######## detect_sched ########
**src/rtl/detect_sched.sv**
```systemverilog
// detect_sched: two-requester round-robin scheduler that time-shares a single serial
// sequence detector (Moore FSM, input a / output y) in fixed-length frames.
//
// Each granted frame runs: CLEAR (1 cycle) -> STREAM (FRAME_LEN cycles) -> RELEASE (1 cycle).
// During CLEAR the detector is cleared. During STREAM the owner's serial bit is steered
// onto det_a. Detector hits are attributed back to the owner.
//
// Parameters:
//   FRAME_LEN  bits per granted frame (2..255)
//   CW         bit-counter width
//
// Ports:
//   clk            system clock, rising edge
//   reset          synchronous active-high reset
//   req0, req1     frame requests, sampled only while idle
//   d0, d1         serial data from requester 0 / 1
//   gnt0, gnt1     one-hot grant (CLEAR and STREAM)
//   shift          owner's current bit is consumed this cycle
//   det_clr        one-cycle detector clear pulse
//   det_a          bit driven to the detector input (0 outside STREAM)
//   y              detector output
//   hit0, hit1     detector hit attributed to requester 0 / 1
//   done           one-cycle end-of-frame pulse
//   busy           high in every state except idle
//   hit_cnt0/1     saturating hit-cycle counters (only with DETECT_SCHED_HITCNT_EN)
//
// Optional feature macro: DETECT_SCHED_HITCNT_EN adds the hit_cnt0/hit_cnt1 outputs.

module detect_sched #(
    parameter int unsigned FRAME_LEN = 8,
    parameter int unsigned CW        = $clog2(FRAME_LEN + 1)
) (
    input  logic       clk,
    input  logic       reset,
    input  logic       req0,
    input  logic       req1,
    input  logic       d0,
    input  logic       d1,
    output logic       gnt0,
    output logic       gnt1,
    output logic       shift,
    output logic       det_clr,
    output logic       det_a,
    input  logic       y,
    output logic       hit0,
    output logic       hit1,
    output logic       done,
`ifdef DETECT_SCHED_HITCNT_EN
    output logic [7:0] hit_cnt0,
    output logic [7:0] hit_cnt1,
`endif
    output logic       busy
);

    typedef enum logic [1:0] {
        StIdle    = 2'd0,
        StClear   = 2'd1,
        StStream  = 2'd2,
        StRelease = 2'd3
    } state_e;

    localparam logic [CW-1:0] LastCnt = CW'(FRAME_LEN - 1);

    state_e        state_q, state_d;
    logic          own_q, own_d;
    logic          prio_q, prio_d;
    logic [CW-1:0] cnt_q, cnt_d;

    // Hit window: the detector output lags its input by one cycle, so the
    // response to STREAM bit k appears at STREAM count k+1, and the response
    // to the final bit appears during RELEASE.
    logic hit_win;

    // ------------------------------------------------------------------
    // State registers
    // ------------------------------------------------------------------
    always_ff @(posedge clk) begin
        if (reset) begin
            state_q <= StIdle;
            own_q   <= 1'b0;
            prio_q  <= 1'b0;
            cnt_q   <= '0;
        end else begin
            state_q <= state_d;
            own_q   <= own_d;
            prio_q  <= prio_d;
            cnt_q   <= cnt_d;
        end
    end

    // ------------------------------------------------------------------
    // Next-state logic
    // ------------------------------------------------------------------
    always_comb begin
        state_d = state_q;
        own_d   = own_q;
        prio_d  = prio_q;
        cnt_d   = cnt_q;

        unique case (state_q)
            StIdle: begin
                if (req0 || req1) begin
                    // A lone requester wins outright; a tie goes to the favoured one.
                    if (req0 && req1) begin
                        own_d = prio_q;
                    end else begin
                        own_d = req1;
                    end
                    state_d = StClear;
                end
            end
            StClear: begin
                cnt_d   = '0;
                state_d = StStream;
            end
            StStream: begin
                cnt_d = cnt_q + CW'(1);
                if (cnt_q == LastCnt) begin
                    state_d = StRelease;
                end
            end
            StRelease: begin
                prio_d  = ~own_q;
                state_d = StIdle;
            end
        endcase
    end

    // ------------------------------------------------------------------
    // Output decode
    // ------------------------------------------------------------------
    always_comb begin
        gnt0    = 1'b0;
        gnt1    = 1'b0;
        shift   = 1'b0;
        det_clr = 1'b0;
        det_a   = 1'b0;
        done    = 1'b0;
        hit_win = 1'b0;

        unique case (state_q)
            StIdle: begin
            end
            StClear: begin
                gnt0    = ~own_q;
                gnt1    = own_q;
                det_clr = 1'b1;
            end
            StStream: begin
                gnt0    = ~own_q;
                gnt1    = own_q;
                shift   = 1'b1;
                det_a   = own_q ? d1 : d0;
                hit_win = (cnt_q != '0);
            end
            StRelease: begin
                done    = 1'b1;
                hit_win = 1'b1;
            end
        endcase
    end

    assign hit0 = hit_win & ~own_q & y;
    assign hit1 = hit_win & own_q & y;
    assign busy = (state_q != StIdle);

`ifdef DETECT_SCHED_HITCNT_EN
    // ------------------------------------------------------------------
    // Saturating hit-cycle counters, cleared only by reset
    // ------------------------------------------------------------------
    logic [7:0] hit_cnt0_q, hit_cnt1_q;

    always_ff @(posedge clk) begin
        if (reset) begin
            hit_cnt0_q <= 8'd0;
            hit_cnt1_q <= 8'd0;
        end else begin
            if (hit0 && (hit_cnt0_q != 8'hFF)) begin
                hit_cnt0_q <= hit_cnt0_q + 8'd1;
            end
            if (hit1 && (hit_cnt1_q != 8'hFF)) begin
                hit_cnt1_q <= hit_cnt1_q + 8'd1;
            end
        end
    end

    assign hit_cnt0 = hit_cnt0_q;
    assign hit_cnt1 = hit_cnt1_q;
`endif

endmodule

```
**config.mk**
```make
export PLATFORM = sky130hd
export DESIGN_NAME = detect_sched
export DESIGN_NICKNAME = d
export VERILOG_FILES = /design/src/rtl/detect_sched.sv
export SDC_FILE = /design/constraint.sdc
export NUM_CORES = 1
export LEC_CHECK = 0
export CAP_MARGIN = 30
export CORE_UTILIZATION = 35
export CTS_CLUSTER_SIZE = 30
export DETAILED_ROUTE_END_ITERATION = 10
export PLACE_DENSITY = 0.72
export SYNTH_ARGS = -nofsm -noshare
export SYNTH_HDL_FRONTEND = slang
export SYNTH_SLANG_ARGS = --single-unit
```
**constraint.sdc**
```tcl
create_clock -name clk -period 1.9 [get_ports clk]
set_clock_uncertainty 0.15 [all_clocks]
set_input_delay 0.38 -clock clk [delete_from_list [all_inputs] [get_ports clk]]
set_output_delay 0.38 -clock clk [all_outputs]
set_load 0.01 [all_outputs]
```
######## lab5_ifetch ########
===== src/rtl/lab5_pkg.sv =====
// lab5 shared definitions: datapath widths, special encodings
// and the fetch state type used by ifetch, decode and IRAM.
package lab5_pkg;
  localparam int PC_W    = 8;
  localparam int INSTR_W = 16;

  localparam logic [INSTR_W-1:0] NOP_WORD  = 16'h0000;
  localparam logic [INSTR_W-1:0] HALT_WORD = 16'h0001;

  typedef enum logic {
    RUN  = 1'b0,
    HALT = 1'b1
  } fetch_state_t;
endpackage


===== src/rtl/lab5_if_id_reg.sv =====
// Pipeline register {instr, pc+2, valid} with hold and flush.
// Flush beats hold so a redirect can kill a stalled slot.
module lab5_if_id_reg
  import lab5_pkg::*;
#(
  parameter logic [INSTR_W-1:0] BUBBLE = lab5_pkg::NOP_WORD
) (
  input  logic               i_clk,
  input  logic               i_rst,
  input  logic               i_hold,
  input  logic               i_flush,
  input  logic [INSTR_W-1:0] i_instr,
  input  logic [PC_W-1:0]    i_pcp2,
  input  logic               i_valid,
  output logic [INSTR_W-1:0] o_instr,
  output logic [PC_W-1:0]    o_pcp2,
  output logic               o_valid
);
  logic [INSTR_W-1:0] r_instr;
  logic [PC_W-1:0]    r_pcp2;
  logic               r_valid;

  always_ff @(posedge i_clk) begin
    if (i_rst || i_flush) begin
      r_instr <= BUBBLE;
      r_pcp2  <= '0;
      r_valid <= 1'b0;
    end else if (!i_hold) begin
      r_instr <= i_instr;
      r_pcp2  <= i_pcp2;
      r_valid <= i_valid;
    end
  end

  assign o_instr = r_instr;
  assign o_pcp2  = r_pcp2;
  assign o_valid = r_valid;
endmodule


===== src/rtl/lab5_ifetch.sv =====
// lab5 fetch stage: PC, next-PC mux, RUN/HALT machine, IF/ID.
// IRAM is read combinationally from the PC flop each cycle.
module lab5_ifetch
  import lab5_pkg::*;
#(
  parameter logic [PC_W-1:0]    RESET_PC  = 8'h00,
  parameter logic [INSTR_W-1:0] HALT_WORD = lab5_pkg::HALT_WORD,
  parameter logic [INSTR_W-1:0] NOP_WORD  = lab5_pkg::NOP_WORD
) (
  input  logic               CLK,
  input  logic               RESET,
  input  logic               STALL,
  input  logic               BR_TAKEN,
  input  logic [PC_W-1:0]    BR_TARGET,
  output logic [PC_W-1:0]    IRAM_ADDR,
  input  logic [INSTR_W-1:0] IRAM_Q,
  output logic [INSTR_W-1:0] IF_INSTR,
  output logic [PC_W-1:0]    IF_PCP2,
  output logic               IF_VALID,
  output logic               HALTED
);
  logic [PC_W-1:0] r_pc;
  logic [PC_W-1:0] w_pc_nxt;
  logic [PC_W-1:0] w_pcp2;
  fetch_state_t    r_state;
  fetch_state_t    w_state_nxt;
  logic            w_hold;
  logic            w_flush;
  logic            w_is_halt;

  assign w_pcp2    = r_pc + PC_W'(2);
  assign w_is_halt = (IRAM_Q == HALT_WORD);

  always_comb begin
    w_pc_nxt    = r_pc;
    w_state_nxt = r_state;
    w_hold      = 1'b0;
    w_flush     = 1'b0;
    priority case (1'b1)
      BR_TAKEN: begin
        w_pc_nxt    = {BR_TARGET[PC_W-1:1], 1'b0};
        w_state_nxt = RUN;
        w_flush     = 1'b1;
      end
      STALL: w_hold = 1'b1;
      (r_state == HALT): w_flush = 1'b1;
      // HALT word goes to decode once; PC parks on it
      w_is_halt: w_state_nxt = HALT;
      default: w_pc_nxt = w_pcp2;
    endcase
  end

  always_ff @(posedge CLK) begin
    if (RESET) begin
      r_pc    <= RESET_PC;
      r_state <= RUN;
    end else begin
      r_pc    <= w_pc_nxt;
      r_state <= w_state_nxt;
    end
  end

  lab5_if_id_reg #(
    .BUBBLE (NOP_WORD)
  ) u_if_id (
    .i_clk   (CLK),
    .i_rst   (RESET),
    .i_hold  (w_hold),
    .i_flush (w_flush),
    .i_instr (IRAM_Q),
    .i_pcp2  (w_pcp2),
    .i_valid (1'b1),
    .o_instr (IF_INSTR),
    .o_pcp2  (IF_PCP2),
    .o_valid (IF_VALID)
  );

  assign IRAM_ADDR = r_pc;
  assign HALTED    = (r_state == HALT);
endmodule

===== config.mk =====
export PLATFORM = sky130hd
export DESIGN_NAME = lab5_ifetch
export DESIGN_NICKNAME = d
export VERILOG_FILES = /design/src/rtl/lab5_pkg.sv /design/src/rtl/lab5_if_id_reg.sv /design/src/rtl/lab5_ifetch.sv
export SDC_FILE = /design/constraint.sdc
export NUM_CORES = 1
export LEC_CHECK = 0
export CORE_UTILIZATION = 38
export DETAILED_ROUTE_END_ITERATION = 8
export GPL_ROUTABILITY_DRIVEN = 0
export GPL_TIMING_DRIVEN = 1
export PLACE_DENSITY = 0.76
export SLEW_MARGIN = 30
export SYNTH_ARGS = -nofsm -noshare
export SYNTH_HDL_FRONTEND = slang
export SYNTH_SLANG_ARGS = --single-unit

===== constraint.sdc =====
create_clock -name CLK -period 1.49 [get_ports CLK]
set_input_delay 0.149 -clock CLK [delete_from_list [all_inputs] [get_ports CLK]]
set_output_delay 0.149 -clock CLK [all_outputs]
set_load 0.02 [all_outputs]

######## seq_restoring_divider ########
`config.mk`:
```
export PLATFORM = sky130hd
export DESIGN_NAME = seq_restoring_divider
export DESIGN_NICKNAME = d
export VERILOG_FILES = /design/src/rtl/seq_restoring_divider.sv
export SDC_FILE = /design/constraint.sdc
export NUM_CORES = 1
export LEC_CHECK = 0
export ABC_AREA = 1
export CAP_MARGIN = 5
export CORE_AREA = 2 2 62 64
export DETAILED_ROUTE_END_ITERATION = 6
export DIE_AREA = 0 0 64 66
export PLACE_DENSITY = 0.73
export SLEW_MARGIN = 20
export SYNTH_ARGS = -nofsm -noshare
export SYNTH_HDL_FRONTEND = slang
export SYNTH_SLANG_ARGS = --single-unit
```
`constraint.sdc`:
```
create_clock -name clock -period 1.6 [get_ports clock]
set_input_delay 0.32 -clock clock [delete_from_list [all_inputs] [get_ports clock]]
set_output_delay 0.32 -clock clock [all_outputs]
set_load 0.01 [all_outputs]
```
`src/rtl/seq_restoring_divider.sv`:
```
// Unsigned restoring divider: one quotient bit per SHIFT/TRIAL pair, with a start/done handshake
// that matches the shift/add multiplier next to it.
module seq_restoring_divider #(
   parameter int WIDTH = 4
) (
   input  logic             clock,
   input  logic             reset,
   input  logic             start,
   input  logic [WIDTH-1:0] dividend,
   input  logic [WIDTH-1:0] divisor,
   output logic [WIDTH-1:0] quotient,
   output logic [WIDTH-1:0] remainder,
   output logic             busy,
   output logic             done,
   output logic             div_by_zero
);

   localparam int CW = $clog2(WIDTH + 1);

   typedef enum logic [1:0] {
      IDLE  = 2'd0,
      SHIFT = 2'd1,
      TRIAL = 2'd2,
      DONE  = 2'd3
   } state_t;

   state_t           state_q, state_d;
   logic [WIDTH:0]   a_q, a_d;
   logic [WIDTH-1:0] q_q, q_d;
   logic [WIDTH-1:0] m_q, m_d;
   logic [CW-1:0]    cnt_q, cnt_d;
   logic [WIDTH-1:0] quot_q, quot_d;
   logic [WIDTH-1:0] rem_q, rem_d;
   logic             busy_q, busy_d;
   logic             done_q, done_d;
   logic             dz_q, dz_d;
   logic             zdiv_q, zdiv_d;

   logic [WIDTH+1:0] diff;
   logic [WIDTH:0]   a_trial;
   logic [WIDTH-1:0] q_trial;

   // Trial subtract at WIDTH+2 bits so the sign bit cleanly says "doesn't fit".
   assign diff    = {1'b0, a_q} - {2'b00, m_q};
   assign a_trial = diff[WIDTH+1] ? a_q : diff[WIDTH:0];
   assign q_trial = {q_q[WIDTH-1:1], ~diff[WIDTH+1]};

   always_comb begin
      state_d = state_q;
      a_d     = a_q;
      q_d     = q_q;
      m_d     = m_q;
      cnt_d   = cnt_q;
      quot_d  = quot_q;
      rem_d   = rem_q;
      busy_d  = busy_q;
      done_d  = 1'b0;
      dz_d    = dz_q;
      zdiv_d  = zdiv_q;

      case (state_q)
         IDLE: begin
            if (start) begin
               a_d    = '0;
               q_d    = dividend;
               m_d    = divisor;
               cnt_d  = CW'(WIDTH);
               busy_d = 1'b1;
               // A zero divisor takes one TRIAL slot so done lands one edge after acceptance.
               if (divisor == '0) begin
                  zdiv_d  = 1'b1;
                  state_d = TRIAL;
               end else begin
                  zdiv_d  = 1'b0;
                  state_d = SHIFT;
               end
            end
         end
         SHIFT: begin
            {a_d, q_d} = {a_q[WIDTH-1:0], q_q, 1'b0};
            state_d    = TRIAL;
         end
         TRIAL: begin
            if (zdiv_q) begin
               quot_d  = '1;
               rem_d   = q_q;
               dz_d    = 1'b1;
               done_d  = 1'b1;
               state_d = DONE;
            end else begin
               a_d   = a_trial;
               q_d   = q_trial;
               cnt_d = cnt_q - CW'(1);
               if (cnt_q == CW'(1)) begin
                  quot_d  = q_trial;
                  rem_d   = a_trial[WIDTH-1:0];
                  dz_d    = 1'b0;
                  done_d  = 1'b1;
                  state_d = DONE;
               end else begin
                  state_d = SHIFT;
               end
            end
         end
         DONE: begin
            busy_d  = 1'b0;
            zdiv_d  = 1'b0;
            state_d = IDLE;
         end
         default: begin
            busy_d  = 1'b0;
            state_d = IDLE;
         end
      endcase
   end

   always_ff @(posedge clock) begin
      if (reset) begin
         state_q <= IDLE;
         a_q     <= '0;
         q_q     <= '0;
         m_q     <= '0;
         cnt_q   <= '0;
         quot_q  <= '0;
         rem_q   <= '0;
         busy_q  <= 1'b0;
         done_q  <= 1'b0;
         dz_q    <= 1'b0;
         zdiv_q  <= 1'b0;
      end else begin
         state_q <= state_d;
         a_q     <= a_d;
         q_q     <= q_d;
         m_q     <= m_d;
         cnt_q   <= cnt_d;
         quot_q  <= quot_d;
         rem_q   <= rem_d;
         busy_q  <= busy_d;
         done_q  <= done_d;
         dz_q    <= dz_d;
         zdiv_q  <= zdiv_d;
      end
   end

   assign quotient    = quot_q;
   assign remainder   = rem_q;
   assign busy        = busy_q;
   assign done        = done_q;
   assign div_by_zero = dz_q;

endmodule

```
######## wallace_mult_arbiter ########
## config.mk

```make
export PLATFORM = sky130hd
export DESIGN_NAME = wallace_mult_arbiter
export DESIGN_NICKNAME = d
export VERILOG_FILES = /design/src/rtl/mult_arb_pkg.sv /design/src/rtl/rr_arbiter.sv /design/src/rtl/wallace_mult.sv /design/src/rtl/wallace_mult_arbiter.sv
export SDC_FILE = /design/constraint.sdc
export NUM_CORES = 1
export LEC_CHECK = 0
export ABC_AREA = 1
export CORE_ASPECT_RATIO = 0.75
export CORE_MARGIN = 2
export CORE_UTILIZATION = 49
export CTS_BUF_LIST = sky130_fd_sc_hd__clkbuf_4 sky130_fd_sc_hd__clkbuf_8 sky130_fd_sc_hd__clkbuf_16
export CTS_CLUSTER_SIZE = 40
export DETAILED_ROUTE_END_ITERATION = 7
export GPL_ROUTABILITY_DRIVEN = 0
export PLACE_DENSITY = 0.86
export REMOVE_ABC_BUFFERS = 1
export SETUP_SLACK_MARGIN = 0.02
export SLEW_MARGIN = 10
export SYNTH_ARGS = -nofsm -noshare
export SYNTH_HDL_FRONTEND = slang
export SYNTH_SLANG_ARGS = --single-unit
export TNS_END_PERCENT = 50
```

## constraint.sdc

```tcl
create_clock -name clk -period 5.6 [get_ports clk]
set_input_delay 1.12 -clock clk [delete_from_list [all_inputs] [get_ports clk]]
set_output_delay 1.12 -clock clk [all_outputs]
set_load 0.1 [all_outputs]
```

## src/rtl/mult_arb_pkg.sv

```systemverilog
`default_nettype none
// ============================================================================
// Module   : mult_arb_pkg
// Brief    : Shared types and carry-save helpers for wallace_mult_arbiter.
// Revision : 1.0
// ============================================================================
package mult_arb_pkg;

  localparam int OP_W     = 8;
  localparam int RES_W    = 16;
  // Tag storage sized for the largest supported requester count (8).
  localparam int ID_MAX_W = 3;

  typedef logic [OP_W-1:0]  op_t;
  typedef logic [RES_W-1:0] res_t;

  typedef struct packed {
    op_t                 x;
    op_t                 y;
    logic [ID_MAX_W-1:0] id;
  } s1_entry_t;

  function automatic res_t csa_sum(input res_t a, input res_t b, input res_t c);
    return a ^ b ^ c;
  endfunction

  function automatic res_t csa_carry(input res_t a, input res_t b, input res_t c);
    return ((a & b) | (a & c) | (b & c)) << 1;
  endfunction

endpackage
`default_nettype wire

```

## src/rtl/rr_arbiter.sv

```systemverilog
`default_nettype none
// ============================================================================
// Module   : rr_arbiter
// Brief    : Round-robin arbiter; the only state is the last-grant pointer.
// Revision : 1.0
// ============================================================================
module rr_arbiter #(
  parameter int N     = 4,
  parameter int IDX_W = $clog2(N)
) (
  input  logic             clk,
  input  logic             reset,
  input  logic [N-1:0]     req,
  input  logic             advance,
  output logic [N-1:0]     grant,
  output logic [IDX_W-1:0] grant_idx
);

  localparam int DW = IDX_W + 1;

  logic [IDX_W-1:0] last_q, last_d;
  logic [DW-1:0]    w_dist, w_best;
  logic             w_found;

  // Winner is the requester at the smallest circular distance after last_q.
  always_comb begin
    grant     = '0;
    grant_idx = '0;
    w_found   = 1'b0;
    w_best    = '0;
    w_dist    = '0;
    for (int i = 0; i < N; i++) begin
      if (i > int'(last_q)) begin
        w_dist = DW'(i - int'(last_q) - 1);
      end else begin
        w_dist = DW'(i + N - int'(last_q) - 1);
      end
      if (req[i] && (!w_found || (w_dist < w_best))) begin
        w_found   = 1'b1;
        w_best    = w_dist;
        grant_idx = IDX_W'(i);
      end
    end
    if (w_found) begin
      grant[grant_idx] = 1'b1;
    end
  end

  assign last_d = advance ? grant_idx : last_q;

  always_ff @(posedge clk) begin
    if (reset) begin
      last_q <= IDX_W'(N - 1);
    end else begin
      last_q <= last_d;
    end
  end

endmodule
`default_nettype wire

```

## src/rtl/wallace_mult.sv

```systemverilog
`default_nettype none
// ============================================================================
// Module   : wallace_mult
// Brief    : Combinational unsigned 8x8 multiplier, carry-save Wallace tree.
// Revision : 1.0
// ============================================================================
module wallace_mult
  import mult_arb_pkg::*;
(
  input  op_t  a_i,
  input  op_t  b_i,
  output res_t p_o
);

  res_t w_pp [OP_W];

  for (genvar i = 0; i < OP_W; i++) begin : g_pp
    assign w_pp[i] = b_i[i] ? (res_t'(a_i) << i) : '0;
  end

  res_t w_s0, w_c0, w_s1, w_c1, w_s2, w_c2;
  res_t w_s3, w_c3, w_s4, w_c4, w_s5, w_c5;

  // 8 rows -> 6 -> 4 -> 3 -> 2, then one carry-propagate add.
  assign w_s0 = csa_sum  (w_pp[0], w_pp[1], w_pp[2]);
  assign w_c0 = csa_carry(w_pp[0], w_pp[1], w_pp[2]);
  assign w_s1 = csa_sum  (w_pp[3], w_pp[4], w_pp[5]);
  assign w_c1 = csa_carry(w_pp[3], w_pp[4], w_pp[5]);

  assign w_s2 = csa_sum  (w_s0, w_c0, w_s1);
  assign w_c2 = csa_carry(w_s0, w_c0, w_s1);
  assign w_s3 = csa_sum  (w_c1, w_pp[6], w_pp[7]);
  assign w_c3 = csa_carry(w_c1, w_pp[6], w_pp[7]);

  assign w_s4 = csa_sum  (w_s2, w_c2, w_s3);
  assign w_c4 = csa_carry(w_s2, w_c2, w_s3);

  assign w_s5 = csa_sum  (w_s4, w_c4, w_c3);
  assign w_c5 = csa_carry(w_s4, w_c4, w_c3);

  assign p_o = w_s5 + w_c5;

endmodule
`default_nettype wire

```

## src/rtl/wallace_mult_arbiter.sv

```systemverilog
`default_nettype none
// ============================================================================
// Module   : wallace_mult_arbiter
// Brief    : Round-robin sharing of one Wallace multiplier, 2-stage pipeline.
// Revision : 1.0
// ============================================================================
module wallace_mult_arbiter
  import mult_arb_pkg::*;
#(
  parameter int NREQ = 4,
  parameter int ID_W = $clog2(NREQ)
) (
  input  logic                 clk,
  input  logic                 reset,
  input  logic [NREQ-1:0]      req_valid,
  input  logic [NREQ*OP_W-1:0] req_x,
  input  logic [NREQ*OP_W-1:0] req_y,
  output logic [NREQ-1:0]      req_ready,
  output logic                 rsp_valid,
  output logic [ID_W-1:0]      rsp_id,
  output res_t                 rsp_data,
  input  logic                 rsp_ready,
  output logic                 busy
);

  logic [NREQ-1:0] w_grant;
  logic [ID_W-1:0] w_grant_idx;
  logic            w_out_adv, w_s1_adv, w_accept_en, w_accept;
  op_t             w_sel_x, w_sel_y;
  res_t            w_product;

  s1_entry_t       s1_q, s1_d;
  logic            s1_valid_q, s1_valid_d;
  logic            rsp_valid_q, rsp_valid_d;
  logic [ID_W-1:0] rsp_id_q, rsp_id_d;
  res_t            rsp_data_q, rsp_data_d;

  rr_arbiter #(
    .N     (NREQ),
    .IDX_W (ID_W)
  ) u_arb (
    .clk       (clk),
    .reset     (reset),
    .req       (req_valid),
    .advance   (w_accept),
    .grant     (w_grant),
    .grant_idx (w_grant_idx)
  );

  wallace_mult u_mult (
    .a_i (s1_q.x),
    .b_i (s1_q.y),
    .p_o (w_product)
  );

  assign w_out_adv   = !rsp_valid_q | rsp_ready;
  assign w_s1_adv    = s1_valid_q & w_out_adv;
  // Reset masks acceptance so no transfer is signalled on the reset edge.
  assign w_accept_en = (!s1_valid_q | w_out_adv) & !reset;
  assign w_accept    = w_accept_en & (|req_valid);
  assign req_ready   = w_grant & {NREQ{w_accept_en}};

  always_comb begin
    w_sel_x = '0;
    w_sel_y = '0;
    for (int i = 0; i < NREQ; i++) begin
      if (w_grant[i]) begin
        w_sel_x = req_x[i*OP_W +: OP_W];
        w_sel_y = req_y[i*OP_W +: OP_W];
      end
    end
  end

  always_comb begin
    s1_d        = s1_q;
    s1_valid_d  = s1_valid_q;
    rsp_valid_d = rsp_valid_q;
    rsp_id_d    = rsp_id_q;
    rsp_data_d  = rsp_data_q;

    if (w_accept) begin
      s1_valid_d = 1'b1;
      s1_d.x     = w_sel_x;
      s1_d.y     = w_sel_y;
      s1_d.id    = ID_MAX_W'(w_grant_idx);
    end else if (w_s1_adv) begin
      s1_valid_d = 1'b0;
    end

    if (w_out_adv) begin
      rsp_valid_d = s1_valid_q;
      if (s1_valid_q) begin
        rsp_data_d = w_product;
        rsp_id_d   = ID_W'(s1_q.id);
      end
    end
  end

  always_ff @(posedge clk) begin
    if (reset) begin
      s1_q        <= '0;
      s1_valid_q  <= 1'b0;
      rsp_valid_q <= 1'b0;
      rsp_id_q    <= '0;
      rsp_data_q  <= '0;
    end else begin
      s1_q        <= s1_d;
      s1_valid_q  <= s1_valid_d;
      rsp_valid_q <= rsp_valid_d;
      rsp_id_q    <= rsp_id_d;
      rsp_data_q  <= rsp_data_d;
    end
  end

  assign rsp_valid = rsp_valid_q;
  assign rsp_id    = rsp_id_q;
  assign rsp_data  = rsp_data_q;
  assign busy      = s1_valid_q | rsp_valid_q;

endmodule
`default_nettype wire

```

######## serial_paralelo_rx ########
`config.mk`:
```
export PLATFORM = sky130hd
export DESIGN_NAME = serial_paralelo_rx
export DESIGN_NICKNAME = d
export VERILOG_FILES = /design/src/rtl/serial_paralelo_rx.sv
export SDC_FILE = /design/constraint.sdc
export NUM_CORES = 1
export LEC_CHECK = 0
export CAP_MARGIN = 10
export CORE_ASPECT_RATIO = 0.6
export CORE_MARGIN = 1
export CORE_UTILIZATION = 35
export DETAILED_ROUTE_END_ITERATION = 10
export PLACE_DENSITY = 0.53
export RECOVER_POWER = 25
export SYNTH_ARGS = -nofsm -noshare
export SYNTH_HDL_FRONTEND = slang
export SYNTH_SLANG_ARGS = --single-unit
export TNS_END_PERCENT = 1
```
`constraint.sdc`:
```
create_clock -name clk -period 2 [get_ports clk]
set_input_delay 0.4 -clock clk [delete_from_list [all_inputs] [get_ports clk]]
set_output_delay 0.4 -clock clk [all_outputs]
set_load 0.02 [all_outputs]
```
`src/rtl/serial_paralelo_rx.sv`:
```
// Receive-side lane deserializer: shifts in MSB-first serial bits, locks byte alignment
// on a run of COM symbols, then forwards each non-COM byte with a valid strobe.
module serial_paralelo_rx #(
    parameter logic [7:0]  COM      = 8'hBC,
    parameter int unsigned COM_LOCK = 4
) (
    input  logic       clk,
    input  logic       reset_L,
    input  logic       data_in,
    output logic [7:0] data_out,
    output logic       valid_out,
    output logic       active
);

    typedef enum logic [1:0] {StSearch, StAlign, StActive} state_e;

    localparam logic [3:0] LockCnt = 4'(COM_LOCK);

    state_e     state_q, state_d;
    logic [7:0] sr_q, sr_d;
    logic [2:0] bc_q, bc_d;
    logic [3:0] comcnt_q, comcnt_d;
    logic [7:0] data_out_q, data_out_d;
    logic       valid_out_q, valid_out_d;
    logic       active_q, active_d;

    logic [7:0] window;
    logic       is_com;
    logic       byte_done;
    logic [3:0] comcnt_inc;

    always_comb begin
        window     = {sr_q[6:0], data_in};
        is_com     = (window == COM);
        // SEARCH hunts every bit; once aligned, bytes end on a fixed 8-bit grid.
        byte_done  = (state_q == StSearch) ? is_com : (bc_q == 3'd7);
        comcnt_inc = comcnt_q + 4'd1;

        sr_d        = window;
        bc_d        = byte_done ? 3'd0 : bc_q + 3'd1;
        state_d     = state_q;
        comcnt_d    = comcnt_q;
        data_out_d  = data_out_q;
        valid_out_d = valid_out_q;
        active_d    = active_q;

        unique case (state_q)
            StSearch: begin
                if (is_com) begin
                    comcnt_d = 4'd1;
                    if (LockCnt == 4'd1) begin
                        state_d  = StActive;
                        active_d = 1'b1;
                    end else begin
                        state_d = StAlign;
                    end
                end
            end
            StAlign: begin
                if (byte_done) begin
                    if (is_com) begin
                        comcnt_d = comcnt_inc;
                        if (comcnt_inc == LockCnt) begin
                            state_d  = StActive;
                            active_d = 1'b1;
                        end
                    end else begin
                        comcnt_d = 4'd0;
                        state_d  = StSearch;
                    end
                end
            end
            StActive: begin
                if (byte_done) begin
                    data_out_d  = window;
                    valid_out_d = !is_com;
                end
            end
            default: state_d = StSearch;
        endcase
    end

    always_ff @(posedge clk) begin
        if (!reset_L) begin
            state_q     <= StSearch;
            sr_q        <= 8'h00;
            bc_q        <= 3'd0;
            comcnt_q    <= 4'd0;
            data_out_q  <= 8'h00;
            valid_out_q <= 1'b0;
            active_q    <= 1'b0;
        end else begin
            state_q     <= state_d;
            sr_q        <= sr_d;
            bc_q        <= bc_d;
            comcnt_q    <= comcnt_d;
            data_out_q  <= data_out_d;
            valid_out_q <= valid_out_d;
            active_q    <= active_d;
        end
    end

    assign data_out  = data_out_q;
    assign valid_out = valid_out_q;
    assign active    = active_q;

endmodule

```

==> notes/layouts.md <==
Pictures saved along the way, in no particular order.

Clock distribution.
picture 1
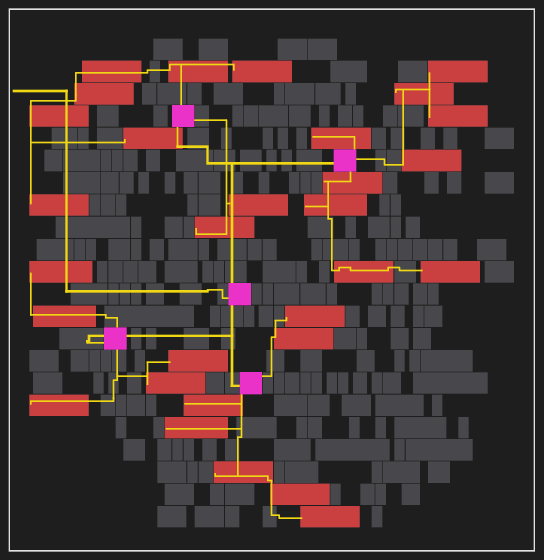
picture 2
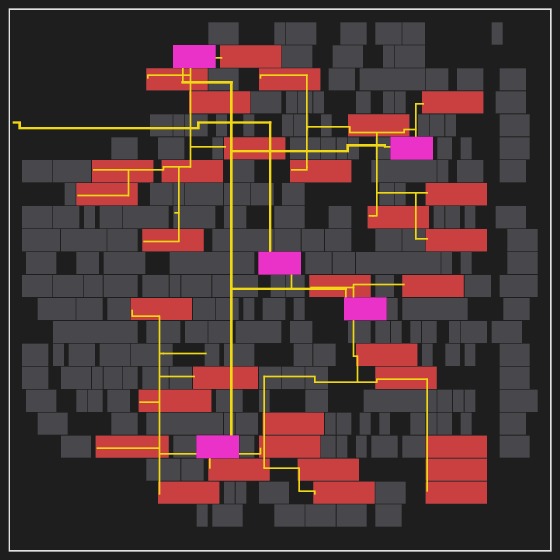
picture 3
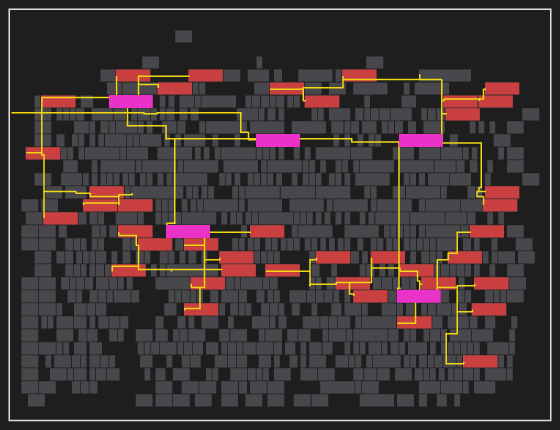
picture 4
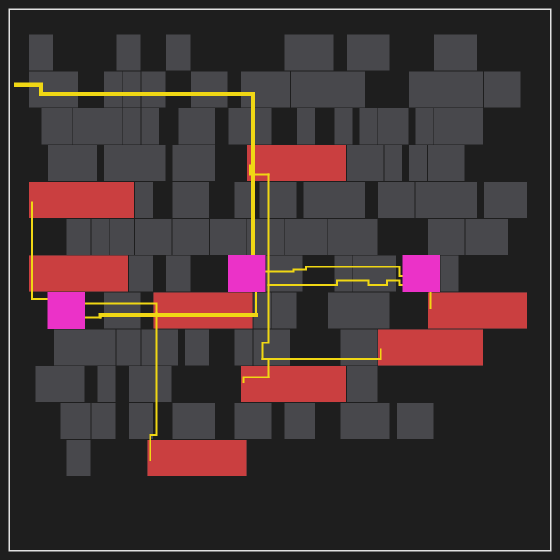
picture 5
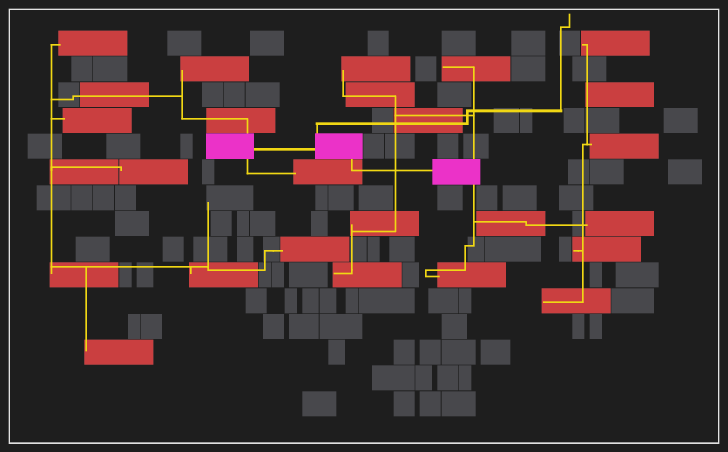
Picture 4 is detect_sched.
Picture 5 is serial_paralelo_rx.
Picture 3 is wallace_mult_arbiter.
Picture 2 is lab5_ifetch.
Picture 1 is seq_restoring_divider.

serial_paralelo_rx, routed metal, one colour a layer:
Bar = 20 um.
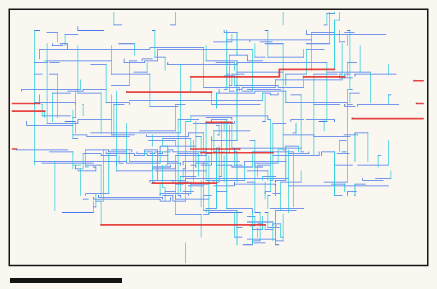
| layer | colour | wire length |
|---|---|---|
| metal 1 | blue | 1110 um |
| metal 2 | cyan | 880 um |
| metal 3 | red | 144 um |

serial_paralelo_rx, floorplan with the power grid:
Bar = 20 um. Pins as bars on the die edge.
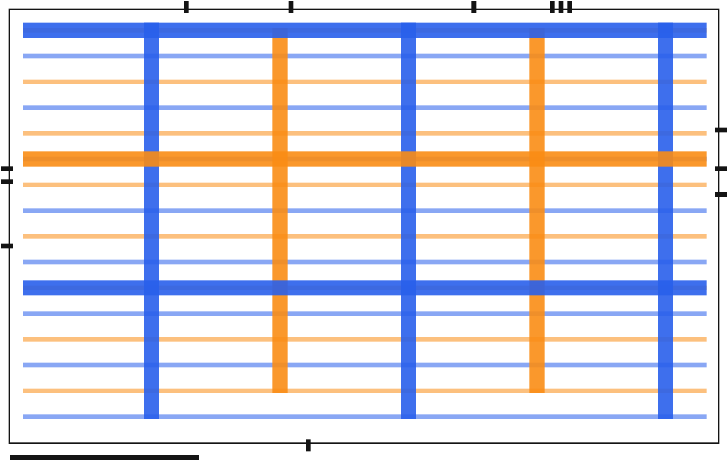
| net | colour |
|---|---|
| VDD | orange |
| VSS | blue |
met1 rails: 16
signal pins: 13

==> PnR_summary.wiki, serial_paralelo_rx <==
== Flow metrics ==
{| class="wikitable"
! Metric !! Value
|-
| Number of buffers inserted by port buffering || 12
|-
| Multiplexer share of the synthesized area || 0.0900
|-
| Max-cap violations || 0
|-
| Proportion of power drawn by the clock network || 0.372
|-
| Data arrival at the endpoint of the critical path || 1.97 ns
|-
| Setup repair after global routing missed its margin || false
|-
| Unique cell types || 34
|-
| Die Size || ~0.0034 mm^2
|-
| FF-to-FF setup slack || 0.29 ns
|-
| Tightest Hold Check Type || register to register
|-
| Post-layout utilization of the core || 0.458
|-
| Flop pwr share || 0.593
|-
| Min-Delay Startpoint || bc_q[0]
|-
| Biggest area cells || dfxtp_1 (47%), mux2i_1 (9.0%), nor2b_1 (6.2%), and2_1 (4.5%), ha_1 (4.5%)
|-
| X dimension of the die || between 70 and 80 um
|-
| Sequential share of the synthesized area || 0.468
|-
| Status || completed
|-
| Capturing instance or port of the critical path || comcnt_q[2]
|-
| Core Box Area || 0.00295 mm^2
|-
| Number of DRC violations after detailed routing || 0
|}
==> serial_paralelo_rx: per-layer routing <==
layer	vias to the layer above	routed length, um	global-route usage
li1	426	-	-
met1	396	1110	0.208
met2	25	880	0.187
met3	0	143	0.0575
met4	0	0	0.0151
met5	-	0	0
==> serial_paralelo_rx: critical path: stages <==
cell and delay (ns):
clkdlybuf4s50_1 0.42, or4_1 0.66, o41ai_2 0.37, a41o_1 0.12
==> serial_paralelo_rx: layout make-up <==
| cell class | instances | area [um^2] |
|---|---|---|
| inverter | 4 | 15.0 |
| fill | 293 | 1600 |
| timing repair buffer | 18 | 158 |
| sequential | 26 | 520 |
| tap | 42 | 52.6 |
| clock buffer | 4 | 55.1 |
| multi-input combinational | 77 | 548 |
==> serial_paralelo_rx: sequential cells by signal, indices dropped and copies added (netlist names) <==
signal,cells
state_q,2
sr_q,7
valid_out,1
active,1
comcnt_q,4
data_out,8
bc_q,3
==> serial_paralelo_rx: through the flow <==
step           area, um^2  hold slack [ns]  std cells
2_1_floorplan        1110            0.399        114
3_3_place_gp         1300            0.408        167
3_5_place_dp         1300            0.423        167
4_1_cts              1360            0.436        171
5_1_grt              1350            0.456        171
6_report             1350            0.425        171
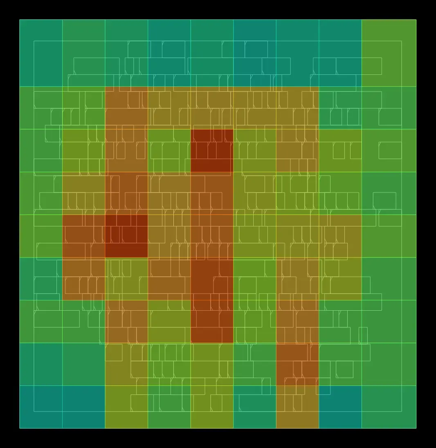
seq_restoring_divider: routing congestion
met1 global-route usage: 0.251
met3 GRT Util: 0.0477
met2 global-route usage: 0.341
overall routing resource usage: 0.204
routed wire length per instance: 12.4 um

==> PnR_summary.wiki, seq_restoring_divider <==
== Flow metrics ==
{| class="wikitable"
! Metric !! Value
|-
| Routability Congestion || 0.827
|-
| Antenna diode count || 0
|-
| Number of flip-flops and latches || 30
|-
| Die Size || 0.00422 mm^2
|-
| Post-CTS setup buffer count || 0
|-
| Adders+Majority by Area || 0.0859
|-
| Number of DRC violations after detailed routing || 0
|-
| Sum of overflow across all layers after global routing || 0
|-
| Area fraction of clock buffers and clock inverters || 0.0367
|-
| Worst reg2reg startpoint || a_q[0]
|-
| Non-clock buffer contribution to total cell area || 0.143
|-
| TritonCTS Sinks || 30
|-
| Slowest-stage cell, CP || fa_2
|-
| Die height || 66 um
|-
| Worst Tran Pin Value || 0.467 ns
|-
| Max-cap violations || 0
|-
| Initial antenna violation count || 0
|-
| Status || completed
|-
| Starting utilization of the core area || 0.476
|-
| Setup repair after global routing missed its margin || true
|-
| Most used routing layer || met2
|}
==> seq_restoring_divider: per-stage QoR <==
stage | TNS (ns) | hold WS [ns] | util | power (uW)
after floorplan | 0 | 0.398 | - | 1480
after global placement | -0.00617 | 0.450 | 0.573 | 1700
after detailed placement | -0.133 | 0.455 | 0.573 | 1710
after CTS | 0 | 0.468 | 0.597 | 2330
after global routing | -0.277 | 0.489 | 0.624 | 2600
final | 0 | 0.461 | 0.624 | 2420
==> seq_restoring_divider: state kept, by name, indices dropped and copies added (netlist names) <==
name         cells
cnt_q            3
done             1
q_q              4
busy             1
div_by_zero      1
m_q              4
state_q          2
zdiv_q           1
quotient         4
a_q              5
remainder        4
==> seq_restoring_divider: routing by layer <==
metal | share of wire | up-vias
met5 | 0 | -
met1 | 0.46 | 738
met2 | 0.48 | 37
met4 | 0.016 | 0
li1 | - | 849
met3 | 0.042 | 8
==> seq_restoring_divider: critical path, delay by kind of cell, from the launching register on <==
family / cells / cell delay, ns
buffers and inverters: 3 / 0.15
DFF: 1 / 0.33
adders and majority gates: 2 / 0.63
and+or+nand+nor: 4 / 0.26
AOI/OAI and AO/OA: 1 / 0.10
detect_sched, placed cells, one colour a class:
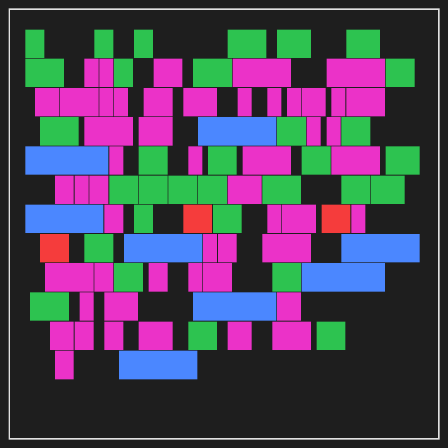
| class | colour | cells | share of their area |
|---|---|---|---|
| clock drivers | red | 3 | 2.9% |
| remaining buffers and delay cells | green | 32 | 32% |
| combinational and other logic | magenta | 51 | 44% |
| sequential cells | blue | 8 | 21% |

detect_sched, floorplan with the power grid:
Bar = 10 um. Pins as bars on the die edge.
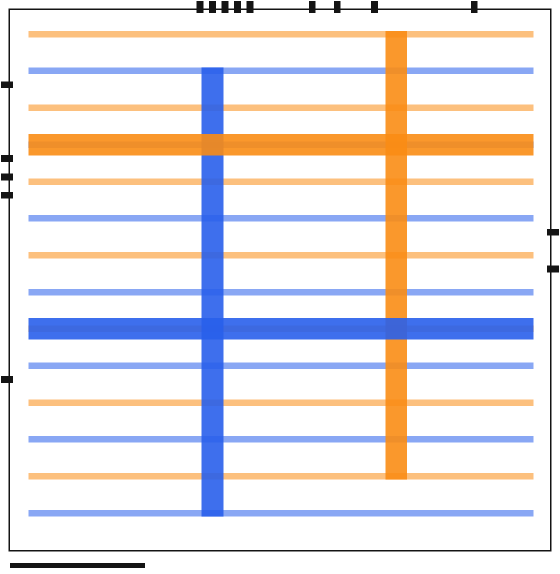
| net | colour |
|---|---|
| VDD | orange |
| VSS | blue |
signal pins: 16
met4 straps: 2
met5 straps: 2
rows: 13
met1 rails: 14

==> PnR_summary.wiki, detect_sched <==
== Flow metrics ==
{| class="wikitable"
! Metric !! Value
|-
| Via count || 545
|-
| Main logic family || simple AND/OR/NAND/NOR gates
|-
| Sequential share of the synthesized area || 0.319
|-
| Max-cap violations || 0
|-
| Tapcell Cnt || 15
|-
| Average via count per standard cell || 5.00
|-
| Status || finished with violations
|-
| Violations in the final reports || negative setup slack
|-
| Slowest stage delay, CP || between 0.3 and 0.4 ns
|-
| Launching element type of the critical path || register
|-
| Area share of xor/xnor cells in the synthesized design || 0
|-
| Cell Area, Synth || 502 um^2
|-
| Yosys stat cell total || 61
|-
| Final critical-path setup slack || -0.0732 ns
|-
| Data arrival at the endpoint of the critical path || 1.44 ns
|-
| Number of global-route vias before repair || 465
|-
| WP data required || 1.37 ns
|-
| Share of final-layout standard cells stronger than drive strength 1 || 0.372
|-
| Non-clock buffers || 32
|-
| Min-Delay Startpoint || prio_q
|-
| Worst Tran Pin Value || 0.377 ns
|-
| Setup repair after global routing missed its margin || true
|-
| Setup CP Type || register to output port
|-
| Number of register bits inferred by synthesis || 8
|-
| Final setup viols || 2
|-
| Invs w/o clock || 8
|}
==> detect_sched: what timing repair did <==
item,4_1_cts,5_1_grt
resized,27,4
pin swaps,2,0
setup endpoints to repair,9,6
setup buffers,2,0
==> detect_sched: worst reg2reg max path, cell delays in order, from the launching register on <==
cell	delay, ns
dfxtp_2	0.33
inv_2	0.05
ha_2	0.19
buf_4	0.15
buf_4	0.16
a22o_1	0.25
a211oi_2	0.21
==> detect_sched: cell usage in the layout (no fill, tap or decap), types with 2 or more instances in the layout <==
cell | Yosys | layout
nand3_1 | 4 | 4
nor2_1 | 7 | 7
nor2b_1 | 2 | 2
clkbuf_2 | 0 | 2
inv_2 | 0 | 3
a21oi_1 | 5 | 4
nand2b_1 | 3 | 3
dfxtp_2 | 0 | 3
buf_4 | 0 | 17
clkdlybuf4s50_1 | 0 | 6
dlygate4sd2_1 | 0 | 4
ha_2 | 0 | 2
nor3b_1 | 2 | 2
ha_1 | 6 | 4
nand2_1 | 3 | 3
mux2i_1 | 3 | 3
dfxtp_1 | 8 | 5
buf_2 | 1 | 3
clkbuf_4 | 0 | 3
inv_1 | 8 | 5
==> detect_sched: power by group <==
part	switching (uW)	internal [uW]
combinational	307	346
sequential	28.7	204
clock	60.1	72.5
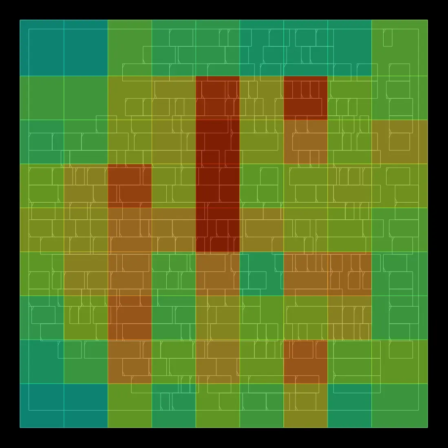
lab5_ifetch: routing congestion
most used routing layer: met2
met1 global-route usage: 0.261
routed wire length per instance: 13.1 um
met2 global-route usage: 0.303
overall routing resource usage: 0.201

==> PnR_summary.wiki, lab5_ifetch <==
== Flow metrics ==
{| class="wikitable"
! Metric !! Value
|-
| Status || completed
|-
| Top cell area share || 0.439
|-
| Number of OpenROAD warnings || 28
|-
| Cell type with the highest occurrence count on the critical path || and3_4
|-
| Largest power group || sequential cells
|-
| Setup Skew || 0.00347 ns
|-
| Highest metal used || met4
|-
| Leading cell types by count after synthesis || nand2_1 (34), dfxtp_1 (32), a21oi_1 (19)
|-
| Placed cell count || 276
|-
| Fraction of power consumed by combinational cells || 0.211
|-
| X dimension of the die || 64.0 um
|-
| Max Buffers Root-to-Sink || 2
|-
| Post-layout utilization of the core || 0.665
|-
| Post-detailed-placement half-perimeter wirelength || 2610 um
|-
| Clock Power || 682 uW
|-
| Slowest-stage cell, CP || dfxtp_4
|-
| Instance area after placement || 0.00223 mm^2
|-
| Unique cell types || 32
|-
| Launching element type of the critical path || register
|-
| Wire length of the first global-routing pass || 6200 um
|}
[lab5_ifetch: state kept, by name, summed over array words and instances, names as in the netlist]
| register | count |
|---|---|
| HALTED | 1 |
| IRAM_ADDR | 7 |
| u_if_id.o_instr | 16 |
| u_if_id.o_pcp2 | 7 |
| u_if_id.o_valid | 1 |
[lab5_ifetch: worst min-delay path by stage]
| stage | startpoint | endpoint | slack, ns |
|---|---|---|---|
| 2_1_floorplan | RESET | IRAM_ADDR[2] | 0.22 |
| 3_3_place_gp | u_if_id.o_instr[1] | u_if_id.o_instr[1] | 0.44 |
| 3_5_place_dp | u_if_id.o_instr[14] | u_if_id.o_instr[14] | 0.44 |
| 4_1_cts | IRAM_Q[12] | u_if_id.o_instr[12] | 0.29 |
| 5_1_grt | IRAM_Q[0] | u_if_id.o_instr[0] | 0.14 |
| 6_report | IRAM_Q[0] | u_if_id.o_instr[0] | 0.16 |
[lab5_ifetch: cell type report]
class | count | area [um^2] | area share
inverter | 8 | 30.0 | 0.0123
timing repair buffer | 83 | 769 | 0.316
sequential | 32 | 649 | 0.267
multi-input combinational | 112 | 832 | 0.342
tap | 48 | 60.1 | 0.0247
clock inverter | 2 | 10.0 | 0.00411
clock buffer | 6 | 82.6 | 0.0339
wallace_mult_arbiter, placed cells, one colour a class:
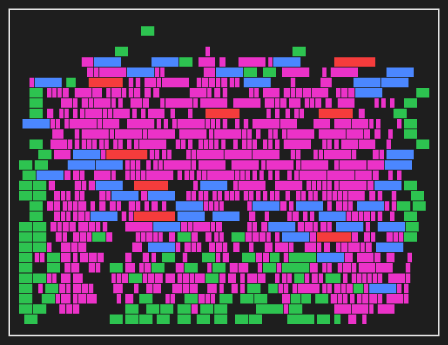
| class | colour | cells | share of their area |
|---|---|---|---|
| sequential cells | blue | 40 | 15% |
| remaining buffers and delay cells | green | 102 | 19% |
| clock drivers and dummy loads | red | 8 | 3.9% |
| combinational and other logic | magenta | 572 | 62% |

wallace_mult_arbiter, floorplan with the power grid:
Bar = 20 um. Pins as bars on the die edge.
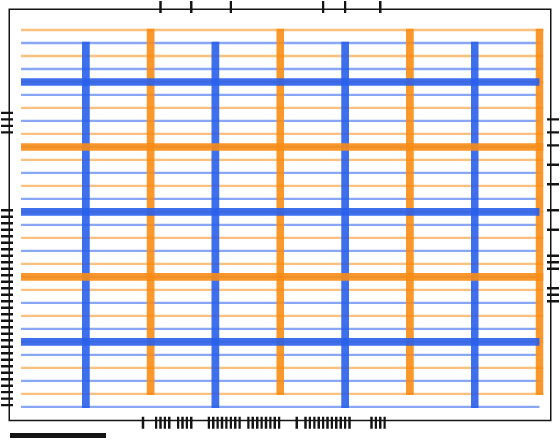
| net | colour |
|---|---|
| VDD | orange |
| VSS | blue |
met4 straps: 8
signal pins: 95

==> PnR_summary.wiki, wallace_mult_arbiter <==
== Flow metrics ==
{| class="wikitable"
! Metric !! Value
|-
| Status || finished with violations
|-
| Violations in the final reports || design-rule violations
|-
| TritonCTS Sinks || 40
|-
| 1st-iter DRT viols || 278
|-
| Commonest Layout Cell || inv_1
|-
| Largest net degree at the start of global routing || 49
|-
| Average via count per standard cell || 5.17
|-
| Net switching power || 910 uW
|-
| Fraction of the cycle the final worst path needs || 0.957
|-
| Worst vdd ir || 0.000164 V
|-
| Switching portion of total power || 0.468
|-
| Setup CP Type || primary input to output port
|-
| Adders+Majority by Area || 0.273
|-
| Final non-filler cell total || roughly 830
|-
| Number of DRC violations after detailed routing || 5
|-
| Slowest stage delay, CP || 0.29 ns
|-
| Instance area after placement || 0.00537 mm^2
|-
| CP max FO || 5
|-
| Simple-gate share of the synthesized area || 0.228
|-
| Number of buffers added by the clock tree synthesis step || 5
|-
| Area share of xor/xnor cells in the synthesized design || 0.0160
|-
| Placed cell count || 821
|-
| Main logic family || adder cells
|-
| Die height || about 86 um
|-
| Met3 Routed Length || 702 um
|-
| Largest delay share family, worst path || simple AND/OR/NAND/NOR gates
|-
| Pwr/cell area || 347 mW/mm^2
|-
| Number of detailed-routing iterations run before antenna repair || 7
|-
| Post-cts resize count || 5
|-
| Met2 wirelength from detailed routing || 5330 um
|-
| Number of nets still failing antenna checks after routing || 0
|}
[wallace_mult_arbiter: path summary, 6_finish.rpt]
kind	depth (start not counted)	start	to	slack, ns
max	27	req_valid[0]	req_ready[0]	0.24
min	2	s1_q[1]	s1_q[1]	0.48
max reg2reg	24	s1_q[15]	rsp_data[14]	0.66
min reg2reg	2	s1_q[1]	s1_q[1]	0.48
[wallace_mult_arbiter: flip-flops by register name, indices dropped and copies added, names as in the netlist]
| signal | cells |
|---|---|
| rsp_valid | 1 |
| rsp_id | 2 |
| rsp_data | 16 |
| u_arb.last_q | 2 |
| s1_q | 18 |
| s1_valid_q | 1 |
[wallace_mult_arbiter: worst min-delay path, delay by kind of cell, from the launching register on]
family | cells | cell delay (ns)
AND-OR/OR-AND | 1 | 0.06
flip-flops | 1 | 0.31
AND/OR/NAND/NOR | 1 | 0.06
[wallace_mult_arbiter: area by class of cell]
class	count	share of cell area
well taps	108	0.0241
repair buffers	102	0.186
clock buffers	5	0.0223
flip-flops and latches	40	0.143
multi-input cells	409	0.500
inverters	163	0.109
clock inverters	3	0.0161

######## xvga_timing_flat ########
xvga_timing_flat, routed metal, one colour a layer:
Bar = 20 um.
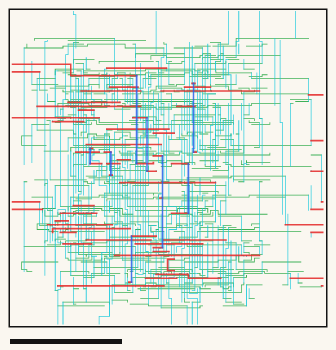

--- src/rtl/xvga_timing_if.sv ---
// Raster timing bundle driven by xvga_timing and read by the pixel pipeline.
// The frame_count_out signal is present only when XVGA_FRAME_COUNT_EN is defined.
interface xvga_timing_if;
    logic [10:0] hcount_out;
    logic [9:0]  vcount_out;
    logic        hsync_out;
    logic        vsync_out;
    logic        blank_out;
    logic        frame_tick_out;
`ifdef XVGA_FRAME_COUNT_EN
    logic [15:0] frame_count_out;

    modport master (
        output hcount_out, vcount_out, hsync_out, vsync_out, blank_out,
               frame_tick_out, frame_count_out
    );
    modport slave (
        input hcount_out, vcount_out, hsync_out, vsync_out, blank_out,
              frame_tick_out, frame_count_out
    );
`else
    modport master (
        output hcount_out, vcount_out, hsync_out, vsync_out, blank_out,
               frame_tick_out
    );
    modport slave (
        input hcount_out, vcount_out, hsync_out, vsync_out, blank_out,
              frame_tick_out
    );
`endif
endinterface

--- src/rtl/xvga_timing.sv ---
// 1024x768@60Hz raster timing generator: pixel/line counters, sync, blank, frame tick.
// Define XVGA_FRAME_COUNT_EN to add the 16-bit frame counter on frame_count_out.
module xvga_timing #(
    parameter int H_ACTIVE = 1024,
    parameter int H_FP     = 24,
    parameter int H_SYNC   = 136,
    parameter int H_BP     = 160,
    parameter int V_ACTIVE = 768,
    parameter int V_FP     = 3,
    parameter int V_SYNC   = 6,
    parameter int V_BP     = 29
) (
    input  logic          vclock_in,
    input  logic          reset_in,
    xvga_timing_if.master vga
);
    localparam int H_TOTAL = H_ACTIVE + H_FP + H_SYNC + H_BP;
    localparam int V_TOTAL = V_ACTIVE + V_FP + V_SYNC + V_BP;

    localparam logic [10:0] H_LAST   = 11'(H_TOTAL - 1);
    localparam logic [10:0] H_VIS    = 11'(H_ACTIVE);
    localparam logic [10:0] HS_START = 11'(H_ACTIVE + H_FP);
    localparam logic [10:0] HS_END   = 11'(H_ACTIVE + H_FP + H_SYNC);
    localparam logic [9:0]  V_LAST   = 10'(V_TOTAL - 1);
    localparam logic [9:0]  V_VIS    = 10'(V_ACTIVE);
    localparam logic [9:0]  VS_START = 10'(V_ACTIVE + V_FP);
    localparam logic [9:0]  VS_END   = 10'(V_ACTIVE + V_FP + V_SYNC);

    logic [10:0] hcount, hcount_nxt;
    logic [9:0]  vcount, vcount_nxt;
    logic        hsync, vsync, blank, tick;
    logic        hsync_nxt, vsync_nxt, blank_nxt, tick_nxt;

    always_comb begin
        hcount_nxt = hcount + 11'd1;
        vcount_nxt = vcount;
        if (hcount == H_LAST) begin
            hcount_nxt = '0;
            vcount_nxt = (vcount == V_LAST) ? '0 : vcount + 10'd1;
        end
    end

    // Decode from the next counter values so every flag lines up with its pixel.
    always_comb begin
        hsync_nxt = (hcount_nxt >= HS_START) && (hcount_nxt < HS_END);
        vsync_nxt = (vcount_nxt >= VS_START) && (vcount_nxt < VS_END);
        blank_nxt = (hcount_nxt >= H_VIS) || (vcount_nxt >= V_VIS);
        tick_nxt  = (hcount_nxt == '0) && (vcount_nxt == V_VIS);
    end

    always_ff @(posedge vclock_in or posedge reset_in) begin
        if (reset_in) begin
            hcount <= '0;
            vcount <= '0;
            hsync  <= 1'b0;
            vsync  <= 1'b0;
            blank  <= 1'b0;
            tick   <= 1'b0;
        end else begin
            hcount <= hcount_nxt;
            vcount <= vcount_nxt;
            hsync  <= hsync_nxt;
            vsync  <= vsync_nxt;
            blank  <= blank_nxt;
            tick   <= tick_nxt;
        end
    end

    assign vga.hcount_out     = hcount;
    assign vga.vcount_out     = vcount;
    assign vga.hsync_out      = hsync;
    assign vga.vsync_out      = vsync;
    assign vga.blank_out      = blank;
    assign vga.frame_tick_out = tick;

`ifdef XVGA_FRAME_COUNT_EN
    logic [15:0] frame_count;

    // Only written on a tick, so a held value survives between frames.
    always_ff @(posedge vclock_in or posedge reset_in) begin
        if (reset_in) begin
            frame_count <= '0;
        end else if (tick_nxt) begin
            frame_count <= frame_count + 16'd1;
        end
    end

    assign vga.frame_count_out = frame_count;
`endif
endmodule

--- src/flat_wrapper.sv ---
// flat-port wrapper written by rule: the top's interface ports become plain ports
module xvga_timing_flat 
#(
    parameter int H_ACTIVE = 1024,
    parameter int H_FP     = 24,
    parameter int H_SYNC   = 136,
    parameter int H_BP     = 160,
    parameter int V_ACTIVE = 768,
    parameter int V_FP     = 3,
    parameter int V_SYNC   = 6,
    parameter int V_BP     = 29
)
  (vclock_in, reset_in, vga_hcount_out, vga_vcount_out, vga_hsync_out, vga_vsync_out, vga_blank_out, vga_frame_tick_out);
  xvga_timing_if vga_i ();
  input  logic vclock_in;
  input  logic reset_in;
  output wire logic [$bits(vga_i.hcount_out)-1:0] vga_hcount_out;
  output wire logic [$bits(vga_i.vcount_out)-1:0] vga_vcount_out;
  output wire logic [$bits(vga_i.hsync_out)-1:0] vga_hsync_out;
  output wire logic [$bits(vga_i.vsync_out)-1:0] vga_vsync_out;
  output wire logic [$bits(vga_i.blank_out)-1:0] vga_blank_out;
  output wire logic [$bits(vga_i.frame_tick_out)-1:0] vga_frame_tick_out;
  assign vga_hcount_out = vga_i.hcount_out;
  assign vga_vcount_out = vga_i.vcount_out;
  assign vga_hsync_out = vga_i.hsync_out;
  assign vga_vsync_out = vga_i.vsync_out;
  assign vga_blank_out = vga_i.blank_out;
  assign vga_frame_tick_out = vga_i.frame_tick_out;
  xvga_timing #(.H_ACTIVE(H_ACTIVE), .H_FP(H_FP), .H_SYNC(H_SYNC), .H_BP(H_BP), .V_ACTIVE(V_ACTIVE), .V_FP(V_FP), .V_SYNC(V_SYNC), .V_BP(V_BP)) u_core (.vclock_in(vclock_in), .reset_in(reset_in), .vga(vga_i));
endmodule
--- config.mk ---
export PLATFORM = sky130hd
export DESIGN_NAME = xvga_timing_flat
export DESIGN_NICKNAME = d
export VERILOG_FILES = /design/src/rtl/xvga_timing_if.sv /design/src/rtl/xvga_timing.sv /design/src/flat_wrapper.sv
export SDC_FILE = /design/constraint.sdc
export NUM_CORES = 1
export LEC_CHECK = 0
export CAP_MARGIN = 0
export CORE_MARGIN = 2
export CORE_UTILIZATION = 63
export DETAILED_ROUTE_END_ITERATION = 10
export DONT_BUFFER_PORTS = 1
export PLACE_DENSITY = 0.76
export SETUP_SLACK_MARGIN = 0.02
export SYNTH_ARGS = -nofsm -noshare
export SYNTH_HDL_FRONTEND = slang
export SYNTH_SLANG_ARGS = --single-unit
--- constraint.sdc ---
create_clock -name vclock_in -period 2.5 [get_ports vclock_in]
set_input_delay 0.625 -clock vclock_in [delete_from_list [all_inputs] [get_ports vclock_in]]
set_output_delay 0.625 -clock vclock_in [all_outputs]
set_load 0.02 [all_outputs]
######## lt24_qsys_nios2_gen2_0_oci_dct_packer ########
--- src/rtl/lt24_qsys_nios2_gen2_0_oci_dct_packer.sv ---
// OCI data-capture trace packer: packs 2-bit atoms LSB-first into 30-bit
// frames and hands them downstream through a one-entry holding register.
//
// Ports:
//   clk, reset                  rising-edge clock, sync active-high reset
//   atom_valid, atom[1:0]       incoming trace atom
//   flush                       pulse: emit the partial frame
//   frame_ready                 downstream accepts the held frame
//   frame_valid, frame_data,
//   frame_count                 holding register contents
//   dct_buffer, dct_count       live accumulator
//   overflow                    sticky: an atom was dropped
module lt24_qsys_nios2_gen2_0_oci_dct_packer #(
    parameter int MAX_ATOMS = 15
) (
    input  logic        clk,
    input  logic        reset,
    input  logic        atom_valid,
    input  logic [1:0]  atom,
    input  logic        flush,
    input  logic        frame_ready,
    output logic        frame_valid,
    output logic [29:0] frame_data,
    output logic [3:0]  frame_count,
    output logic [29:0] dct_buffer,
    output logic [3:0]  dct_count,
    output logic        overflow
);

    typedef enum logic [1:0] {
        EMPTY,
        PART,
        FULL
    } state_t;

    localparam logic [3:0] MAX_CNT = 4'(MAX_ATOMS);

    state_t      state;
    logic        flush_pend;
    logic        out_free;
    logic        do_flush;
    logic [29:0] appended;
    logic [3:0]  cnt_tot;

    logic        nxt_pend;
    logic        nxt_ovf;
    logic [29:0] nxt_buf;
    logic [3:0]  nxt_cnt;
    logic        load;
    logic [29:0] ld_data;
    logic [3:0]  ld_cnt;

    always_comb begin
        if (dct_count == 4'd0)
            state = EMPTY;
        else if (dct_count == MAX_CNT)
            state = FULL;
        else
            state = PART;
    end

    assign out_free = !frame_valid || frame_ready;
    assign do_flush = flush || flush_pend;

    // Accumulator with the same-cycle atom placed at slot dct_count.
    // Only used when not FULL, so the shift stays inside 30 bits.
    always_comb begin
        appended = dct_buffer;
        if (atom_valid)
            appended = dct_buffer | ({28'd0, atom} << {dct_count, 1'b0});
    end

    assign cnt_tot = dct_count + {3'd0, atom_valid};

    always_comb begin
        nxt_buf  = dct_buffer;
        nxt_cnt  = dct_count;
        nxt_pend = flush_pend || flush;
        nxt_ovf  = overflow;
        load     = 1'b0;
        ld_data  = '0;
        ld_cnt   = '0;
        unique case (1'b1)
            (state == FULL) && out_free: begin
                load    = 1'b1;
                ld_data = dct_buffer;
                ld_cnt  = dct_count;
                if (atom_valid) begin
                    nxt_buf = {28'd0, atom};
                    nxt_cnt = 4'd1;
                end else begin
                    nxt_buf  = '0;
                    nxt_cnt  = 4'd0;
                    nxt_pend = 1'b0;
                end
            end
            (state == FULL) && !out_free: begin
                if (atom_valid)
                    nxt_ovf = 1'b1;
            end
            (state != FULL) && do_flush && out_free: begin
                // An empty flush is simply consumed with no frame.
                load     = (cnt_tot != 4'd0);
                ld_data  = appended;
                ld_cnt   = cnt_tot;
                nxt_buf  = '0;
                nxt_cnt  = 4'd0;
                nxt_pend = 1'b0;
            end
            default: begin
                if (atom_valid) begin
                    nxt_buf = appended;
                    nxt_cnt = cnt_tot;
                end
            end
        endcase
    end

    always_ff @(posedge clk) begin
        if (reset) begin
            dct_buffer  <= '0;
            dct_count   <= '0;
            flush_pend  <= 1'b0;
            overflow    <= 1'b0;
            frame_valid <= 1'b0;
            frame_data  <= '0;
            frame_count <= '0;
        end else begin
            dct_buffer <= nxt_buf;
            dct_count  <= nxt_cnt;
            flush_pend <= nxt_pend;
            overflow   <= nxt_ovf;
            if (load) begin
                frame_valid <= 1'b1;
                frame_data  <= ld_data;
                frame_count <= ld_cnt;
            end else if (frame_ready) begin
                frame_valid <= 1'b0;
            end
        end
    end

endmodule

--- config.mk ---
export PLATFORM = sky130hd
export DESIGN_NAME = lt24_qsys_nios2_gen2_0_oci_dct_packer
export DESIGN_NICKNAME = d
export VERILOG_FILES = /design/src/rtl/lt24_qsys_nios2_gen2_0_oci_dct_packer.sv
export SDC_FILE = /design/constraint.sdc
export NUM_CORES = 1
export LEC_CHECK = 0
export CAP_MARGIN = 15
export CORE_ASPECT_RATIO = 0.6
export CORE_MARGIN = 1
export CORE_UTILIZATION = 52
export DETAILED_ROUTE_END_ITERATION = 8
export GPL_TIMING_DRIVEN = 0
export PLACE_DENSITY = 0.84
export SYNTH_ARGS = -nofsm -noshare
export SYNTH_HDL_FRONTEND = slang
export SYNTH_SLANG_ARGS = --single-unit
--- constraint.sdc ---
create_clock -name clk -period 4.25 [get_ports clk]
set_clock_uncertainty 0.05 [all_clocks]
set_input_delay 1.275 -clock clk [delete_from_list [all_inputs] [get_ports clk]]
set_output_delay 1.275 -clock clk [all_outputs]
set_load 0.005 [all_outputs]
######## imem_responder ########
### src/rtl/imem_pkg.sv
// Shared types for the instruction-memory responder.
// FSM state enum, queued request record, wait-counter width.
package imem_pkg;

  localparam int unsigned WAIT_W = 4;
  localparam int unsigned WORD_W = 32;

  typedef enum logic [1:0] {
    IDLE,
    WAIT,
    RESP
  } imem_state_e;

  typedef struct packed {
    logic [WORD_W-1:0] word_addr;
    logic              err;
  } imem_req_t;

endpackage

### src/rtl/fetch_req_fifo.sv
// Synchronous FIFO of accepted fetch requests.
// Ports: push/data in, pop, full/empty flags, head entry out.
module fetch_req_fifo
  import imem_pkg::*;
#(
  parameter int unsigned DEPTH = 2
) (
  input  logic      clk_i,
  input  logic      rst_ni,
  input  logic      push,
  input  imem_req_t data,
  input  logic      pop,
  output logic      full,
  output logic      empty,
  output imem_req_t head
);

  localparam int unsigned PW = (DEPTH > 1) ? $clog2(DEPTH) : 1;
  localparam int unsigned CW = $clog2(DEPTH + 1);

  imem_req_t         mem [DEPTH];
  logic [PW-1:0]     wr_q;
  logic [PW-1:0]     rd_q;
  logic [CW-1:0]     cnt_q;
  logic              do_push;
  logic              do_pop;

  assign full    = (cnt_q == CW'(DEPTH));
  assign empty   = (cnt_q == '0);
  assign do_push = push && !full;
  assign do_pop  = pop && !empty;
  assign head    = mem[rd_q];

  always_ff @(posedge clk_i) begin
    if (do_push) mem[wr_q] <= data;
  end

  always_ff @(posedge clk_i or negedge rst_ni) begin
    if (!rst_ni) begin
      wr_q  <= '0;
      rd_q  <= '0;
      cnt_q <= '0;
    end else begin
      if (do_push)
        wr_q <= (wr_q == PW'(DEPTH - 1)) ? '0 : wr_q + PW'(1);
      if (do_pop)
        rd_q <= (rd_q == PW'(DEPTH - 1)) ? '0 : rd_q + PW'(1);
      if (do_push && !do_pop)
        cnt_q <= cnt_q + CW'(1);
      else if (!do_push && do_pop)
        cnt_q <= cnt_q - CW'(1);
    end
  end

endmodule

### src/rtl/imem_responder.sv
// Fetch-port responder: queues req/gnt requests, reads SRAM after
// wait states, returns in-order rvalid/rdata/err. SRAM port is 1-cycle.
module imem_responder
  import imem_pkg::*;
#(
  parameter int unsigned     XLEN            = 32,
  parameter logic [XLEN-1:0] BASE_ADDR       = 32'h4000_0000,
  parameter int unsigned     DEPTH_WORDS     = 1024,
  parameter int unsigned     WAIT_CYCLES     = 0,
  parameter int unsigned     MAX_OUTSTANDING = 2
) (
  input  logic                           clk_i,
  input  logic                           rst_ni,
  input  logic                           req_i,
  input  logic [XLEN-1:0]                addr_i,
  output logic                           gnt_o,
  output logic                           rvalid_o,
  output logic [XLEN-1:0]                rdata_o,
  output logic                           err_o,
  output logic                           sram_en_o,
  output logic [$clog2(DEPTH_WORDS)-1:0] sram_addr_o,
  input  logic [XLEN-1:0]                sram_rdata_i
);

  localparam int unsigned AW = $clog2(DEPTH_WORDS);
  localparam logic [XLEN:0] LIMIT =
    {1'b0, BASE_ADDR} + ((XLEN+1)'(DEPTH_WORDS) << 2);
  localparam logic [WAIT_W-1:0] WAIT_INIT = WAIT_W'(WAIT_CYCLES);

  imem_state_e       state_q, state_d;
  logic [WAIT_W-1:0] cnt_q, cnt_d;
  logic              err_q, err_d;
  logic [AW-1:0]     addr_q;
  logic [XLEN-1:0]   offset;
  imem_req_t         req_in;
  imem_req_t         head;
  logic              full;
  logic              empty;
  logic              pop;
  logic              unused_waddr;

  assign gnt_o  = !full;
  assign offset = addr_i - BASE_ADDR;

  always_comb begin
    req_in.word_addr = WORD_W'(offset >> 2);
    req_in.err = (addr_i[1:0] != 2'b00)
              || (addr_i < BASE_ADDR)
              || ({1'b0, addr_i} >= LIMIT);
  end

  fetch_req_fifo #(
    .DEPTH (MAX_OUTSTANDING)
  ) u_fifo (
    .clk_i  (clk_i),
    .rst_ni (rst_ni),
    .push   (req_i && gnt_o),
    .data   (req_in),
    .pop    (pop),
    .full   (full),
    .empty  (empty),
    .head   (head)
  );

  assign unused_waddr = ^(head.word_addr >> AW);

  // IDLE and RESP share dispatch of the next head so that
  // responses can run back to back.
  always_comb begin
    state_d   = state_q;
    cnt_d     = cnt_q;
    err_d     = err_q;
    pop       = 1'b0;
    sram_en_o = 1'b0;
    unique case (state_q)
      IDLE, RESP: begin
        if (empty) begin
          state_d = IDLE;
        end else if (head.err) begin
          pop     = 1'b1;
          err_d   = 1'b1;
          state_d = RESP;
        end else if (WAIT_CYCLES == 0) begin
          sram_en_o = 1'b1;
          pop       = 1'b1;
          err_d     = 1'b0;
          state_d   = RESP;
        end else begin
          cnt_d   = WAIT_INIT;
          state_d = WAIT;
        end
      end
      WAIT: begin
        cnt_d = cnt_q - WAIT_W'(1);
        if (cnt_q == WAIT_W'(1)) begin
          sram_en_o = 1'b1;
          pop       = 1'b1;
          err_d     = 1'b0;
          state_d   = RESP;
        end
      end
      default: state_d = IDLE;
    endcase
  end

  always_ff @(posedge clk_i or negedge rst_ni) begin
    if (!rst_ni) begin
      state_q <= IDLE;
      cnt_q   <= '0;
      err_q   <= 1'b0;
      addr_q  <= '0;
    end else begin
      state_q <= state_d;
      cnt_q   <= cnt_d;
      err_q   <= err_d;
      if (sram_en_o) addr_q <= head.word_addr[AW-1:0];
    end
  end

  assign sram_addr_o = sram_en_o ? head.word_addr[AW-1:0] : addr_q;
  assign rvalid_o    = (state_q == RESP);
  assign err_o       = rvalid_o && err_q;
  assign rdata_o     = (rvalid_o && !err_q) ? sram_rdata_i : '0;

endmodule

### config.mk
export PLATFORM = sky130hd
export DESIGN_NAME = imem_responder
export DESIGN_NICKNAME = d
export VERILOG_FILES = /design/src/rtl/imem_pkg.sv /design/src/rtl/fetch_req_fifo.sv /design/src/rtl/imem_responder.sv
export SDC_FILE = /design/constraint.sdc
export NUM_CORES = 1
export LEC_CHECK = 0
export ABC_AREA = 1
export CAP_MARGIN = 20
export CORE_UTILIZATION = 41
export CTS_BUF_LIST = sky130_fd_sc_hd__clkbuf_4 sky130_fd_sc_hd__clkbuf_8
export DETAILED_ROUTE_END_ITERATION = 6
export PLACE_DENSITY_LB_ADDON = 0.05
export SLEW_MARGIN = 20
export SYNTH_ARGS = -nofsm -noshare
export SYNTH_HDL_FRONTEND = slang
export SYNTH_SLANG_ARGS = --single-unit
### constraint.sdc
create_clock -name clk_i -period 3.28 [get_ports clk_i]
set_clock_uncertainty 0.15 [all_clocks]
set_input_delay 0.328 -clock clk_i [delete_from_list [all_inputs] [get_ports clk_i]]
set_output_delay 0.328 -clock clk_i [all_outputs]
set_load 0.02 [all_outputs]
lt24_qsys_nios2_gen2_0_oci_dct_packer, routed metal, one colour a layer:
Bar = 20 um.
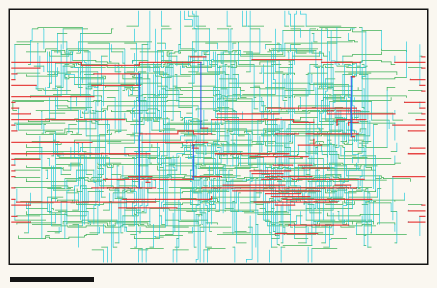
| layer | colour | wire length |
|---|---|---|
| metal 4 | blue | 65.3 um |
| metal 2 | cyan | 3720 um |
| metal 3 | red | 834 um |
| metal 1 | green | 3910 um |

lt24_qsys_nios2_gen2_0_oci_dct_packer, routing congestion:
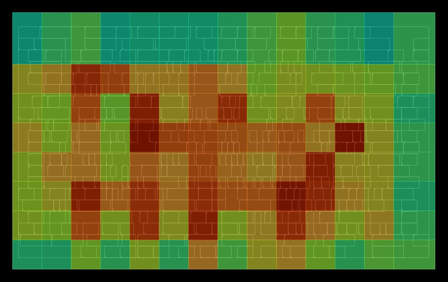
met2 global-route usage: 0.442
routed wire length per instance: 17.9 um
post-layout utilization of the core: 0.758

==> PnR_summary.wiki, lt24_qsys_nios2_gen2_0_oci_dct_packer <==
== Flow metrics ==
{| class="wikitable"
! Metric !! Value
|-
| Status || completed
|-
| Worst vdd ir || 0.000213 V
|-
| Total design power || 1300 uW
|-
| Share of final-layout standard cells stronger than drive strength 1 || 0.117
|-
| Final critical-path setup slack || 0.488 ns
|-
| Average via count per standard cell || around 6.2
|-
| Clock Power || 480 uW
|-
| H-tree lvl count || 3
|-
| Yosys stat cell total || 318
|-
| Critical-path cell list || clkdlybuf4s50_1 -> ha_1 -> ha_1 -> and2_1 -> a211oi_1 -> or4_4 -> nand2b_1 -> buf_2 -> a32o_1
|-
| Placed cell count || around 460
|-
| Min-Delay Startpoint || frame_data[17]
|-
| Quantity of hold-fixing buffers added after cts || 0
|-
| Worst setup EP type || register
|-
| Launching element type of the critical path || primary input
|-
| Highest metal used || met4
|-
| Clock-pin slew reported for the worst setup and hold paths after clock tree synthesis || 0.07 ns
|-
| TritonCTS Sinks || ~71
|-
| Number of register bits inferred by synthesis || about 71
|-
| Worst Hold End || frame_data[17]
|-
| Post-synth ARST share || 0
|-
| Setup CP Type || primary input to register
|-
| Number of DRC violations after detailed routing || 0
|}
-- lt24_qsys_nios2_gen2_0_oci_dct_packer: area by class of cell --
type / count / area [um^2] / share of cell area
sequential: 71 / 1420 / 0.357
multi-input combinational: 222 / 1410 / 0.353
timing repair buffer: 76 / 761 / 0.191
clock buffer: 13 / 159 / 0.0399
buffer: 23 / 128 / 0.0321
tap: 66 / 82.6 / 0.0207
clock inverter: 3 / 17.5 / 0.00440
inverter: 2 / 7.51 / 0.00189
-- lt24_qsys_nios2_gen2_0_oci_dct_packer: sequential cells by signal, indices dropped and copies added (netlist names) --
| name | cells |
|---|---|
| frame_data | 30 |
| frame_count | 4 |
| dct_count | 4 |
| overflow | 1 |
| dct_buffer | 30 |
| frame_valid | 1 |
| flush_pend | 1 |
-- lt24_qsys_nios2_gen2_0_oci_dct_packer: cell families (layout without fill, tap and decap cells) --
family                   count (synthesis)  in the layout  synth area share
adder cells (fa/ha/maj)                  2              2           0.00845
multiplexers                             2              2           0.00676
flip-flops                              71             71             0.480
AND-OR/OR-AND                          108            108             0.292
XOR/XNOR                                 1              1           0.00296
buffers and inverters                   25            117            0.0456
AND/OR/NAND/NOR                        109            109             0.164
imem_responder, floorplan with the power grid:
Bar = 20 um. Pins as bars on the die edge.
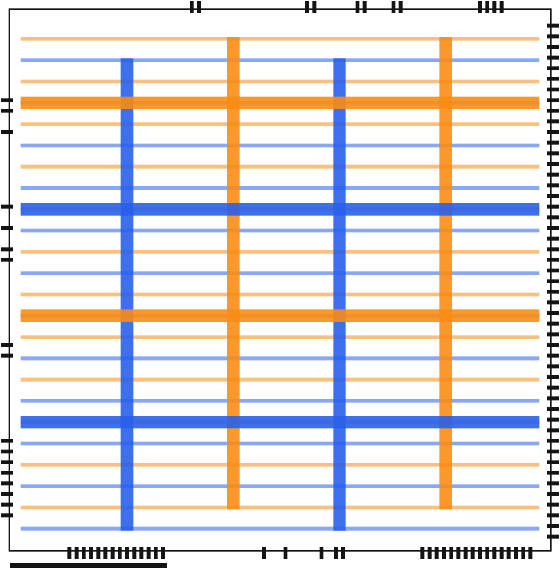
| net | colour |
|---|---|
| VDD | orange |
| VSS | blue |
rows: 23
signal pins: 113

==> PnR_summary.wiki, imem_responder <==
== Flow metrics ==
{| class="wikitable"
! Metric !! Value
|-
| Status || completed
|-
| Quantity of hold-fixing buffers added after cts || 0
|-
| Invs w/o clock || around 43
|-
| Biggest area cells || edfxtp_1 (36%), dfrtp_1 (22%), nand2_1 (15%), nor2_1 (9.8%), inv_1 (8.2%)
|-
| Clock Power || between 300 and 400 uW
|-
| Met3 Routed Length || ~460 um
|-
| DRT Wirelength || 4280 um
|-
| Worst max-slew margin expressed relative to the limit || 0.373
|-
| Tapcell Cnt || 50
|-
| Number of global-route vias before repair || about 1500
|-
| Launching element type of the critical path || register
|-
| Post-detailed-placement half-perimeter wirelength || 3540 um
|-
| Fraction of power consumed by combinational cells || 0.557
|-
| Most used routing layer || met2
|-
| Leading cell types by count after synthesis || nand2_1 (73), nor2_1 (48), inv_1 (40)
|-
| Leakage || between 0.001 and 0.0015 uW
|-
| TritonCTS Sinks || 38
|-
| Final critical-path setup slack || 0.549 ns
|-
| Largest register FFs || 22
|}
==> imem_responder: cells in the final DEF (no fill, tap or decap) <==
| master | n |
|---|---|
| nand2_1 | 73 |
| inv_1 | 40 |
| xor2_1 | 1 |
| ha_1 | 1 |
| nand3_1 | 2 |
| or2_2 | 1 |
| nand4_1 | 1 |
| clkbuf_4 | 1 |
| xnor2_1 | 1 |
| clkbuf_8 | 5 |
| clkdlybuf4s50_1 | 112 |
| nand3_4 | 1 |
| inv_2 | 3 |
| nor2_2 | 1 |
| a21oi_2 | 1 |
| nand2_2 | 3 |
| clkinv_1 | 1 |
| clkinv_2 | 1 |
| edfxtp_1 | 22 |
| dfrtp_1 | 16 |
| nor2_1 | 48 |
| nor2_4 | 2 |
==> imem_responder: worst max-delay path, delay by kind of cell, from the launching register on <==
| family | cells | cell delay, ns |
|---|---|---|
| buf+inv | 2 | 0.78 |
| flops | 1 | 0.55 |
| simple gates | 5 | 0.64 |
==> imem_responder: cell families after synthesis <==
group	Yosys count
and+or+nand+nor	132
buffers and inverters	49
DFF	38
xor gates and xnor gates	2
AOI/OAI and AO/OA	1
adders and majority gates	1
xvga_timing_flat, placed cells, one colour a class:
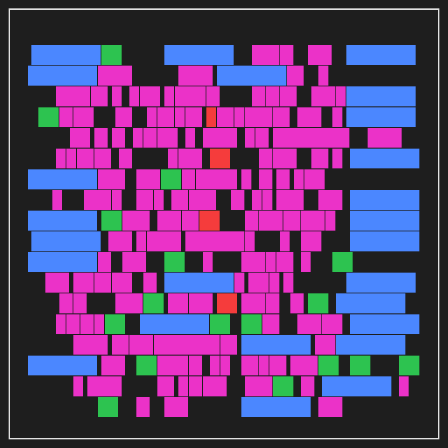
| class | colour | cells | share of their area |
|---|---|---|---|
| combinational and other logic | magenta | 150 | 57% |
| sequential cells | blue | 25 | 35% |
| remaining buffers and delay cells | green | 17 | 7.0% |
| clock drivers and dummy loads | red | 4 | 1.5% |

xvga_timing_flat, floorplan with the power grid:
Bar = 20 um. Pins as bars on the die edge.
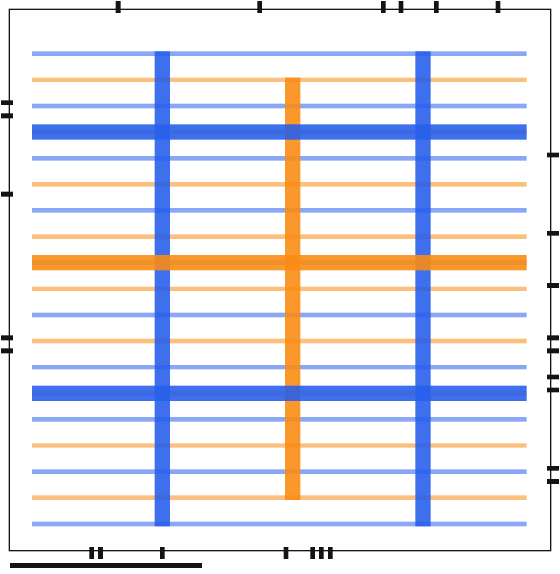
| net | colour |
|---|---|
| VDD | orange |
| VSS | blue |
met1 rails: 19
met4 straps: 3
met5 straps: 3

Notes on 'routed metal, one colour a layer' of xvga_timing_flat above:
| layer | colour | wire length |
|---|---|---|
| metal 4 | blue | 77.5 um |
| metal 2 | cyan | 1990 um |
| metal 1 | green | 1840 um |
| metal 3 | red | 395 um |

==> PnR_summary.wiki, xvga_timing_flat <==
== Flow metrics ==
{| class="wikitable"
! Metric !! Value
|-
| Most common logic cells in the final layout || dfrtp_1 (25), nor2_1 (19), buf_4 (17)
|-
| Antenna diode count || 0
|-
| Number of pins with negative max-slew slack in the final report || 0
|-
| Final critical-path setup slack || 0.0976 ns
|-
| CP startpoint || u_core.vga.hcount_out[6]
|-
| CP max FO || 9
|-
| Die Size || 0.00316 mm^2
|-
| Status || completed
|-
| Die height || between 50 and 60 um
|-
| Yosys stat cell total || roughly 190
|-
| Placed cell count || 222
|-
| Number of global-route vias before repair || 1452
|-
| Top cell area share || 0.364
|-
| Area Growth Syn to Fin || 7.50%
|-
| Fraction of the cycle the final worst path needs || 0.961
|-
| Area occupied by registers || 626 um^2
|}
[xvga_timing_flat: timing repair]
action / in CTS / in global routing
endpoints found under the setup margin: 0 / 2
gates resized: 0 / 1
hold endpoints to repair: 0 / 0
[xvga_timing_flat: registers in the layout, summed over array words and instances (netlist names)]
name	count
u_core.vga.blank_out	1
u_core.vga.frame_tick_out	1
u_core.vga.hcount_out	11
u_core.vga.hsync_out	1
u_core.vga.vcount_out	10
u_core.vga.vsync_out	1
[xvga_timing_flat: synth_stat cells, types with 3 or more instances]
master / number
xor2_1: 7
and3_1: 4
o21ai_0: 3
nor3_1: 7
a21oi_1: 7
a211oi_1: 6
ha_1: 4
clkbuf_1: 10
a31oi_1: 5
nor4_1: 4
and4_1: 3
nand4_1: 6
dfrtp_1: 25
nor2_1: 19
nand2_1: 15
xnor2_1: 6
nand3_1: 11
inv_1: 7
[xvga_timing_flat: worst register-to-register path, delay by kind of cell, from the launching register on]
family / cells / cell delay [ns]
and+or+nand+nor: 4 / 1.60
DFF: 1 / 0.52
AOI/OAI and AO/OA: 1 / 0.18

######## timer_duty_ramp_ctrl ########
timer_duty_ramp_ctrl, routed metal, one colour a layer:
Bar = 50 um.
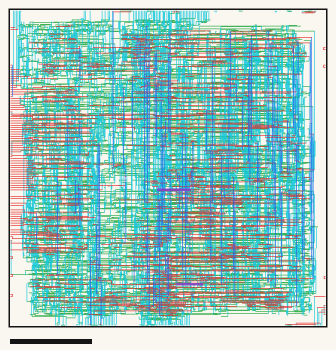

<file path="src/rtl/timer_pkg.sv">
// Shared Timer register map, control bit positions and ramp engine types.
package timer_pkg;

  localparam int TMR_CTRL_ADDR      = 2;
  localparam int TMR_PRESCALER_ADDR = 3;
  localparam int TMR_CMP_ADDR       = 4;

  localparam int CTRL_RUN_BIT = 0;

  typedef enum logic [2:0] {
    ST_IDLE,
    ST_HALT,
    ST_LOAD,
    ST_RUN,
    ST_WAIT,
    ST_STEP,
    ST_FIN
  } ramp_state_t;

  typedef enum logic {
    DIR_UP,
    DIR_DOWN
  } dir_t;

endpackage

</file>
<file path="src/rtl/timer_bus_mux.sv">
// CPU-priority mux onto the single Timer register port. The engine only gets
// the bus in cycles where the CPU leaves chip select low; eng_grant marks the
// cycle in which an engine write actually lands in the Timer.
module timer_bus_mux #(
  parameter int ADDR_W = 5,
  parameter int DATA_W = 32
) (
  input  logic              cpu_cs,
  input  logic              cpu_write,
  input  logic              cpu_read,
  input  logic [ADDR_W-1:0] cpu_addr,
  input  logic [DATA_W-1:0] cpu_wdata,
  output logic [DATA_W-1:0] cpu_rdata,
  input  logic              eng_req,
  input  logic [ADDR_W-1:0] eng_addr,
  input  logic [DATA_W-1:0] eng_wdata,
  output logic              eng_grant,
  output logic              tmr_cs,
  output logic              tmr_write,
  output logic              tmr_read,
  output logic [ADDR_W-1:0] tmr_addr,
  output logic [DATA_W-1:0] tmr_wdata,
  input  logic [DATA_W-1:0] tmr_rdata
);

  assign cpu_rdata = tmr_rdata;
  assign eng_grant = eng_req & ~cpu_cs;

  // Select the bus owner: CPU first, engine write second, otherwise idle.
  always_comb begin
    tmr_cs    = 1'b0;
    tmr_write = 1'b0;
    tmr_read  = 1'b0;
    tmr_addr  = '0;
    tmr_wdata = '0;
    if (cpu_cs) begin
      tmr_cs    = 1'b1;
      tmr_write = cpu_write;
      tmr_read  = cpu_read;
      tmr_addr  = cpu_addr;
      tmr_wdata = cpu_wdata;
    end else if (eng_req) begin
      tmr_cs    = 1'b1;
      tmr_write = 1'b1;
      tmr_addr  = eng_addr;
      tmr_wdata = eng_wdata;
    end
  end

endmodule

</file>
<file path="src/rtl/timer_duty_ramp_ctrl.sv">
// Ramps the Timer compare register from duty_start to duty_end in fixed steps,
// one step per hold_periods PWM periods, sharing the Timer port with the CPU.
module timer_duty_ramp_ctrl
  import timer_pkg::*;
#(
  parameter int ADDR_W    = 5,
  parameter int DATA_W    = 32,
  parameter int CTRL_ADDR = TMR_CTRL_ADDR,
  parameter int CMP_ADDR  = TMR_CMP_ADDR,
  parameter int CNT_W     = 16
) (
  input  logic              clk,
  input  logic              rst,
  input  logic              cpu_cs,
  input  logic              cpu_write,
  input  logic              cpu_read,
  input  logic [ADDR_W-1:0] cpu_addr,
  input  logic [DATA_W-1:0] cpu_wdata,
  output logic [DATA_W-1:0] cpu_rdata,
  output logic              tmr_cs,
  output logic              tmr_write,
  output logic              tmr_read,
  output logic [ADDR_W-1:0] tmr_addr,
  output logic [DATA_W-1:0] tmr_wdata,
  input  logic [DATA_W-1:0] tmr_rdata,
  input  logic              period_tick,
  input  logic              start,
  input  logic              abort,
  input  logic [DATA_W-1:0] duty_start,
  input  logic [DATA_W-1:0] duty_end,
  input  logic [DATA_W-1:0] duty_step,
  input  logic [CNT_W-1:0]  hold_periods,
  output logic              busy,
  output logic              done
);

  localparam logic [DATA_W-1:0] RUN_WORD = DATA_W'(1) << CTRL_RUN_BIT;

  ramp_state_t       state;
  dir_t              dir;
  logic [DATA_W-1:0] cur;
  logic [DATA_W-1:0] target;
  logic [DATA_W-1:0] step;
  logic [CNT_W-1:0]  hold;
  logic [CNT_W-1:0]  cnt;

  logic              eng_req;
  logic [ADDR_W-1:0] eng_addr;
  logic [DATA_W-1:0] eng_wdata;
  logic              eng_grant;
  logic [DATA_W-1:0] step_next;

  logic              req_up;
  logic [DATA_W-1:0] req_span;
  logic [DATA_W-1:0] step_eff;
  logic [CNT_W-1:0]  hold_eff;

  // Next compare value: one extra bit catches wrap, result clamped to target.
  function automatic logic [DATA_W-1:0] step_clamp(
    input logic [DATA_W-1:0] c,
    input logic [DATA_W-1:0] t,
    input logic [DATA_W-1:0] s,
    input dir_t              d
  );
    logic [DATA_W:0]   wide;
    logic [DATA_W-1:0] r;
    if (d == DIR_UP) begin
      wide = {1'b0, c} + {1'b0, s};
      r    = (wide >= {1'b0, t}) ? t : wide[DATA_W-1:0];
    end else begin
      wide = {1'b0, c} - {1'b0, s};
      r    = (wide[DATA_W] || (wide[DATA_W-1:0] <= t)) ? t : wide[DATA_W-1:0];
    end
    return r;
  endfunction

  assign req_up    = (duty_end >= duty_start);
  assign req_span  = req_up ? (duty_end - duty_start) : (duty_start - duty_end);
  assign step_eff  = (duty_step == '0) ? req_span : duty_step;
  assign hold_eff  = (hold_periods == '0) ? CNT_W'(1) : hold_periods;
  assign step_next = step_clamp(cur, target, step, dir);

  // Engine write request, address and data decoded from the current state.
  always_comb begin
    eng_req   = 1'b0;
    eng_addr  = '0;
    eng_wdata = '0;
    case (state)
      ST_HALT: begin
        eng_req  = 1'b1;
        eng_addr = ADDR_W'(CTRL_ADDR);
      end
      ST_LOAD: begin
        eng_req   = 1'b1;
        eng_addr  = ADDR_W'(CMP_ADDR);
        eng_wdata = cur;
      end
      ST_RUN: begin
        eng_req   = 1'b1;
        eng_addr  = ADDR_W'(CTRL_ADDR);
        eng_wdata = RUN_WORD;
      end
      ST_STEP: begin
        eng_req   = 1'b1;
        eng_addr  = ADDR_W'(CMP_ADDR);
        eng_wdata = step_next;
      end
      default: ;
    endcase
  end

  timer_bus_mux #(
    .ADDR_W(ADDR_W),
    .DATA_W(DATA_W)
  ) u_mux (
    .cpu_cs   (cpu_cs),
    .cpu_write(cpu_write),
    .cpu_read (cpu_read),
    .cpu_addr (cpu_addr),
    .cpu_wdata(cpu_wdata),
    .cpu_rdata(cpu_rdata),
    .eng_req  (eng_req),
    .eng_addr (eng_addr),
    .eng_wdata(eng_wdata),
    .eng_grant(eng_grant),
    .tmr_cs   (tmr_cs),
    .tmr_write(tmr_write),
    .tmr_read (tmr_read),
    .tmr_addr (tmr_addr),
    .tmr_wdata(tmr_wdata),
    .tmr_rdata(tmr_rdata)
  );

  // Ramp sequencer; write states advance only on a granted bus cycle.
  always_ff @(posedge clk) begin
    if (rst) begin
      state  <= ST_IDLE;
      busy   <= 1'b0;
      done   <= 1'b0;
      dir    <= DIR_UP;
      cur    <= '0;
      target <= '0;
      step   <= '0;
      hold   <= '0;
      cnt    <= '0;
    end else begin
      done <= 1'b0;
      if (abort && (state != ST_IDLE)) begin
        state <= ST_IDLE;
        busy  <= 1'b0;
      end else begin
        case (state)
          ST_IDLE: begin
            if (start && !abort) begin
              cur    <= duty_start;
              target <= duty_end;
              step   <= step_eff;
              hold   <= hold_eff;
              dir    <= req_up ? DIR_UP : DIR_DOWN;
              busy   <= 1'b1;
              state  <= ST_HALT;
            end
          end
          ST_HALT: if (eng_grant) state <= ST_LOAD;
          ST_LOAD: if (eng_grant) state <= ST_RUN;
          ST_RUN: begin
            if (eng_grant) begin
              if (cur == target) begin
                state <= ST_FIN;
                busy  <= 1'b0;
                done  <= 1'b1;
              end else begin
                state <= ST_WAIT;
                cnt   <= hold;
              end
            end
          end
          ST_WAIT: begin
            if (period_tick) begin
              if (cnt == CNT_W'(1)) state <= ST_STEP;
              else                  cnt   <= cnt - 1'b1;
            end
          end
          ST_STEP: begin
            if (eng_grant) begin
              cur <= step_next;
              if (step_next == target) begin
                state <= ST_FIN;
                busy  <= 1'b0;
                done  <= 1'b1;
              end else begin
                state <= ST_WAIT;
                cnt   <= hold;
              end
            end
          end
          ST_FIN: state <= ST_IDLE;
          default: begin
            state <= ST_IDLE;
            busy  <= 1'b0;
          end
        endcase
      end
    end
  end

endmodule

</file>
<file path="config.mk">
export PLATFORM = sky130hd
export DESIGN_NAME = timer_duty_ramp_ctrl
export DESIGN_NICKNAME = d
export VERILOG_FILES = /design/src/rtl/timer_pkg.sv /design/src/rtl/timer_bus_mux.sv /design/src/rtl/timer_duty_ramp_ctrl.sv
export SDC_FILE = /design/constraint.sdc
export NUM_CORES = 1
export LEC_CHECK = 0
export CAP_MARGIN = 20
export CORE_MARGIN = 5
export CORE_UTILIZATION = 55
export DETAILED_ROUTE_END_ITERATION = 16
export DONT_BUFFER_PORTS = 1
export PLACE_DENSITY_LB_ADDON = 0.12
export SLEW_MARGIN = 30
export SYNTH_ARGS = -nofsm -noshare
export SYNTH_HDL_FRONTEND = slang
export SYNTH_SLANG_ARGS = --single-unit
</file>
<file path="constraint.sdc">
create_clock -name clk -period 7.7 [get_ports clk]
set_input_delay 1.155 -clock clk [delete_from_list [all_inputs] [get_ports clk]]
set_output_delay 1.155 -clock clk [all_outputs]
set_load 0.005 [all_outputs]
</file>
######## i2c_mpu_responder ########
**src/rtl/i2c_mpu_responder.sv**
```systemverilog
// i2c_mpu_responder: I2C target model of the MPU6050 end of the gyroscope bus.
// It oversamples SCL/SDA on clk, answers DEV_ADDR and serves register-pointer and
// read transactions from a 2**ADDR_W x 8 register file. SDA is driven open-drain:
// the block only ever pulls SDA low (sda_oe=1) or releases it.
// Optional feature macro: I2C_RESP_WRITE_EN. When it is defined, bus data bytes
// after the pointer byte are ACKed and written to the register file. When it is
// not defined, those bytes are not ACKed and the register file can only be
// written through the cfg_* port.
`timescale 1ns/1ps

module i2c_mpu_responder #(
  parameter logic [6:0] DEV_ADDR    = 7'h68,
  parameter int         ADDR_W      = 4,
  parameter int         SYNC_STAGES = 2
) (
  input  logic              clk,
  input  logic              reset,
  input  logic              scl_in,
  input  logic              sda_in,
  output logic              sda_oe,
  input  logic              cfg_we,
  input  logic [ADDR_W-1:0] cfg_addr,
  input  logic [7:0]        cfg_data,
  output logic              busy,
  output logic              rd_strobe,
  output logic              nack_seen
);

  localparam int DEPTH = 1 << ADDR_W;

  localparam logic [3:0] S_IDLE      = 4'd0;
  localparam logic [3:0] S_ADDR      = 4'd1;
  localparam logic [3:0] S_ADDR_ACK  = 4'd2;
  localparam logic [3:0] S_PTR       = 4'd3;
  localparam logic [3:0] S_PTR_ACK   = 4'd4;
  localparam logic [3:0] S_WDATA     = 4'd5;
  localparam logic [3:0] S_WDATA_ACK = 4'd6;
  localparam logic [3:0] S_TX        = 4'd7;
  localparam logic [3:0] S_TX_ACK    = 4'd8;
  localparam logic [3:0] S_WAIT      = 4'd9;

  logic [SYNC_STAGES-1:0] scl_sync;
  logic [SYNC_STAGES-1:0] sda_sync;
  logic                   scl_s;
  logic                   sda_s;
  logic                   scl_q;
  logic                   sda_q;
  logic                   scl_rise;
  logic                   scl_fall;
  logic                   start_det;
  logic                   stop_det;

  logic [3:0]        state;
  logic [2:0]        bit_cnt;
  logic [6:0]        rx_sh;
  logic [7:0]        rx_byte;
  logic              rw;
  logic              ack_drv;
  logic [7:0]        tx_sh;
  logic [3:0]        tx_cnt;
  logic [ADDR_W-1:0] ptr;
  logic [ADDR_W-1:0] ptr_inc;
  logic [7:0]        regs [DEPTH];

  assign scl_s     = scl_sync[SYNC_STAGES-1];
  assign sda_s     = sda_sync[SYNC_STAGES-1];
  assign scl_rise  = scl_s & ~scl_q;
  assign scl_fall  = ~scl_s & scl_q;
  // SDA edges only count as START/STOP when SCL was high on both samples.
  assign start_det = scl_s & scl_q & sda_q & ~sda_s;
  assign stop_det  = scl_s & scl_q & ~sda_q & sda_s;
  assign rx_byte   = {rx_sh, sda_s};
  assign ptr_inc   = ptr + 1'b1;

  // Input synchronisers and one-clk history for edge detection. Deliberately not
  // reset, so a reset in the middle of a transfer cannot fabricate a START.
  always_ff @(posedge clk) begin
    scl_sync <= {scl_sync[SYNC_STAGES-2:0], scl_in};
    sda_sync <= {sda_sync[SYNC_STAGES-2:0], sda_in};
    scl_q    <= scl_s;
    sda_q    <= sda_s;
  end

  // Bus protocol FSM: byte reception, ACK slots, byte transmission and pointer.
  always_ff @(posedge clk) begin
    if (reset) begin
      state     <= S_IDLE;
      sda_oe    <= 1'b0;
      rd_strobe <= 1'b0;
      nack_seen <= 1'b0;
      ptr       <= '0;
      bit_cnt   <= 3'd0;
      ack_drv   <= 1'b0;
      tx_cnt    <= 4'd0;
    end else begin
      rd_strobe <= 1'b0;
      nack_seen <= 1'b0;
      if (start_det) begin
        state   <= S_ADDR;
        bit_cnt <= 3'd0;
        sda_oe  <= 1'b0;
        ack_drv <= 1'b0;
      end else if (stop_det) begin
        state   <= S_IDLE;
        sda_oe  <= 1'b0;
        ack_drv <= 1'b0;
      end else begin
        case (state)
          S_ADDR: begin
            if (scl_rise) begin
              rx_sh   <= rx_byte[6:0];
              bit_cnt <= bit_cnt + 3'd1;
              if (bit_cnt == 3'd7) begin
                rw <= rx_byte[0];
                // A foreign address parks in WAIT without ever touching SDA.
                state <= (rx_byte[7:1] == DEV_ADDR) ? S_ADDR_ACK : S_WAIT;
              end
            end
          end
          S_ADDR_ACK: begin
            if (scl_fall) begin
              if (!ack_drv) begin
                sda_oe  <= 1'b1;
                ack_drv <= 1'b1;
              end else if (rw) begin
                // The fall that ends the ACK also presents the first data bit.
                ack_drv   <= 1'b0;
                tx_sh     <= {regs[ptr][6:0], 1'b0};
                sda_oe    <= ~regs[ptr][7];
                tx_cnt    <= 4'd1;
                rd_strobe <= 1'b1;
                state     <= S_TX;
              end else begin
                ack_drv <= 1'b0;
                sda_oe  <= 1'b0;
                bit_cnt <= 3'd0;
                state   <= S_PTR;
              end
            end
          end
          S_PTR: begin
            if (scl_rise) begin
              rx_sh   <= rx_byte[6:0];
              bit_cnt <= bit_cnt + 3'd1;
              if (bit_cnt == 3'd7) begin
                ptr   <= rx_byte[ADDR_W-1:0];
                state <= S_PTR_ACK;
              end
            end
          end
          S_PTR_ACK, S_WDATA_ACK: begin
            if (scl_fall) begin
              if (!ack_drv) begin
                sda_oe  <= 1'b1;
                ack_drv <= 1'b1;
              end else begin
                ack_drv <= 1'b0;
                sda_oe  <= 1'b0;
                bit_cnt <= 3'd0;
                state   <= S_WDATA;
              end
            end
          end
          S_WDATA: begin
            if (scl_rise) begin
              rx_sh   <= rx_byte[6:0];
              bit_cnt <= bit_cnt + 3'd1;
              if (bit_cnt == 3'd7) begin
`ifdef I2C_RESP_WRITE_EN
                ptr   <= ptr_inc;
                state <= S_WDATA_ACK;
`else
                // No ACK slot is driven: the master sees a NACK on the data byte.
                state <= S_WAIT;
`endif
              end
            end
          end
          S_TX: begin
            if (scl_fall) begin
              if (tx_cnt == 4'd8) begin
                sda_oe <= 1'b0;
                state  <= S_TX_ACK;
              end else begin
                sda_oe <= ~tx_sh[7];
                tx_sh  <= {tx_sh[6:0], 1'b0};
                tx_cnt <= tx_cnt + 4'd1;
              end
            end
          end
          S_TX_ACK: begin
            if (scl_rise) begin
              if (!sda_s) begin
                ptr       <= ptr_inc;
                tx_sh     <= regs[ptr_inc];
                tx_cnt    <= 4'd0;
                rd_strobe <= 1'b1;
                state     <= S_TX;
              end else begin
                nack_seen <= 1'b1;
                state     <= S_WAIT;
              end
            end
          end
          default: begin
          end
        endcase
      end
    end
  end

`ifdef I2C_RESP_WRITE_EN
  logic bus_we;
  assign bus_we = ~reset & ~start_det & ~stop_det & scl_rise &
                  (state == S_WDATA) & (bit_cnt == 3'd7);
`endif

  // Register file: the local cfg port overrides a bus write to the same entry.
  always_ff @(posedge clk) begin
`ifdef I2C_RESP_WRITE_EN
    if (bus_we) regs[ptr] <= rx_byte;
`endif
    if (cfg_we) regs[cfg_addr] <= cfg_data;
  end

  // busy marks the addressed part of a transaction, from address ACK to the end.
  always_comb begin
    busy = 1'b0;
    case (state)
      S_ADDR_ACK, S_PTR, S_PTR_ACK, S_WDATA, S_WDATA_ACK, S_TX, S_TX_ACK: busy = 1'b1;
      default: busy = 1'b0;
    endcase
  end

endmodule

```
**config.mk**
```make
export PLATFORM = sky130hd
export DESIGN_NAME = i2c_mpu_responder
export DESIGN_NICKNAME = d
export VERILOG_FILES = /design/src/rtl/i2c_mpu_responder.sv
export SDC_FILE = /design/constraint.sdc
export NUM_CORES = 1
export LEC_CHECK = 0
export ABC_CLOCK_PERIOD_IN_PS = 2900
export CAP_MARGIN = 20
export CELL_PAD_IN_SITES_DETAIL_PLACEMENT = 1
export CELL_PAD_IN_SITES_GLOBAL_PLACEMENT = 2
export CORE_MARGIN = 2
export CORE_UTILIZATION = 30
export DETAILED_ROUTE_END_ITERATION = 10
export HOLD_SLACK_MARGIN = 0.03
export PLACE_DENSITY_LB_ADDON = 0.1
export SETUP_SLACK_MARGIN = 0.02
export SLEW_MARGIN = 20
export SYNTH_ARGS = -nofsm -noshare
export SYNTH_HDL_FRONTEND = slang
export SYNTH_SLANG_ARGS = --single-unit
```
**constraint.sdc**
```tcl
create_clock -name clk -period 2.9 [get_ports clk]
set_clock_uncertainty 0.15 [all_clocks]
set_input_delay 0.58 -clock clk [delete_from_list [all_inputs] [get_ports clk]]
set_output_delay 0.58 -clock clk [all_outputs]
set_load 0.03 [all_outputs]
```
######## fir_deconv_flat ########
<file path="src/rtl/fir_pkg.sv">
// fir_pkg: shared constants and types for the 3-tap FIR link
// y[n] = C0*x[n] + C1*x[n-1] + C2*x[n-2] and its inverse (fir_deconv).
// Contents: coefficient constants, default sample widths, FSM state enum.
package fir_pkg;

  // Default widths: recovered sample x and filtered sample y (both unsigned).
  localparam int X_W = 8;
  localparam int Y_W = 16;

  // FIR coefficients. C0 is also the divisor used by the inverse stage.
  localparam logic [1:0] C0 = 2'd3;
  localparam logic [1:0] C1 = 2'd2;
  localparam logic [1:0] C2 = 2'd1;

  // Handshake FSM states of the inverse stage.
  typedef enum logic [1:0] {
    IDLE = 2'd0,
    DIV  = 2'd1,
    OUT  = 2'd2
  } state_t;

endpackage

</file>
<file path="src/rtl/fir_deconv_if.sv">
// fir_deconv_if: groups the two valid/ready streams of fir_deconv.
//   y side: y_in / y_valid from the producer, y_ready back to the producer.
//   x side: x_out / x_valid to the consumer, x_ready back from the consumer.
// Modports:
//   master - the environment: drives y_in/y_valid/x_ready.
//   slave  - the fir_deconv block: drives y_ready/x_out/x_valid.
interface fir_deconv_if;

  logic [fir_pkg::Y_W-1:0] y_in;
  logic                    y_valid;
  logic                    y_ready;
  logic [fir_pkg::X_W-1:0] x_out;
  logic                    x_valid;
  logic                    x_ready;

  modport master (
    output y_in,
    output y_valid,
    input  y_ready,
    input  x_out,
    input  x_valid,
    output x_ready
  );

  modport slave (
    input  y_in,
    input  y_valid,
    output y_ready,
    output x_out,
    output x_valid,
    input  x_ready
  );

endinterface

</file>
<file path="src/rtl/fir_deconv_seq_div3.sv">
// seq_div3: sequential restoring divider by C0 (=3), one quotient bit per
// cycle, MSB first, Y_W cycles per division.
// Ports:
//   clk, reset - clock and synchronous active-high reset
//   start      - load dividend and begin a division
//   dividend   - unsigned Y_W-bit dividend (sampled when start=1)
//   done       - high during the cycle whose edge produces quotient bit 0
//   quotient   - final quotient, valid while done=1
//   rem        - final remainder (0..2), valid while done=1
module seq_div3
  import fir_pkg::*;
(
  input  logic           clk,
  input  logic           reset,
  input  logic           start,
  input  logic [Y_W-1:0] dividend,
  output logic           done,
  output logic [Y_W-1:0] quotient,
  output logic [1:0]     rem
);

  localparam int              CNT_W    = $clog2(Y_W);
  localparam logic [CNT_W-1:0] CNT_LAST = CNT_W'(Y_W - 1);

  logic             r_busy;
  logic [CNT_W-1:0] r_cnt;
  // Dividend bits shift out at the MSB while quotient bits shift in at the LSB.
  logic [Y_W-1:0]   r_shift;
  logic [1:0]       r_rem;

  logic [2:0]       w_trial;
  logic [2:0]       w_diff;
  logic             w_qbit;
  logic [1:0]       w_rem_nxt;
  logic [Y_W-1:0]   w_shift_nxt;

  // Trial subtract of the divisor from {remainder, next dividend bit}.
  always_comb begin
    w_trial     = {r_rem, r_shift[Y_W-1]};
    w_diff      = w_trial - {1'b0, C0};
    w_qbit      = (w_trial >= {1'b0, C0});
    w_rem_nxt   = 2'b00;
    if (w_qbit) begin
      w_rem_nxt = w_diff[1:0];
    end else begin
      w_rem_nxt = w_trial[1:0];
    end
    w_shift_nxt = {r_shift[Y_W-2:0], w_qbit};
  end

  // The last step's result is presented directly so the caller can capture
  // it on the same edge that produces bit 0.
  assign done     = r_busy && (r_cnt == CNT_LAST);
  assign quotient = w_shift_nxt;
  assign rem      = w_rem_nxt;

  // Divider state: load on start, then one restoring step per cycle.
  always_ff @(posedge clk) begin
    if (reset) begin
      r_busy  <= 1'b0;
      r_cnt   <= '0;
      r_shift <= '0;
      r_rem   <= 2'b00;
    end else if (start) begin
      r_busy  <= 1'b1;
      r_cnt   <= '0;
      r_shift <= dividend;
      r_rem   <= 2'b00;
    end else if (r_busy) begin
      r_shift <= w_shift_nxt;
      r_rem   <= w_rem_nxt;
      r_cnt   <= r_cnt + CNT_W'(1);
      if (done) begin
        r_busy <= 1'b0;
      end
    end
  end

endmodule

</file>
<file path="src/rtl/fir_deconv.sv">
// fir_deconv: inverse of the 3-tap FIR y = 3x[n] + 2x[n-1] + x[n-2].
// Recovers x[n] = (y[n] - 2x[n-1] - x[n-2]) / 3 using a sequential divider,
// with valid/ready handshakes on both sides, and raises a sticky err flag
// for any sample that no FIR-generated stream could produce (negative
// numerator, result above 2^X_W-1, or non-zero remainder).
// Ports:
//   clk, reset - clock and synchronous active-high reset
//   bus        - fir_deconv_if.slave (y_in/y_valid/y_ready, x_out/x_valid/x_ready)
//   err_clr    - clears err (a simultaneous new error wins)
//   err        - sticky error flag
module fir_deconv
  import fir_pkg::*;
(
  input  logic         clk,
  input  logic         reset,
  fir_deconv_if.slave  bus,
  input  logic         err_clr,
  output logic         err
);

  state_t         r_state;
  state_t         w_state_nxt;
  logic [X_W-1:0] r_x1;
  logic [X_W-1:0] r_x2;
  logic [X_W-1:0] r_x_out;
  logic           r_neg;
  logic           r_err;

  logic           w_accept;
  logic [Y_W+1:0] w_num;
  logic           w_num_neg;
  logic [Y_W-1:0] w_dividend;
  logic           w_div_done;
  logic [Y_W-1:0] w_quo;
  logic [1:0]     w_rem;
  logic [X_W-1:0] w_x_res;
  logic           w_bad;

  assign w_accept = (r_state == IDLE) && bus.y_valid;

  // Signed numerator in Y_W+2 bits; the top bit is the sign because the
  // subtracted terms never exceed 3*(2^X_W-1).
  always_comb begin
    w_num      = {2'b00, bus.y_in}
               - {{(Y_W+1-X_W){1'b0}}, r_x1, 1'b0}
               - {{(Y_W+2-X_W){1'b0}}, r_x2};
    w_num_neg  = w_num[Y_W+1];
    w_dividend = '0;
    if (w_num_neg) begin
      w_dividend = '0;
    end else begin
      w_dividend = w_num[Y_W-1:0];
    end
  end

  seq_div3 u_div (
    .clk      (clk),
    .reset    (reset),
    .start    (w_accept),
    .dividend (w_dividend),
    .done     (w_div_done),
    .quotient (w_quo),
    .rem      (w_rem)
  );

  // Result shaping: clamp negative to 0, saturate large quotients, and
  // classify the sample as inconsistent with an FIR stream.
  always_comb begin
    w_x_res = '0;
    w_bad   = 1'b0;
    if (r_neg) begin
      w_x_res = '0;
      w_bad   = 1'b1;
    end else if (|w_quo[Y_W-1:X_W]) begin
      w_x_res = '1;
      w_bad   = 1'b1;
    end else begin
      w_x_res = w_quo[X_W-1:0];
      w_bad   = (w_rem != 2'b00);
    end
  end

  // Handshake FSM next-state logic.
  always_comb begin
    w_state_nxt = r_state;
    case (r_state)
      IDLE: begin
        if (w_accept) begin
          w_state_nxt = DIV;
        end else begin
          w_state_nxt = IDLE;
        end
      end
      DIV: begin
        if (w_div_done) begin
          w_state_nxt = OUT;
        end else begin
          w_state_nxt = DIV;
        end
      end
      OUT: begin
        if (bus.x_ready) begin
          w_state_nxt = IDLE;
        end else begin
          w_state_nxt = OUT;
        end
      end
      default: begin
        w_state_nxt = IDLE;
      end
    endcase
  end

  // State, per-sample neg flag, output register and history registers.
  // History takes the emitted (clamped) value so it tracks what the
  // consumer actually saw.
  always_ff @(posedge clk) begin
    if (reset) begin
      r_state <= IDLE;
      r_neg   <= 1'b0;
      r_x_out <= '0;
      r_x1    <= '0;
      r_x2    <= '0;
    end else begin
      r_state <= w_state_nxt;
      if (w_accept) begin
        r_neg <= w_num_neg;
      end
      if (w_div_done) begin
        r_x_out <= w_x_res;
        r_x2    <= r_x1;
        r_x1    <= w_x_res;
      end
    end
  end

  // Sticky error flag; a new error on the same edge overrides err_clr.
  always_ff @(posedge clk) begin
    if (reset) begin
      r_err <= 1'b0;
    end else if (w_div_done && w_bad) begin
      r_err <= 1'b1;
    end else if (err_clr) begin
      r_err <= 1'b0;
    end
  end

  // Outputs decode registered state only, so no input reaches them
  // combinationally.
  assign bus.y_ready = (r_state == IDLE);
  assign bus.x_valid = (r_state == OUT);
  assign bus.x_out   = r_x_out;
  assign err         = r_err;

endmodule
</file>
<file path="src/flat_wrapper.sv">
// flat-port wrapper written by rule: the top's interface ports become plain ports
module fir_deconv_flat import fir_pkg::*;
  (clk, reset, err_clr, err, bus_y_in, bus_y_valid, bus_y_ready, bus_x_out, bus_x_valid, bus_x_ready);
  fir_deconv_if bus_i ();
  input  logic clk;
  input  logic reset;
  input  logic err_clr;
  output logic err;
  input wire logic [$bits(bus_i.y_in)-1:0] bus_y_in;
  input wire logic [$bits(bus_i.y_valid)-1:0] bus_y_valid;
  output wire logic [$bits(bus_i.y_ready)-1:0] bus_y_ready;
  output wire logic [$bits(bus_i.x_out)-1:0] bus_x_out;
  output wire logic [$bits(bus_i.x_valid)-1:0] bus_x_valid;
  input wire logic [$bits(bus_i.x_ready)-1:0] bus_x_ready;
  assign bus_i.y_in = bus_y_in;
  assign bus_i.y_valid = bus_y_valid;
  assign bus_y_ready = bus_i.y_ready;
  assign bus_x_out = bus_i.x_out;
  assign bus_x_valid = bus_i.x_valid;
  assign bus_i.x_ready = bus_x_ready;
  fir_deconv u_core (.clk(clk), .reset(reset), .bus(bus_i), .err_clr(err_clr), .err(err));
endmodule
</file>
<file path="config.mk">
export PLATFORM = sky130hd
export DESIGN_NAME = fir_deconv_flat
export DESIGN_NICKNAME = d
export VERILOG_FILES = /design/src/rtl/fir_pkg.sv /design/src/rtl/fir_deconv_if.sv /design/src/rtl/fir_deconv_seq_div3.sv /design/src/rtl/fir_deconv.sv /design/src/flat_wrapper.sv
export SDC_FILE = /design/constraint.sdc
export NUM_CORES = 1
export LEC_CHECK = 0
export ABC_AREA = 1
export CORE_MARGIN = 5
export CORE_UTILIZATION = 46
export CTS_CLUSTER_DIAMETER = 150
export DETAILED_ROUTE_END_ITERATION = 10
export HOLD_SLACK_MARGIN = 0.06
export PLACE_DENSITY = 0.77
export SLEW_MARGIN = 10
export SYNTH_ARGS = -nofsm -noshare
export SYNTH_HDL_FRONTEND = slang
export SYNTH_SLANG_ARGS = --single-unit
</file>
<file path="constraint.sdc">
create_clock -name clk -period 4.8 [get_ports clk]
set_input_delay 0.48 -clock clk [delete_from_list [all_inputs] [get_ports clk]]
set_output_delay 0.48 -clock clk [all_outputs]
set_load 0.005 [all_outputs]
</file>
i2c_mpu_responder, clock distribution:
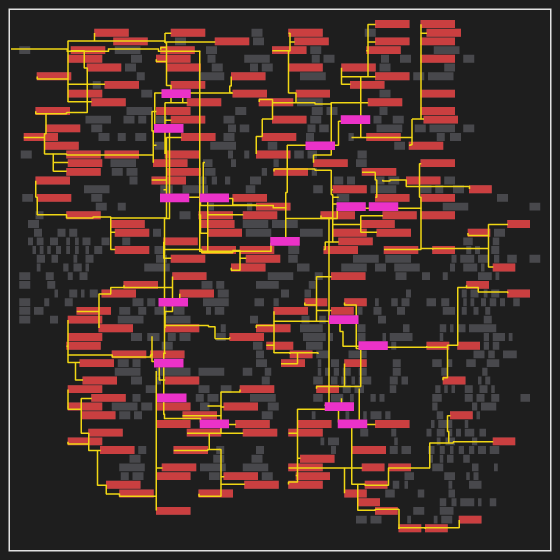
[clock drivers] magenta | count: 17
[clock wires] yellow | length: 2340 um
[flip-flops] red | count: 173
flops lie: all over the die

i2c_mpu_responder, floorplan with the power grid:
Bar = 50 um. Pins as bars on the die edge.
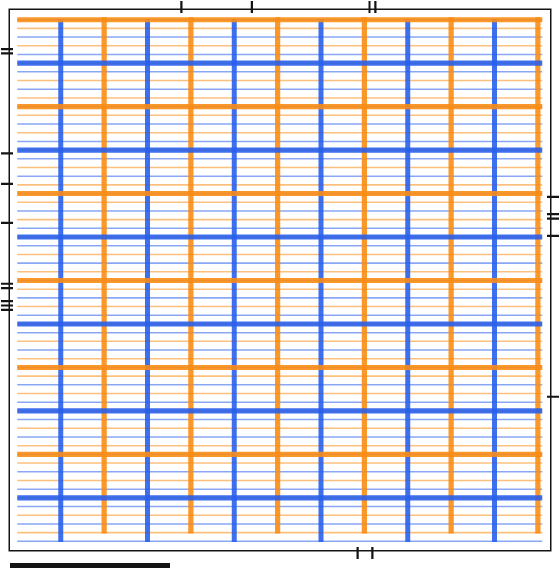
| net | colour |
|---|---|
| VSS | blue |
| VDD | orange |
rows: 60
met5 straps: 12

==> PnR_summary.wiki, i2c_mpu_responder <==
== Flow metrics ==
{| class="wikitable"
! Metric !! Value
|-
| Clock-pin slew reported for the worst setup and hold paths after clock tree synthesis || about 0.070 ns
|-
| Fin Hold WS || approximately 0.18 ns
|-
| Starting utilization of the core area || 0.305
|-
| Final setup viols || 0
|-
| Number of warnings printed during yosys synthesis || 0
|-
| Worst Tran Pin Value || ~1.0 ns
|-
| AO/OA Area Share || 0.0745
|-
| H-tree lvl count || 4
|-
| Buffers & Inverters on Critical Path || 1
|-
| Post-layout utilization of the core || 0.359
|-
| CTS tree || built
|-
| Number of buffers added by the clock tree synthesis step || 17
|-
| Instance area after placement || ~0.009 mm^2
|-
| Flip-flops with a built-in enable || 144
|-
| Simple-gate share of the synthesized area || 0.0886
|-
| Core Box Area || 0.0268 mm^2
|-
| Tapcell Cnt || 341
|-
| Dominant synthesized flop cell || edfxtp_1
|-
| Cell Area, Synth || between 0.008 and 0.009 mm^2
|-
| Sequential share of the synthesized area || 0.601
|-
| CP startpoint || state[3]
|-
| Status || completed
|-
| Sum of overflow across all layers after global routing || 0
|-
| Worst vdd ir || 0.000281 V
|}
i2c_mpu_responder: where the power goes:
| group | switching [uW] | internal (uW) | leakage (uW) |
|---|---|---|---|
| Clock | 1100 | 1240 | 0.000296 |
| Combinational | 148 | 100 | 0.00112 |
| Sequential | 30.3 | 2740 | 0.00154 |
| Total | 1280 | 4070 | 0.00296 |
i2c_mpu_responder: sequential cells by signal, summed over array words and instances (netlist names), 2 cells and up, named ones only:
register,count
bit_cnt,3
sda_sync,2
rx_sh,7
tx_cnt,4
state,4
regs,128
ptr,4
tx_sh,8
scl_sync,2
i2c_mpu_responder: routing by layer:
layer | vias up | wire, um | GRT usage | share of wire
met1 | 2582 | 11200 | 0.236 | 0.48
met4 | 0 | 163 | 0.0427 | 0.0070
li1 | 2313 | - | - | -
met3 | 8 | 551 | 0.0213 | 0.024
met5 | - | 0 | 0 | 0
met2 | 72 | 11300 | 0.283 | 0.49
i2c_mpu_responder: cells in the final DEF, fill, tap and decap left out, types with 17 or more instances in the layout:
master / instances
dfxtp_1: 27
nor2_1: 31
a22oi_1: 29
mux2i_1: 76
clkbuf_16: 17
buf_4: 43
mux4_2: 36
nand3_1: 25
edfxtp_1: 144
clkdlybuf4s50_1: 19
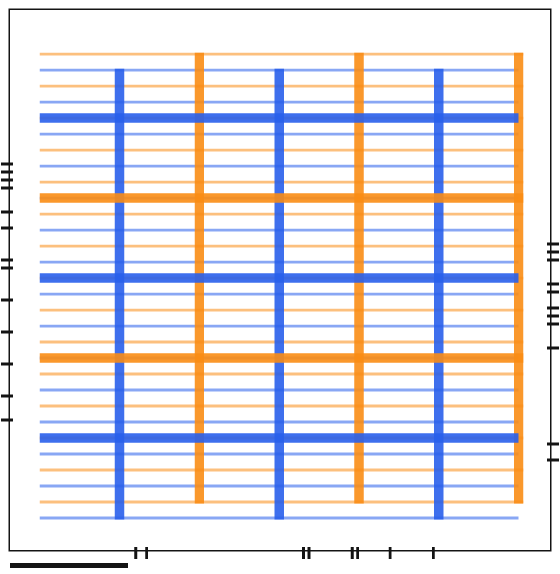
fir_deconv_flat: floorplan with the power grid
Bar = 20 um. Pins as bars on the die edge.
| net | colour |
|---|---|
| VSS | blue |
| VDD | orange |
met5 straps: 5
rows: 29
met1 rails: 30

==> PnR_summary.wiki, fir_deconv_flat <==
== Flow metrics ==
{| class="wikitable"
! Metric !! Value
|-
| Switching portion of total power || 0.328
|-
| Combinational share of cell area || 0.533
|-
| Quantity of hold-fixing buffers added after cts || 0
|-
| Slowest stage delay, CP || ~0.45 ns
|-
| Largest delay share family, worst path || simple AND/OR/NAND/NOR gates
|-
| Pre-CTS setup slack || 1.04 ns
|-
| Worst max-slew margin expressed relative to the limit || 0.564
|-
| Core Box Area || 0.00642 mm^2
|-
| Setup repair after global routing missed its margin || false
|-
| Area occupied by registers || 861 um^2
|-
| Power in sequential cells || 390 uW
|-
| DRT Wirelength || 7300 um
|-
| Root buffer cell || clkbuf_8
|-
| Initial antenna violation count || 0
|-
| Status || completed
|-
| Clock Power || 230 uW
|-
| Largest register FFs || 16
|-
| Top class by area || logic gates
|-
| Buffers & Inverters on Critical Path || 3
|-
| Number of detailed-routing iterations run before antenna repair || 4
|-
| Number of buffers added by the clock tree synthesis step || 5
|-
| Yosys stat cell total || 488
|-
| Post-synth ARST share || 0
|-
| Cell Area, Synth || 0.00308 mm^2
|}
fir_deconv_flat: metal layers:
metal	vias to the layer above	track usage	wire length (um)
met4	0	0.0619	155
li1	1619	-	-
met2	93	0.312	3280
met5	-	0	0
met3	16	0.0286	407
met1	1381	0.244	3450
fir_deconv_flat: final timing paths:
path,slack [ns],to,cells after the start
max,1.33,u_core.u_div.r_shift[5],19
min,0.47,u_core.err,2
max reg2reg,1.59,u_core.u_div.r_shift[5],17
min reg2reg,0.47,u_core.err,2
fir_deconv_flat: logic make-up after synthesis:
| logic type | share of synthesized area |
|---|---|
| AND-OR/OR-AND | 0.174 |
| XOR/XNOR | 0.0427 |
| adder cells (fa/ha/maj) | 0.0861 |
| buffers and inverters | 0.110 |
| flip-flops | 0.280 |
| AND/OR/NAND/NOR | 0.308 |
fir_deconv_flat: cells in the final DEF (no fill, tap or decap), types with 6 or more instances in the layout:
cell / instances
a21oi_1: 48
inv_1: 75
dfxtp_1: 43
nand3_1: 29
ha_1: 18
nand2_2: 7
clkdlybuf4s50_1: 31
o21ai_0: 53
nand2_1: 116
nor2_1: 41
xor2_1: 13
nand4_1: 6
timer_duty_ramp_ctrl, placed cells, one colour a class:
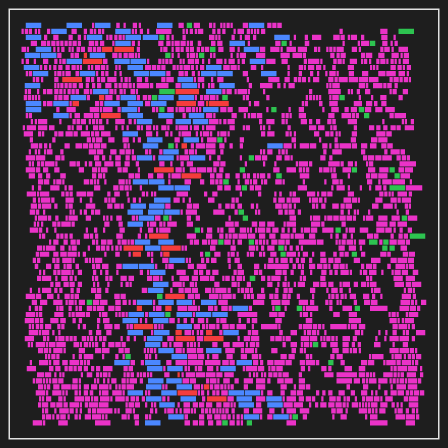
| class | colour | cells | share of their area |
|---|---|---|---|
| combinational and other logic | magenta | 2317 | 80% |
| remaining buffers and delay cells | green | 57 | 2.6% |
| sequential cells | blue | 134 | 14% |
| clock drivers and dummy loads | red | 32 | 3.0% |

About 'routed metal, one colour a layer' of timer_duty_ramp_ctrl:
| layer | colour | wire length |
|---|---|---|
| metal 3 | red | 10900 um |
| metal 5 | purple | 34.0 um |
| metal 4 | blue | 4290 um |
| metal 2 | cyan | 33.5 mm |
| metal 1 | green | 31.4 mm |

==> PnR_summary.wiki, timer_duty_ramp_ctrl <==
== Flow metrics ==
{| class="wikitable"
! Metric !! Value
|-
| Max-cap violations || 0
|-
| CP max FO || 14
|-
| Highest metal used || met5
|-
| Largest net degree at the start of global routing || between 100 and 150
|-
| Biggest area cells || dfxtp_1 (15%), ha_1 (13%), a21oi_1 (7.1%), nand2_1 (6.6%), nor2_1 (4.3%)
|-
| 1st-iter DRT viols || 2932
|-
| Post-synthesis instance total || 2642
|-
| Multiplexer share of the synthesized area || 0.0224
|-
| Top cell area share || 0.145
|-
| Wire length of the first global-routing pass || 119000 um
|-
| Number of global-route vias before repair || 19200
|-
| Switching portion of total power || 0.510
|-
| Setup CP Type || register to output port
|-
| Status || completed
|-
| Routability Congestion || around 1.1
|}
-- timer_duty_ramp_ctrl: flip-flops by register name, indices dropped and copies added, names as in the netlist, 3 cells and up --
| name | flops |
|---|---|
| cnt | 16 |
| cur | 32 |
| hold | 16 |
| state | 3 |
| step | 32 |
| target | 32 |
-- timer_duty_ramp_ctrl: power by group through the flow --
stage	Combinational (uW)	Sequential, uW	Clock, uW
floorplan	1980	810	0
global placement	2810	853	0
detailed placement	2850	857	0
CTS	2860	842	787
global route	3210	854	821
finish	3030	850	782
-- timer_duty_ramp_ctrl: layout make-up --
cell class,instances,area [um^2],share of cell area
multi-input combinational,2125,14400,0.741
sequential,134,2680,0.138
inverter,192,724,0.0373
tap,448,561,0.0289
timing repair buffer,57,482,0.0248
clock buffer,20,447,0.0230
clock inverter,12,120,0.00619
-- timer_duty_ramp_ctrl: worst max-delay path: cells and delay by family, from the launching register on --
kind / cells / cell delay [ns]
flip-flops: 1 / 0.43
AND/OR/NAND/NOR: 3 / 0.41
adder cells (fa/ha/maj): 2 / 0.63
buffers and inverters: 3 / 0.53
XOR/XNOR: 1 / 0.13
AND-OR/OR-AND: 14 / 3.82


==> layout pictures side by side <==
Placed cells, one colour a class.
image #1
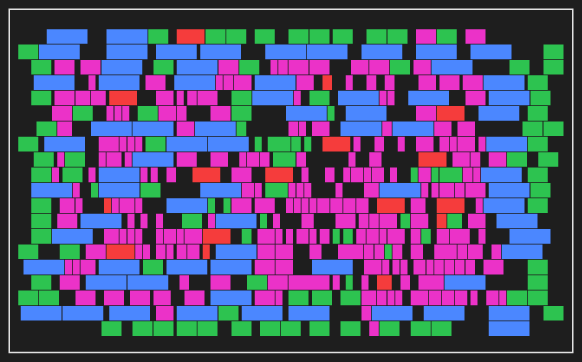
image #2
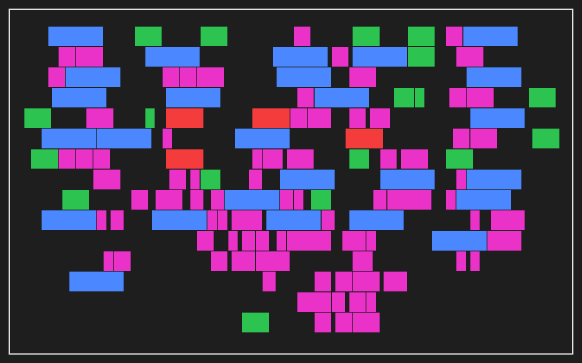
image #3
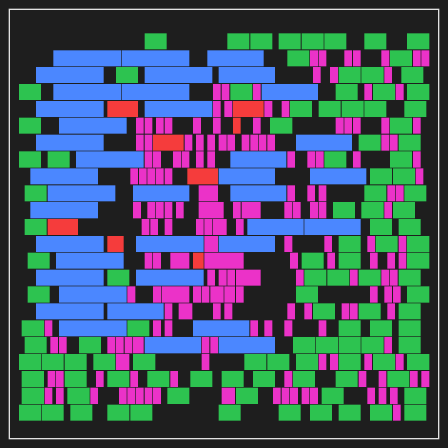
image #4
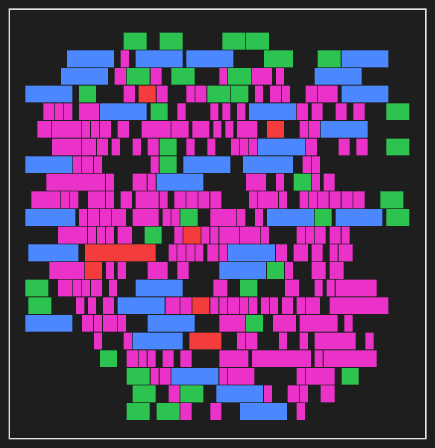
image #5
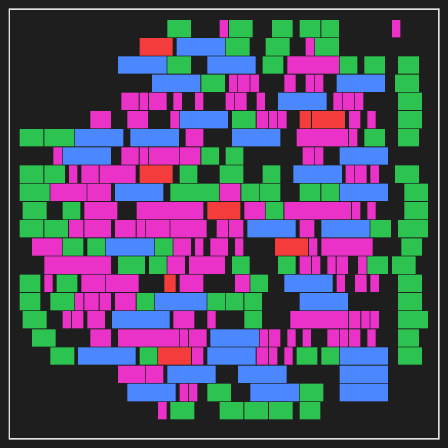
image #6
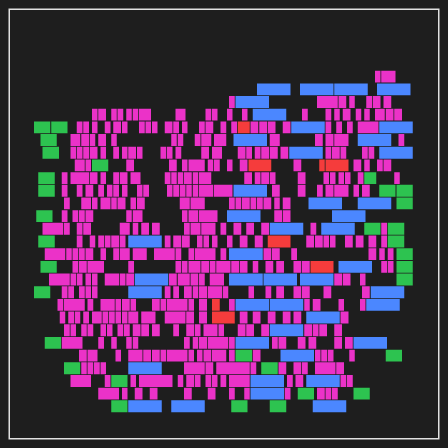
lab5_ifetch is image #5.
fir_deconv_flat is image #6.
seq_restoring_divider is image #4.
lt24_qsys_nios2_gen2_0_oci_dct_packer is image #1.
serial_paralelo_rx is image #2.
imem_responder is image #3.

Key to image #2:
| class | colour | cells | share of their area |
|---|---|---|---|
| clock drivers and dummy loads | red | 4 | 4.2% |
| combinational and other logic | magenta | 81 | 43% |
| sequential cells | blue | 26 | 40% |
| remaining buffers and delay cells | green | 18 | 12% |


## Gallery

Floorplan with the power grid.
Plate I
Bar = 20 um. Pins as bars on the die edge.
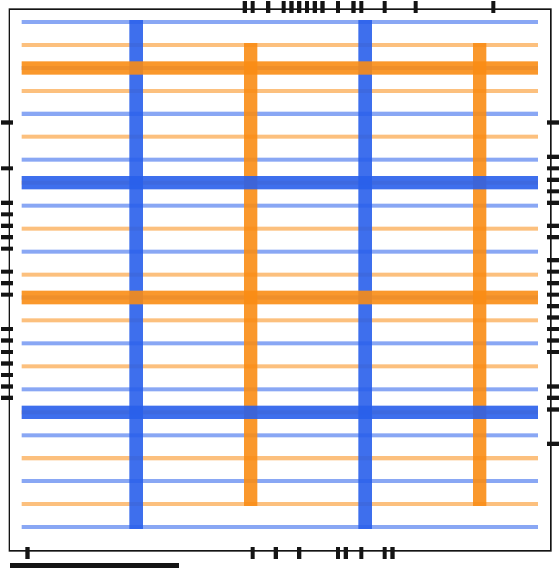
Plate II
Bar = 20 um. Pins as bars on the die edge.
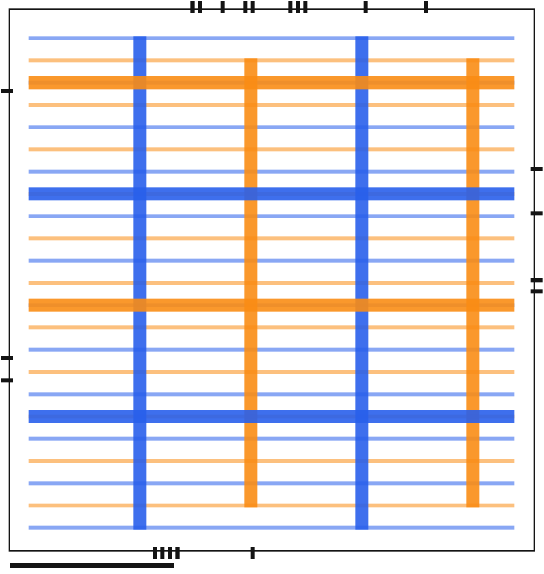
Plate III
Bar = 20 um. Pins as bars on the die edge.
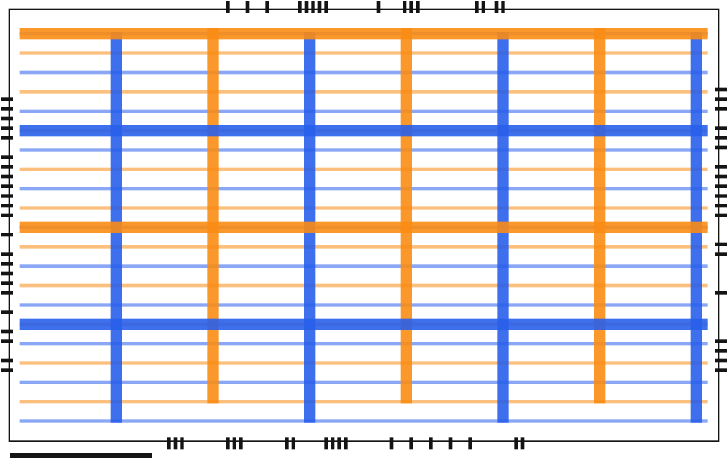
Plate IV
Bar = 50 um. Pins as bars on the die edge.
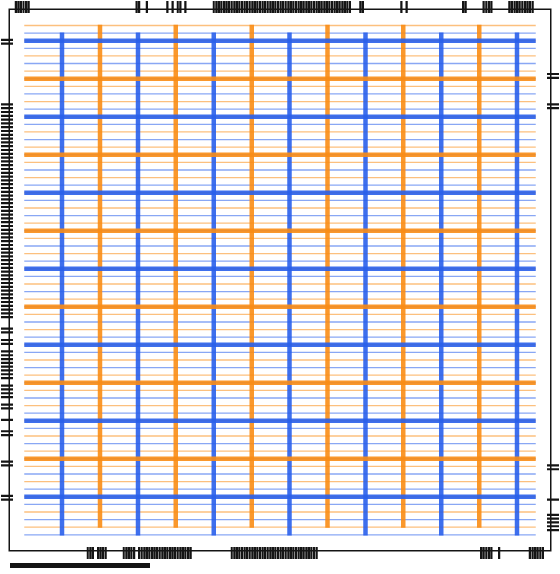
Plate I: lab5_ifetch
Plate IV: timer_duty_ramp_ctrl
Plate II: seq_restoring_divider
Plate III: lt24_qsys_nios2_gen2_0_oci_dct_packer

Key to Plate I:
| net | colour |
|---|---|
| VSS | blue |
| VDD | orange |
met1 rails: 23
rows: 22
met4 straps: 4
signal pins: 62
met5 straps: 4

No activity file was given, so power comes from the tool's default toggle rates.
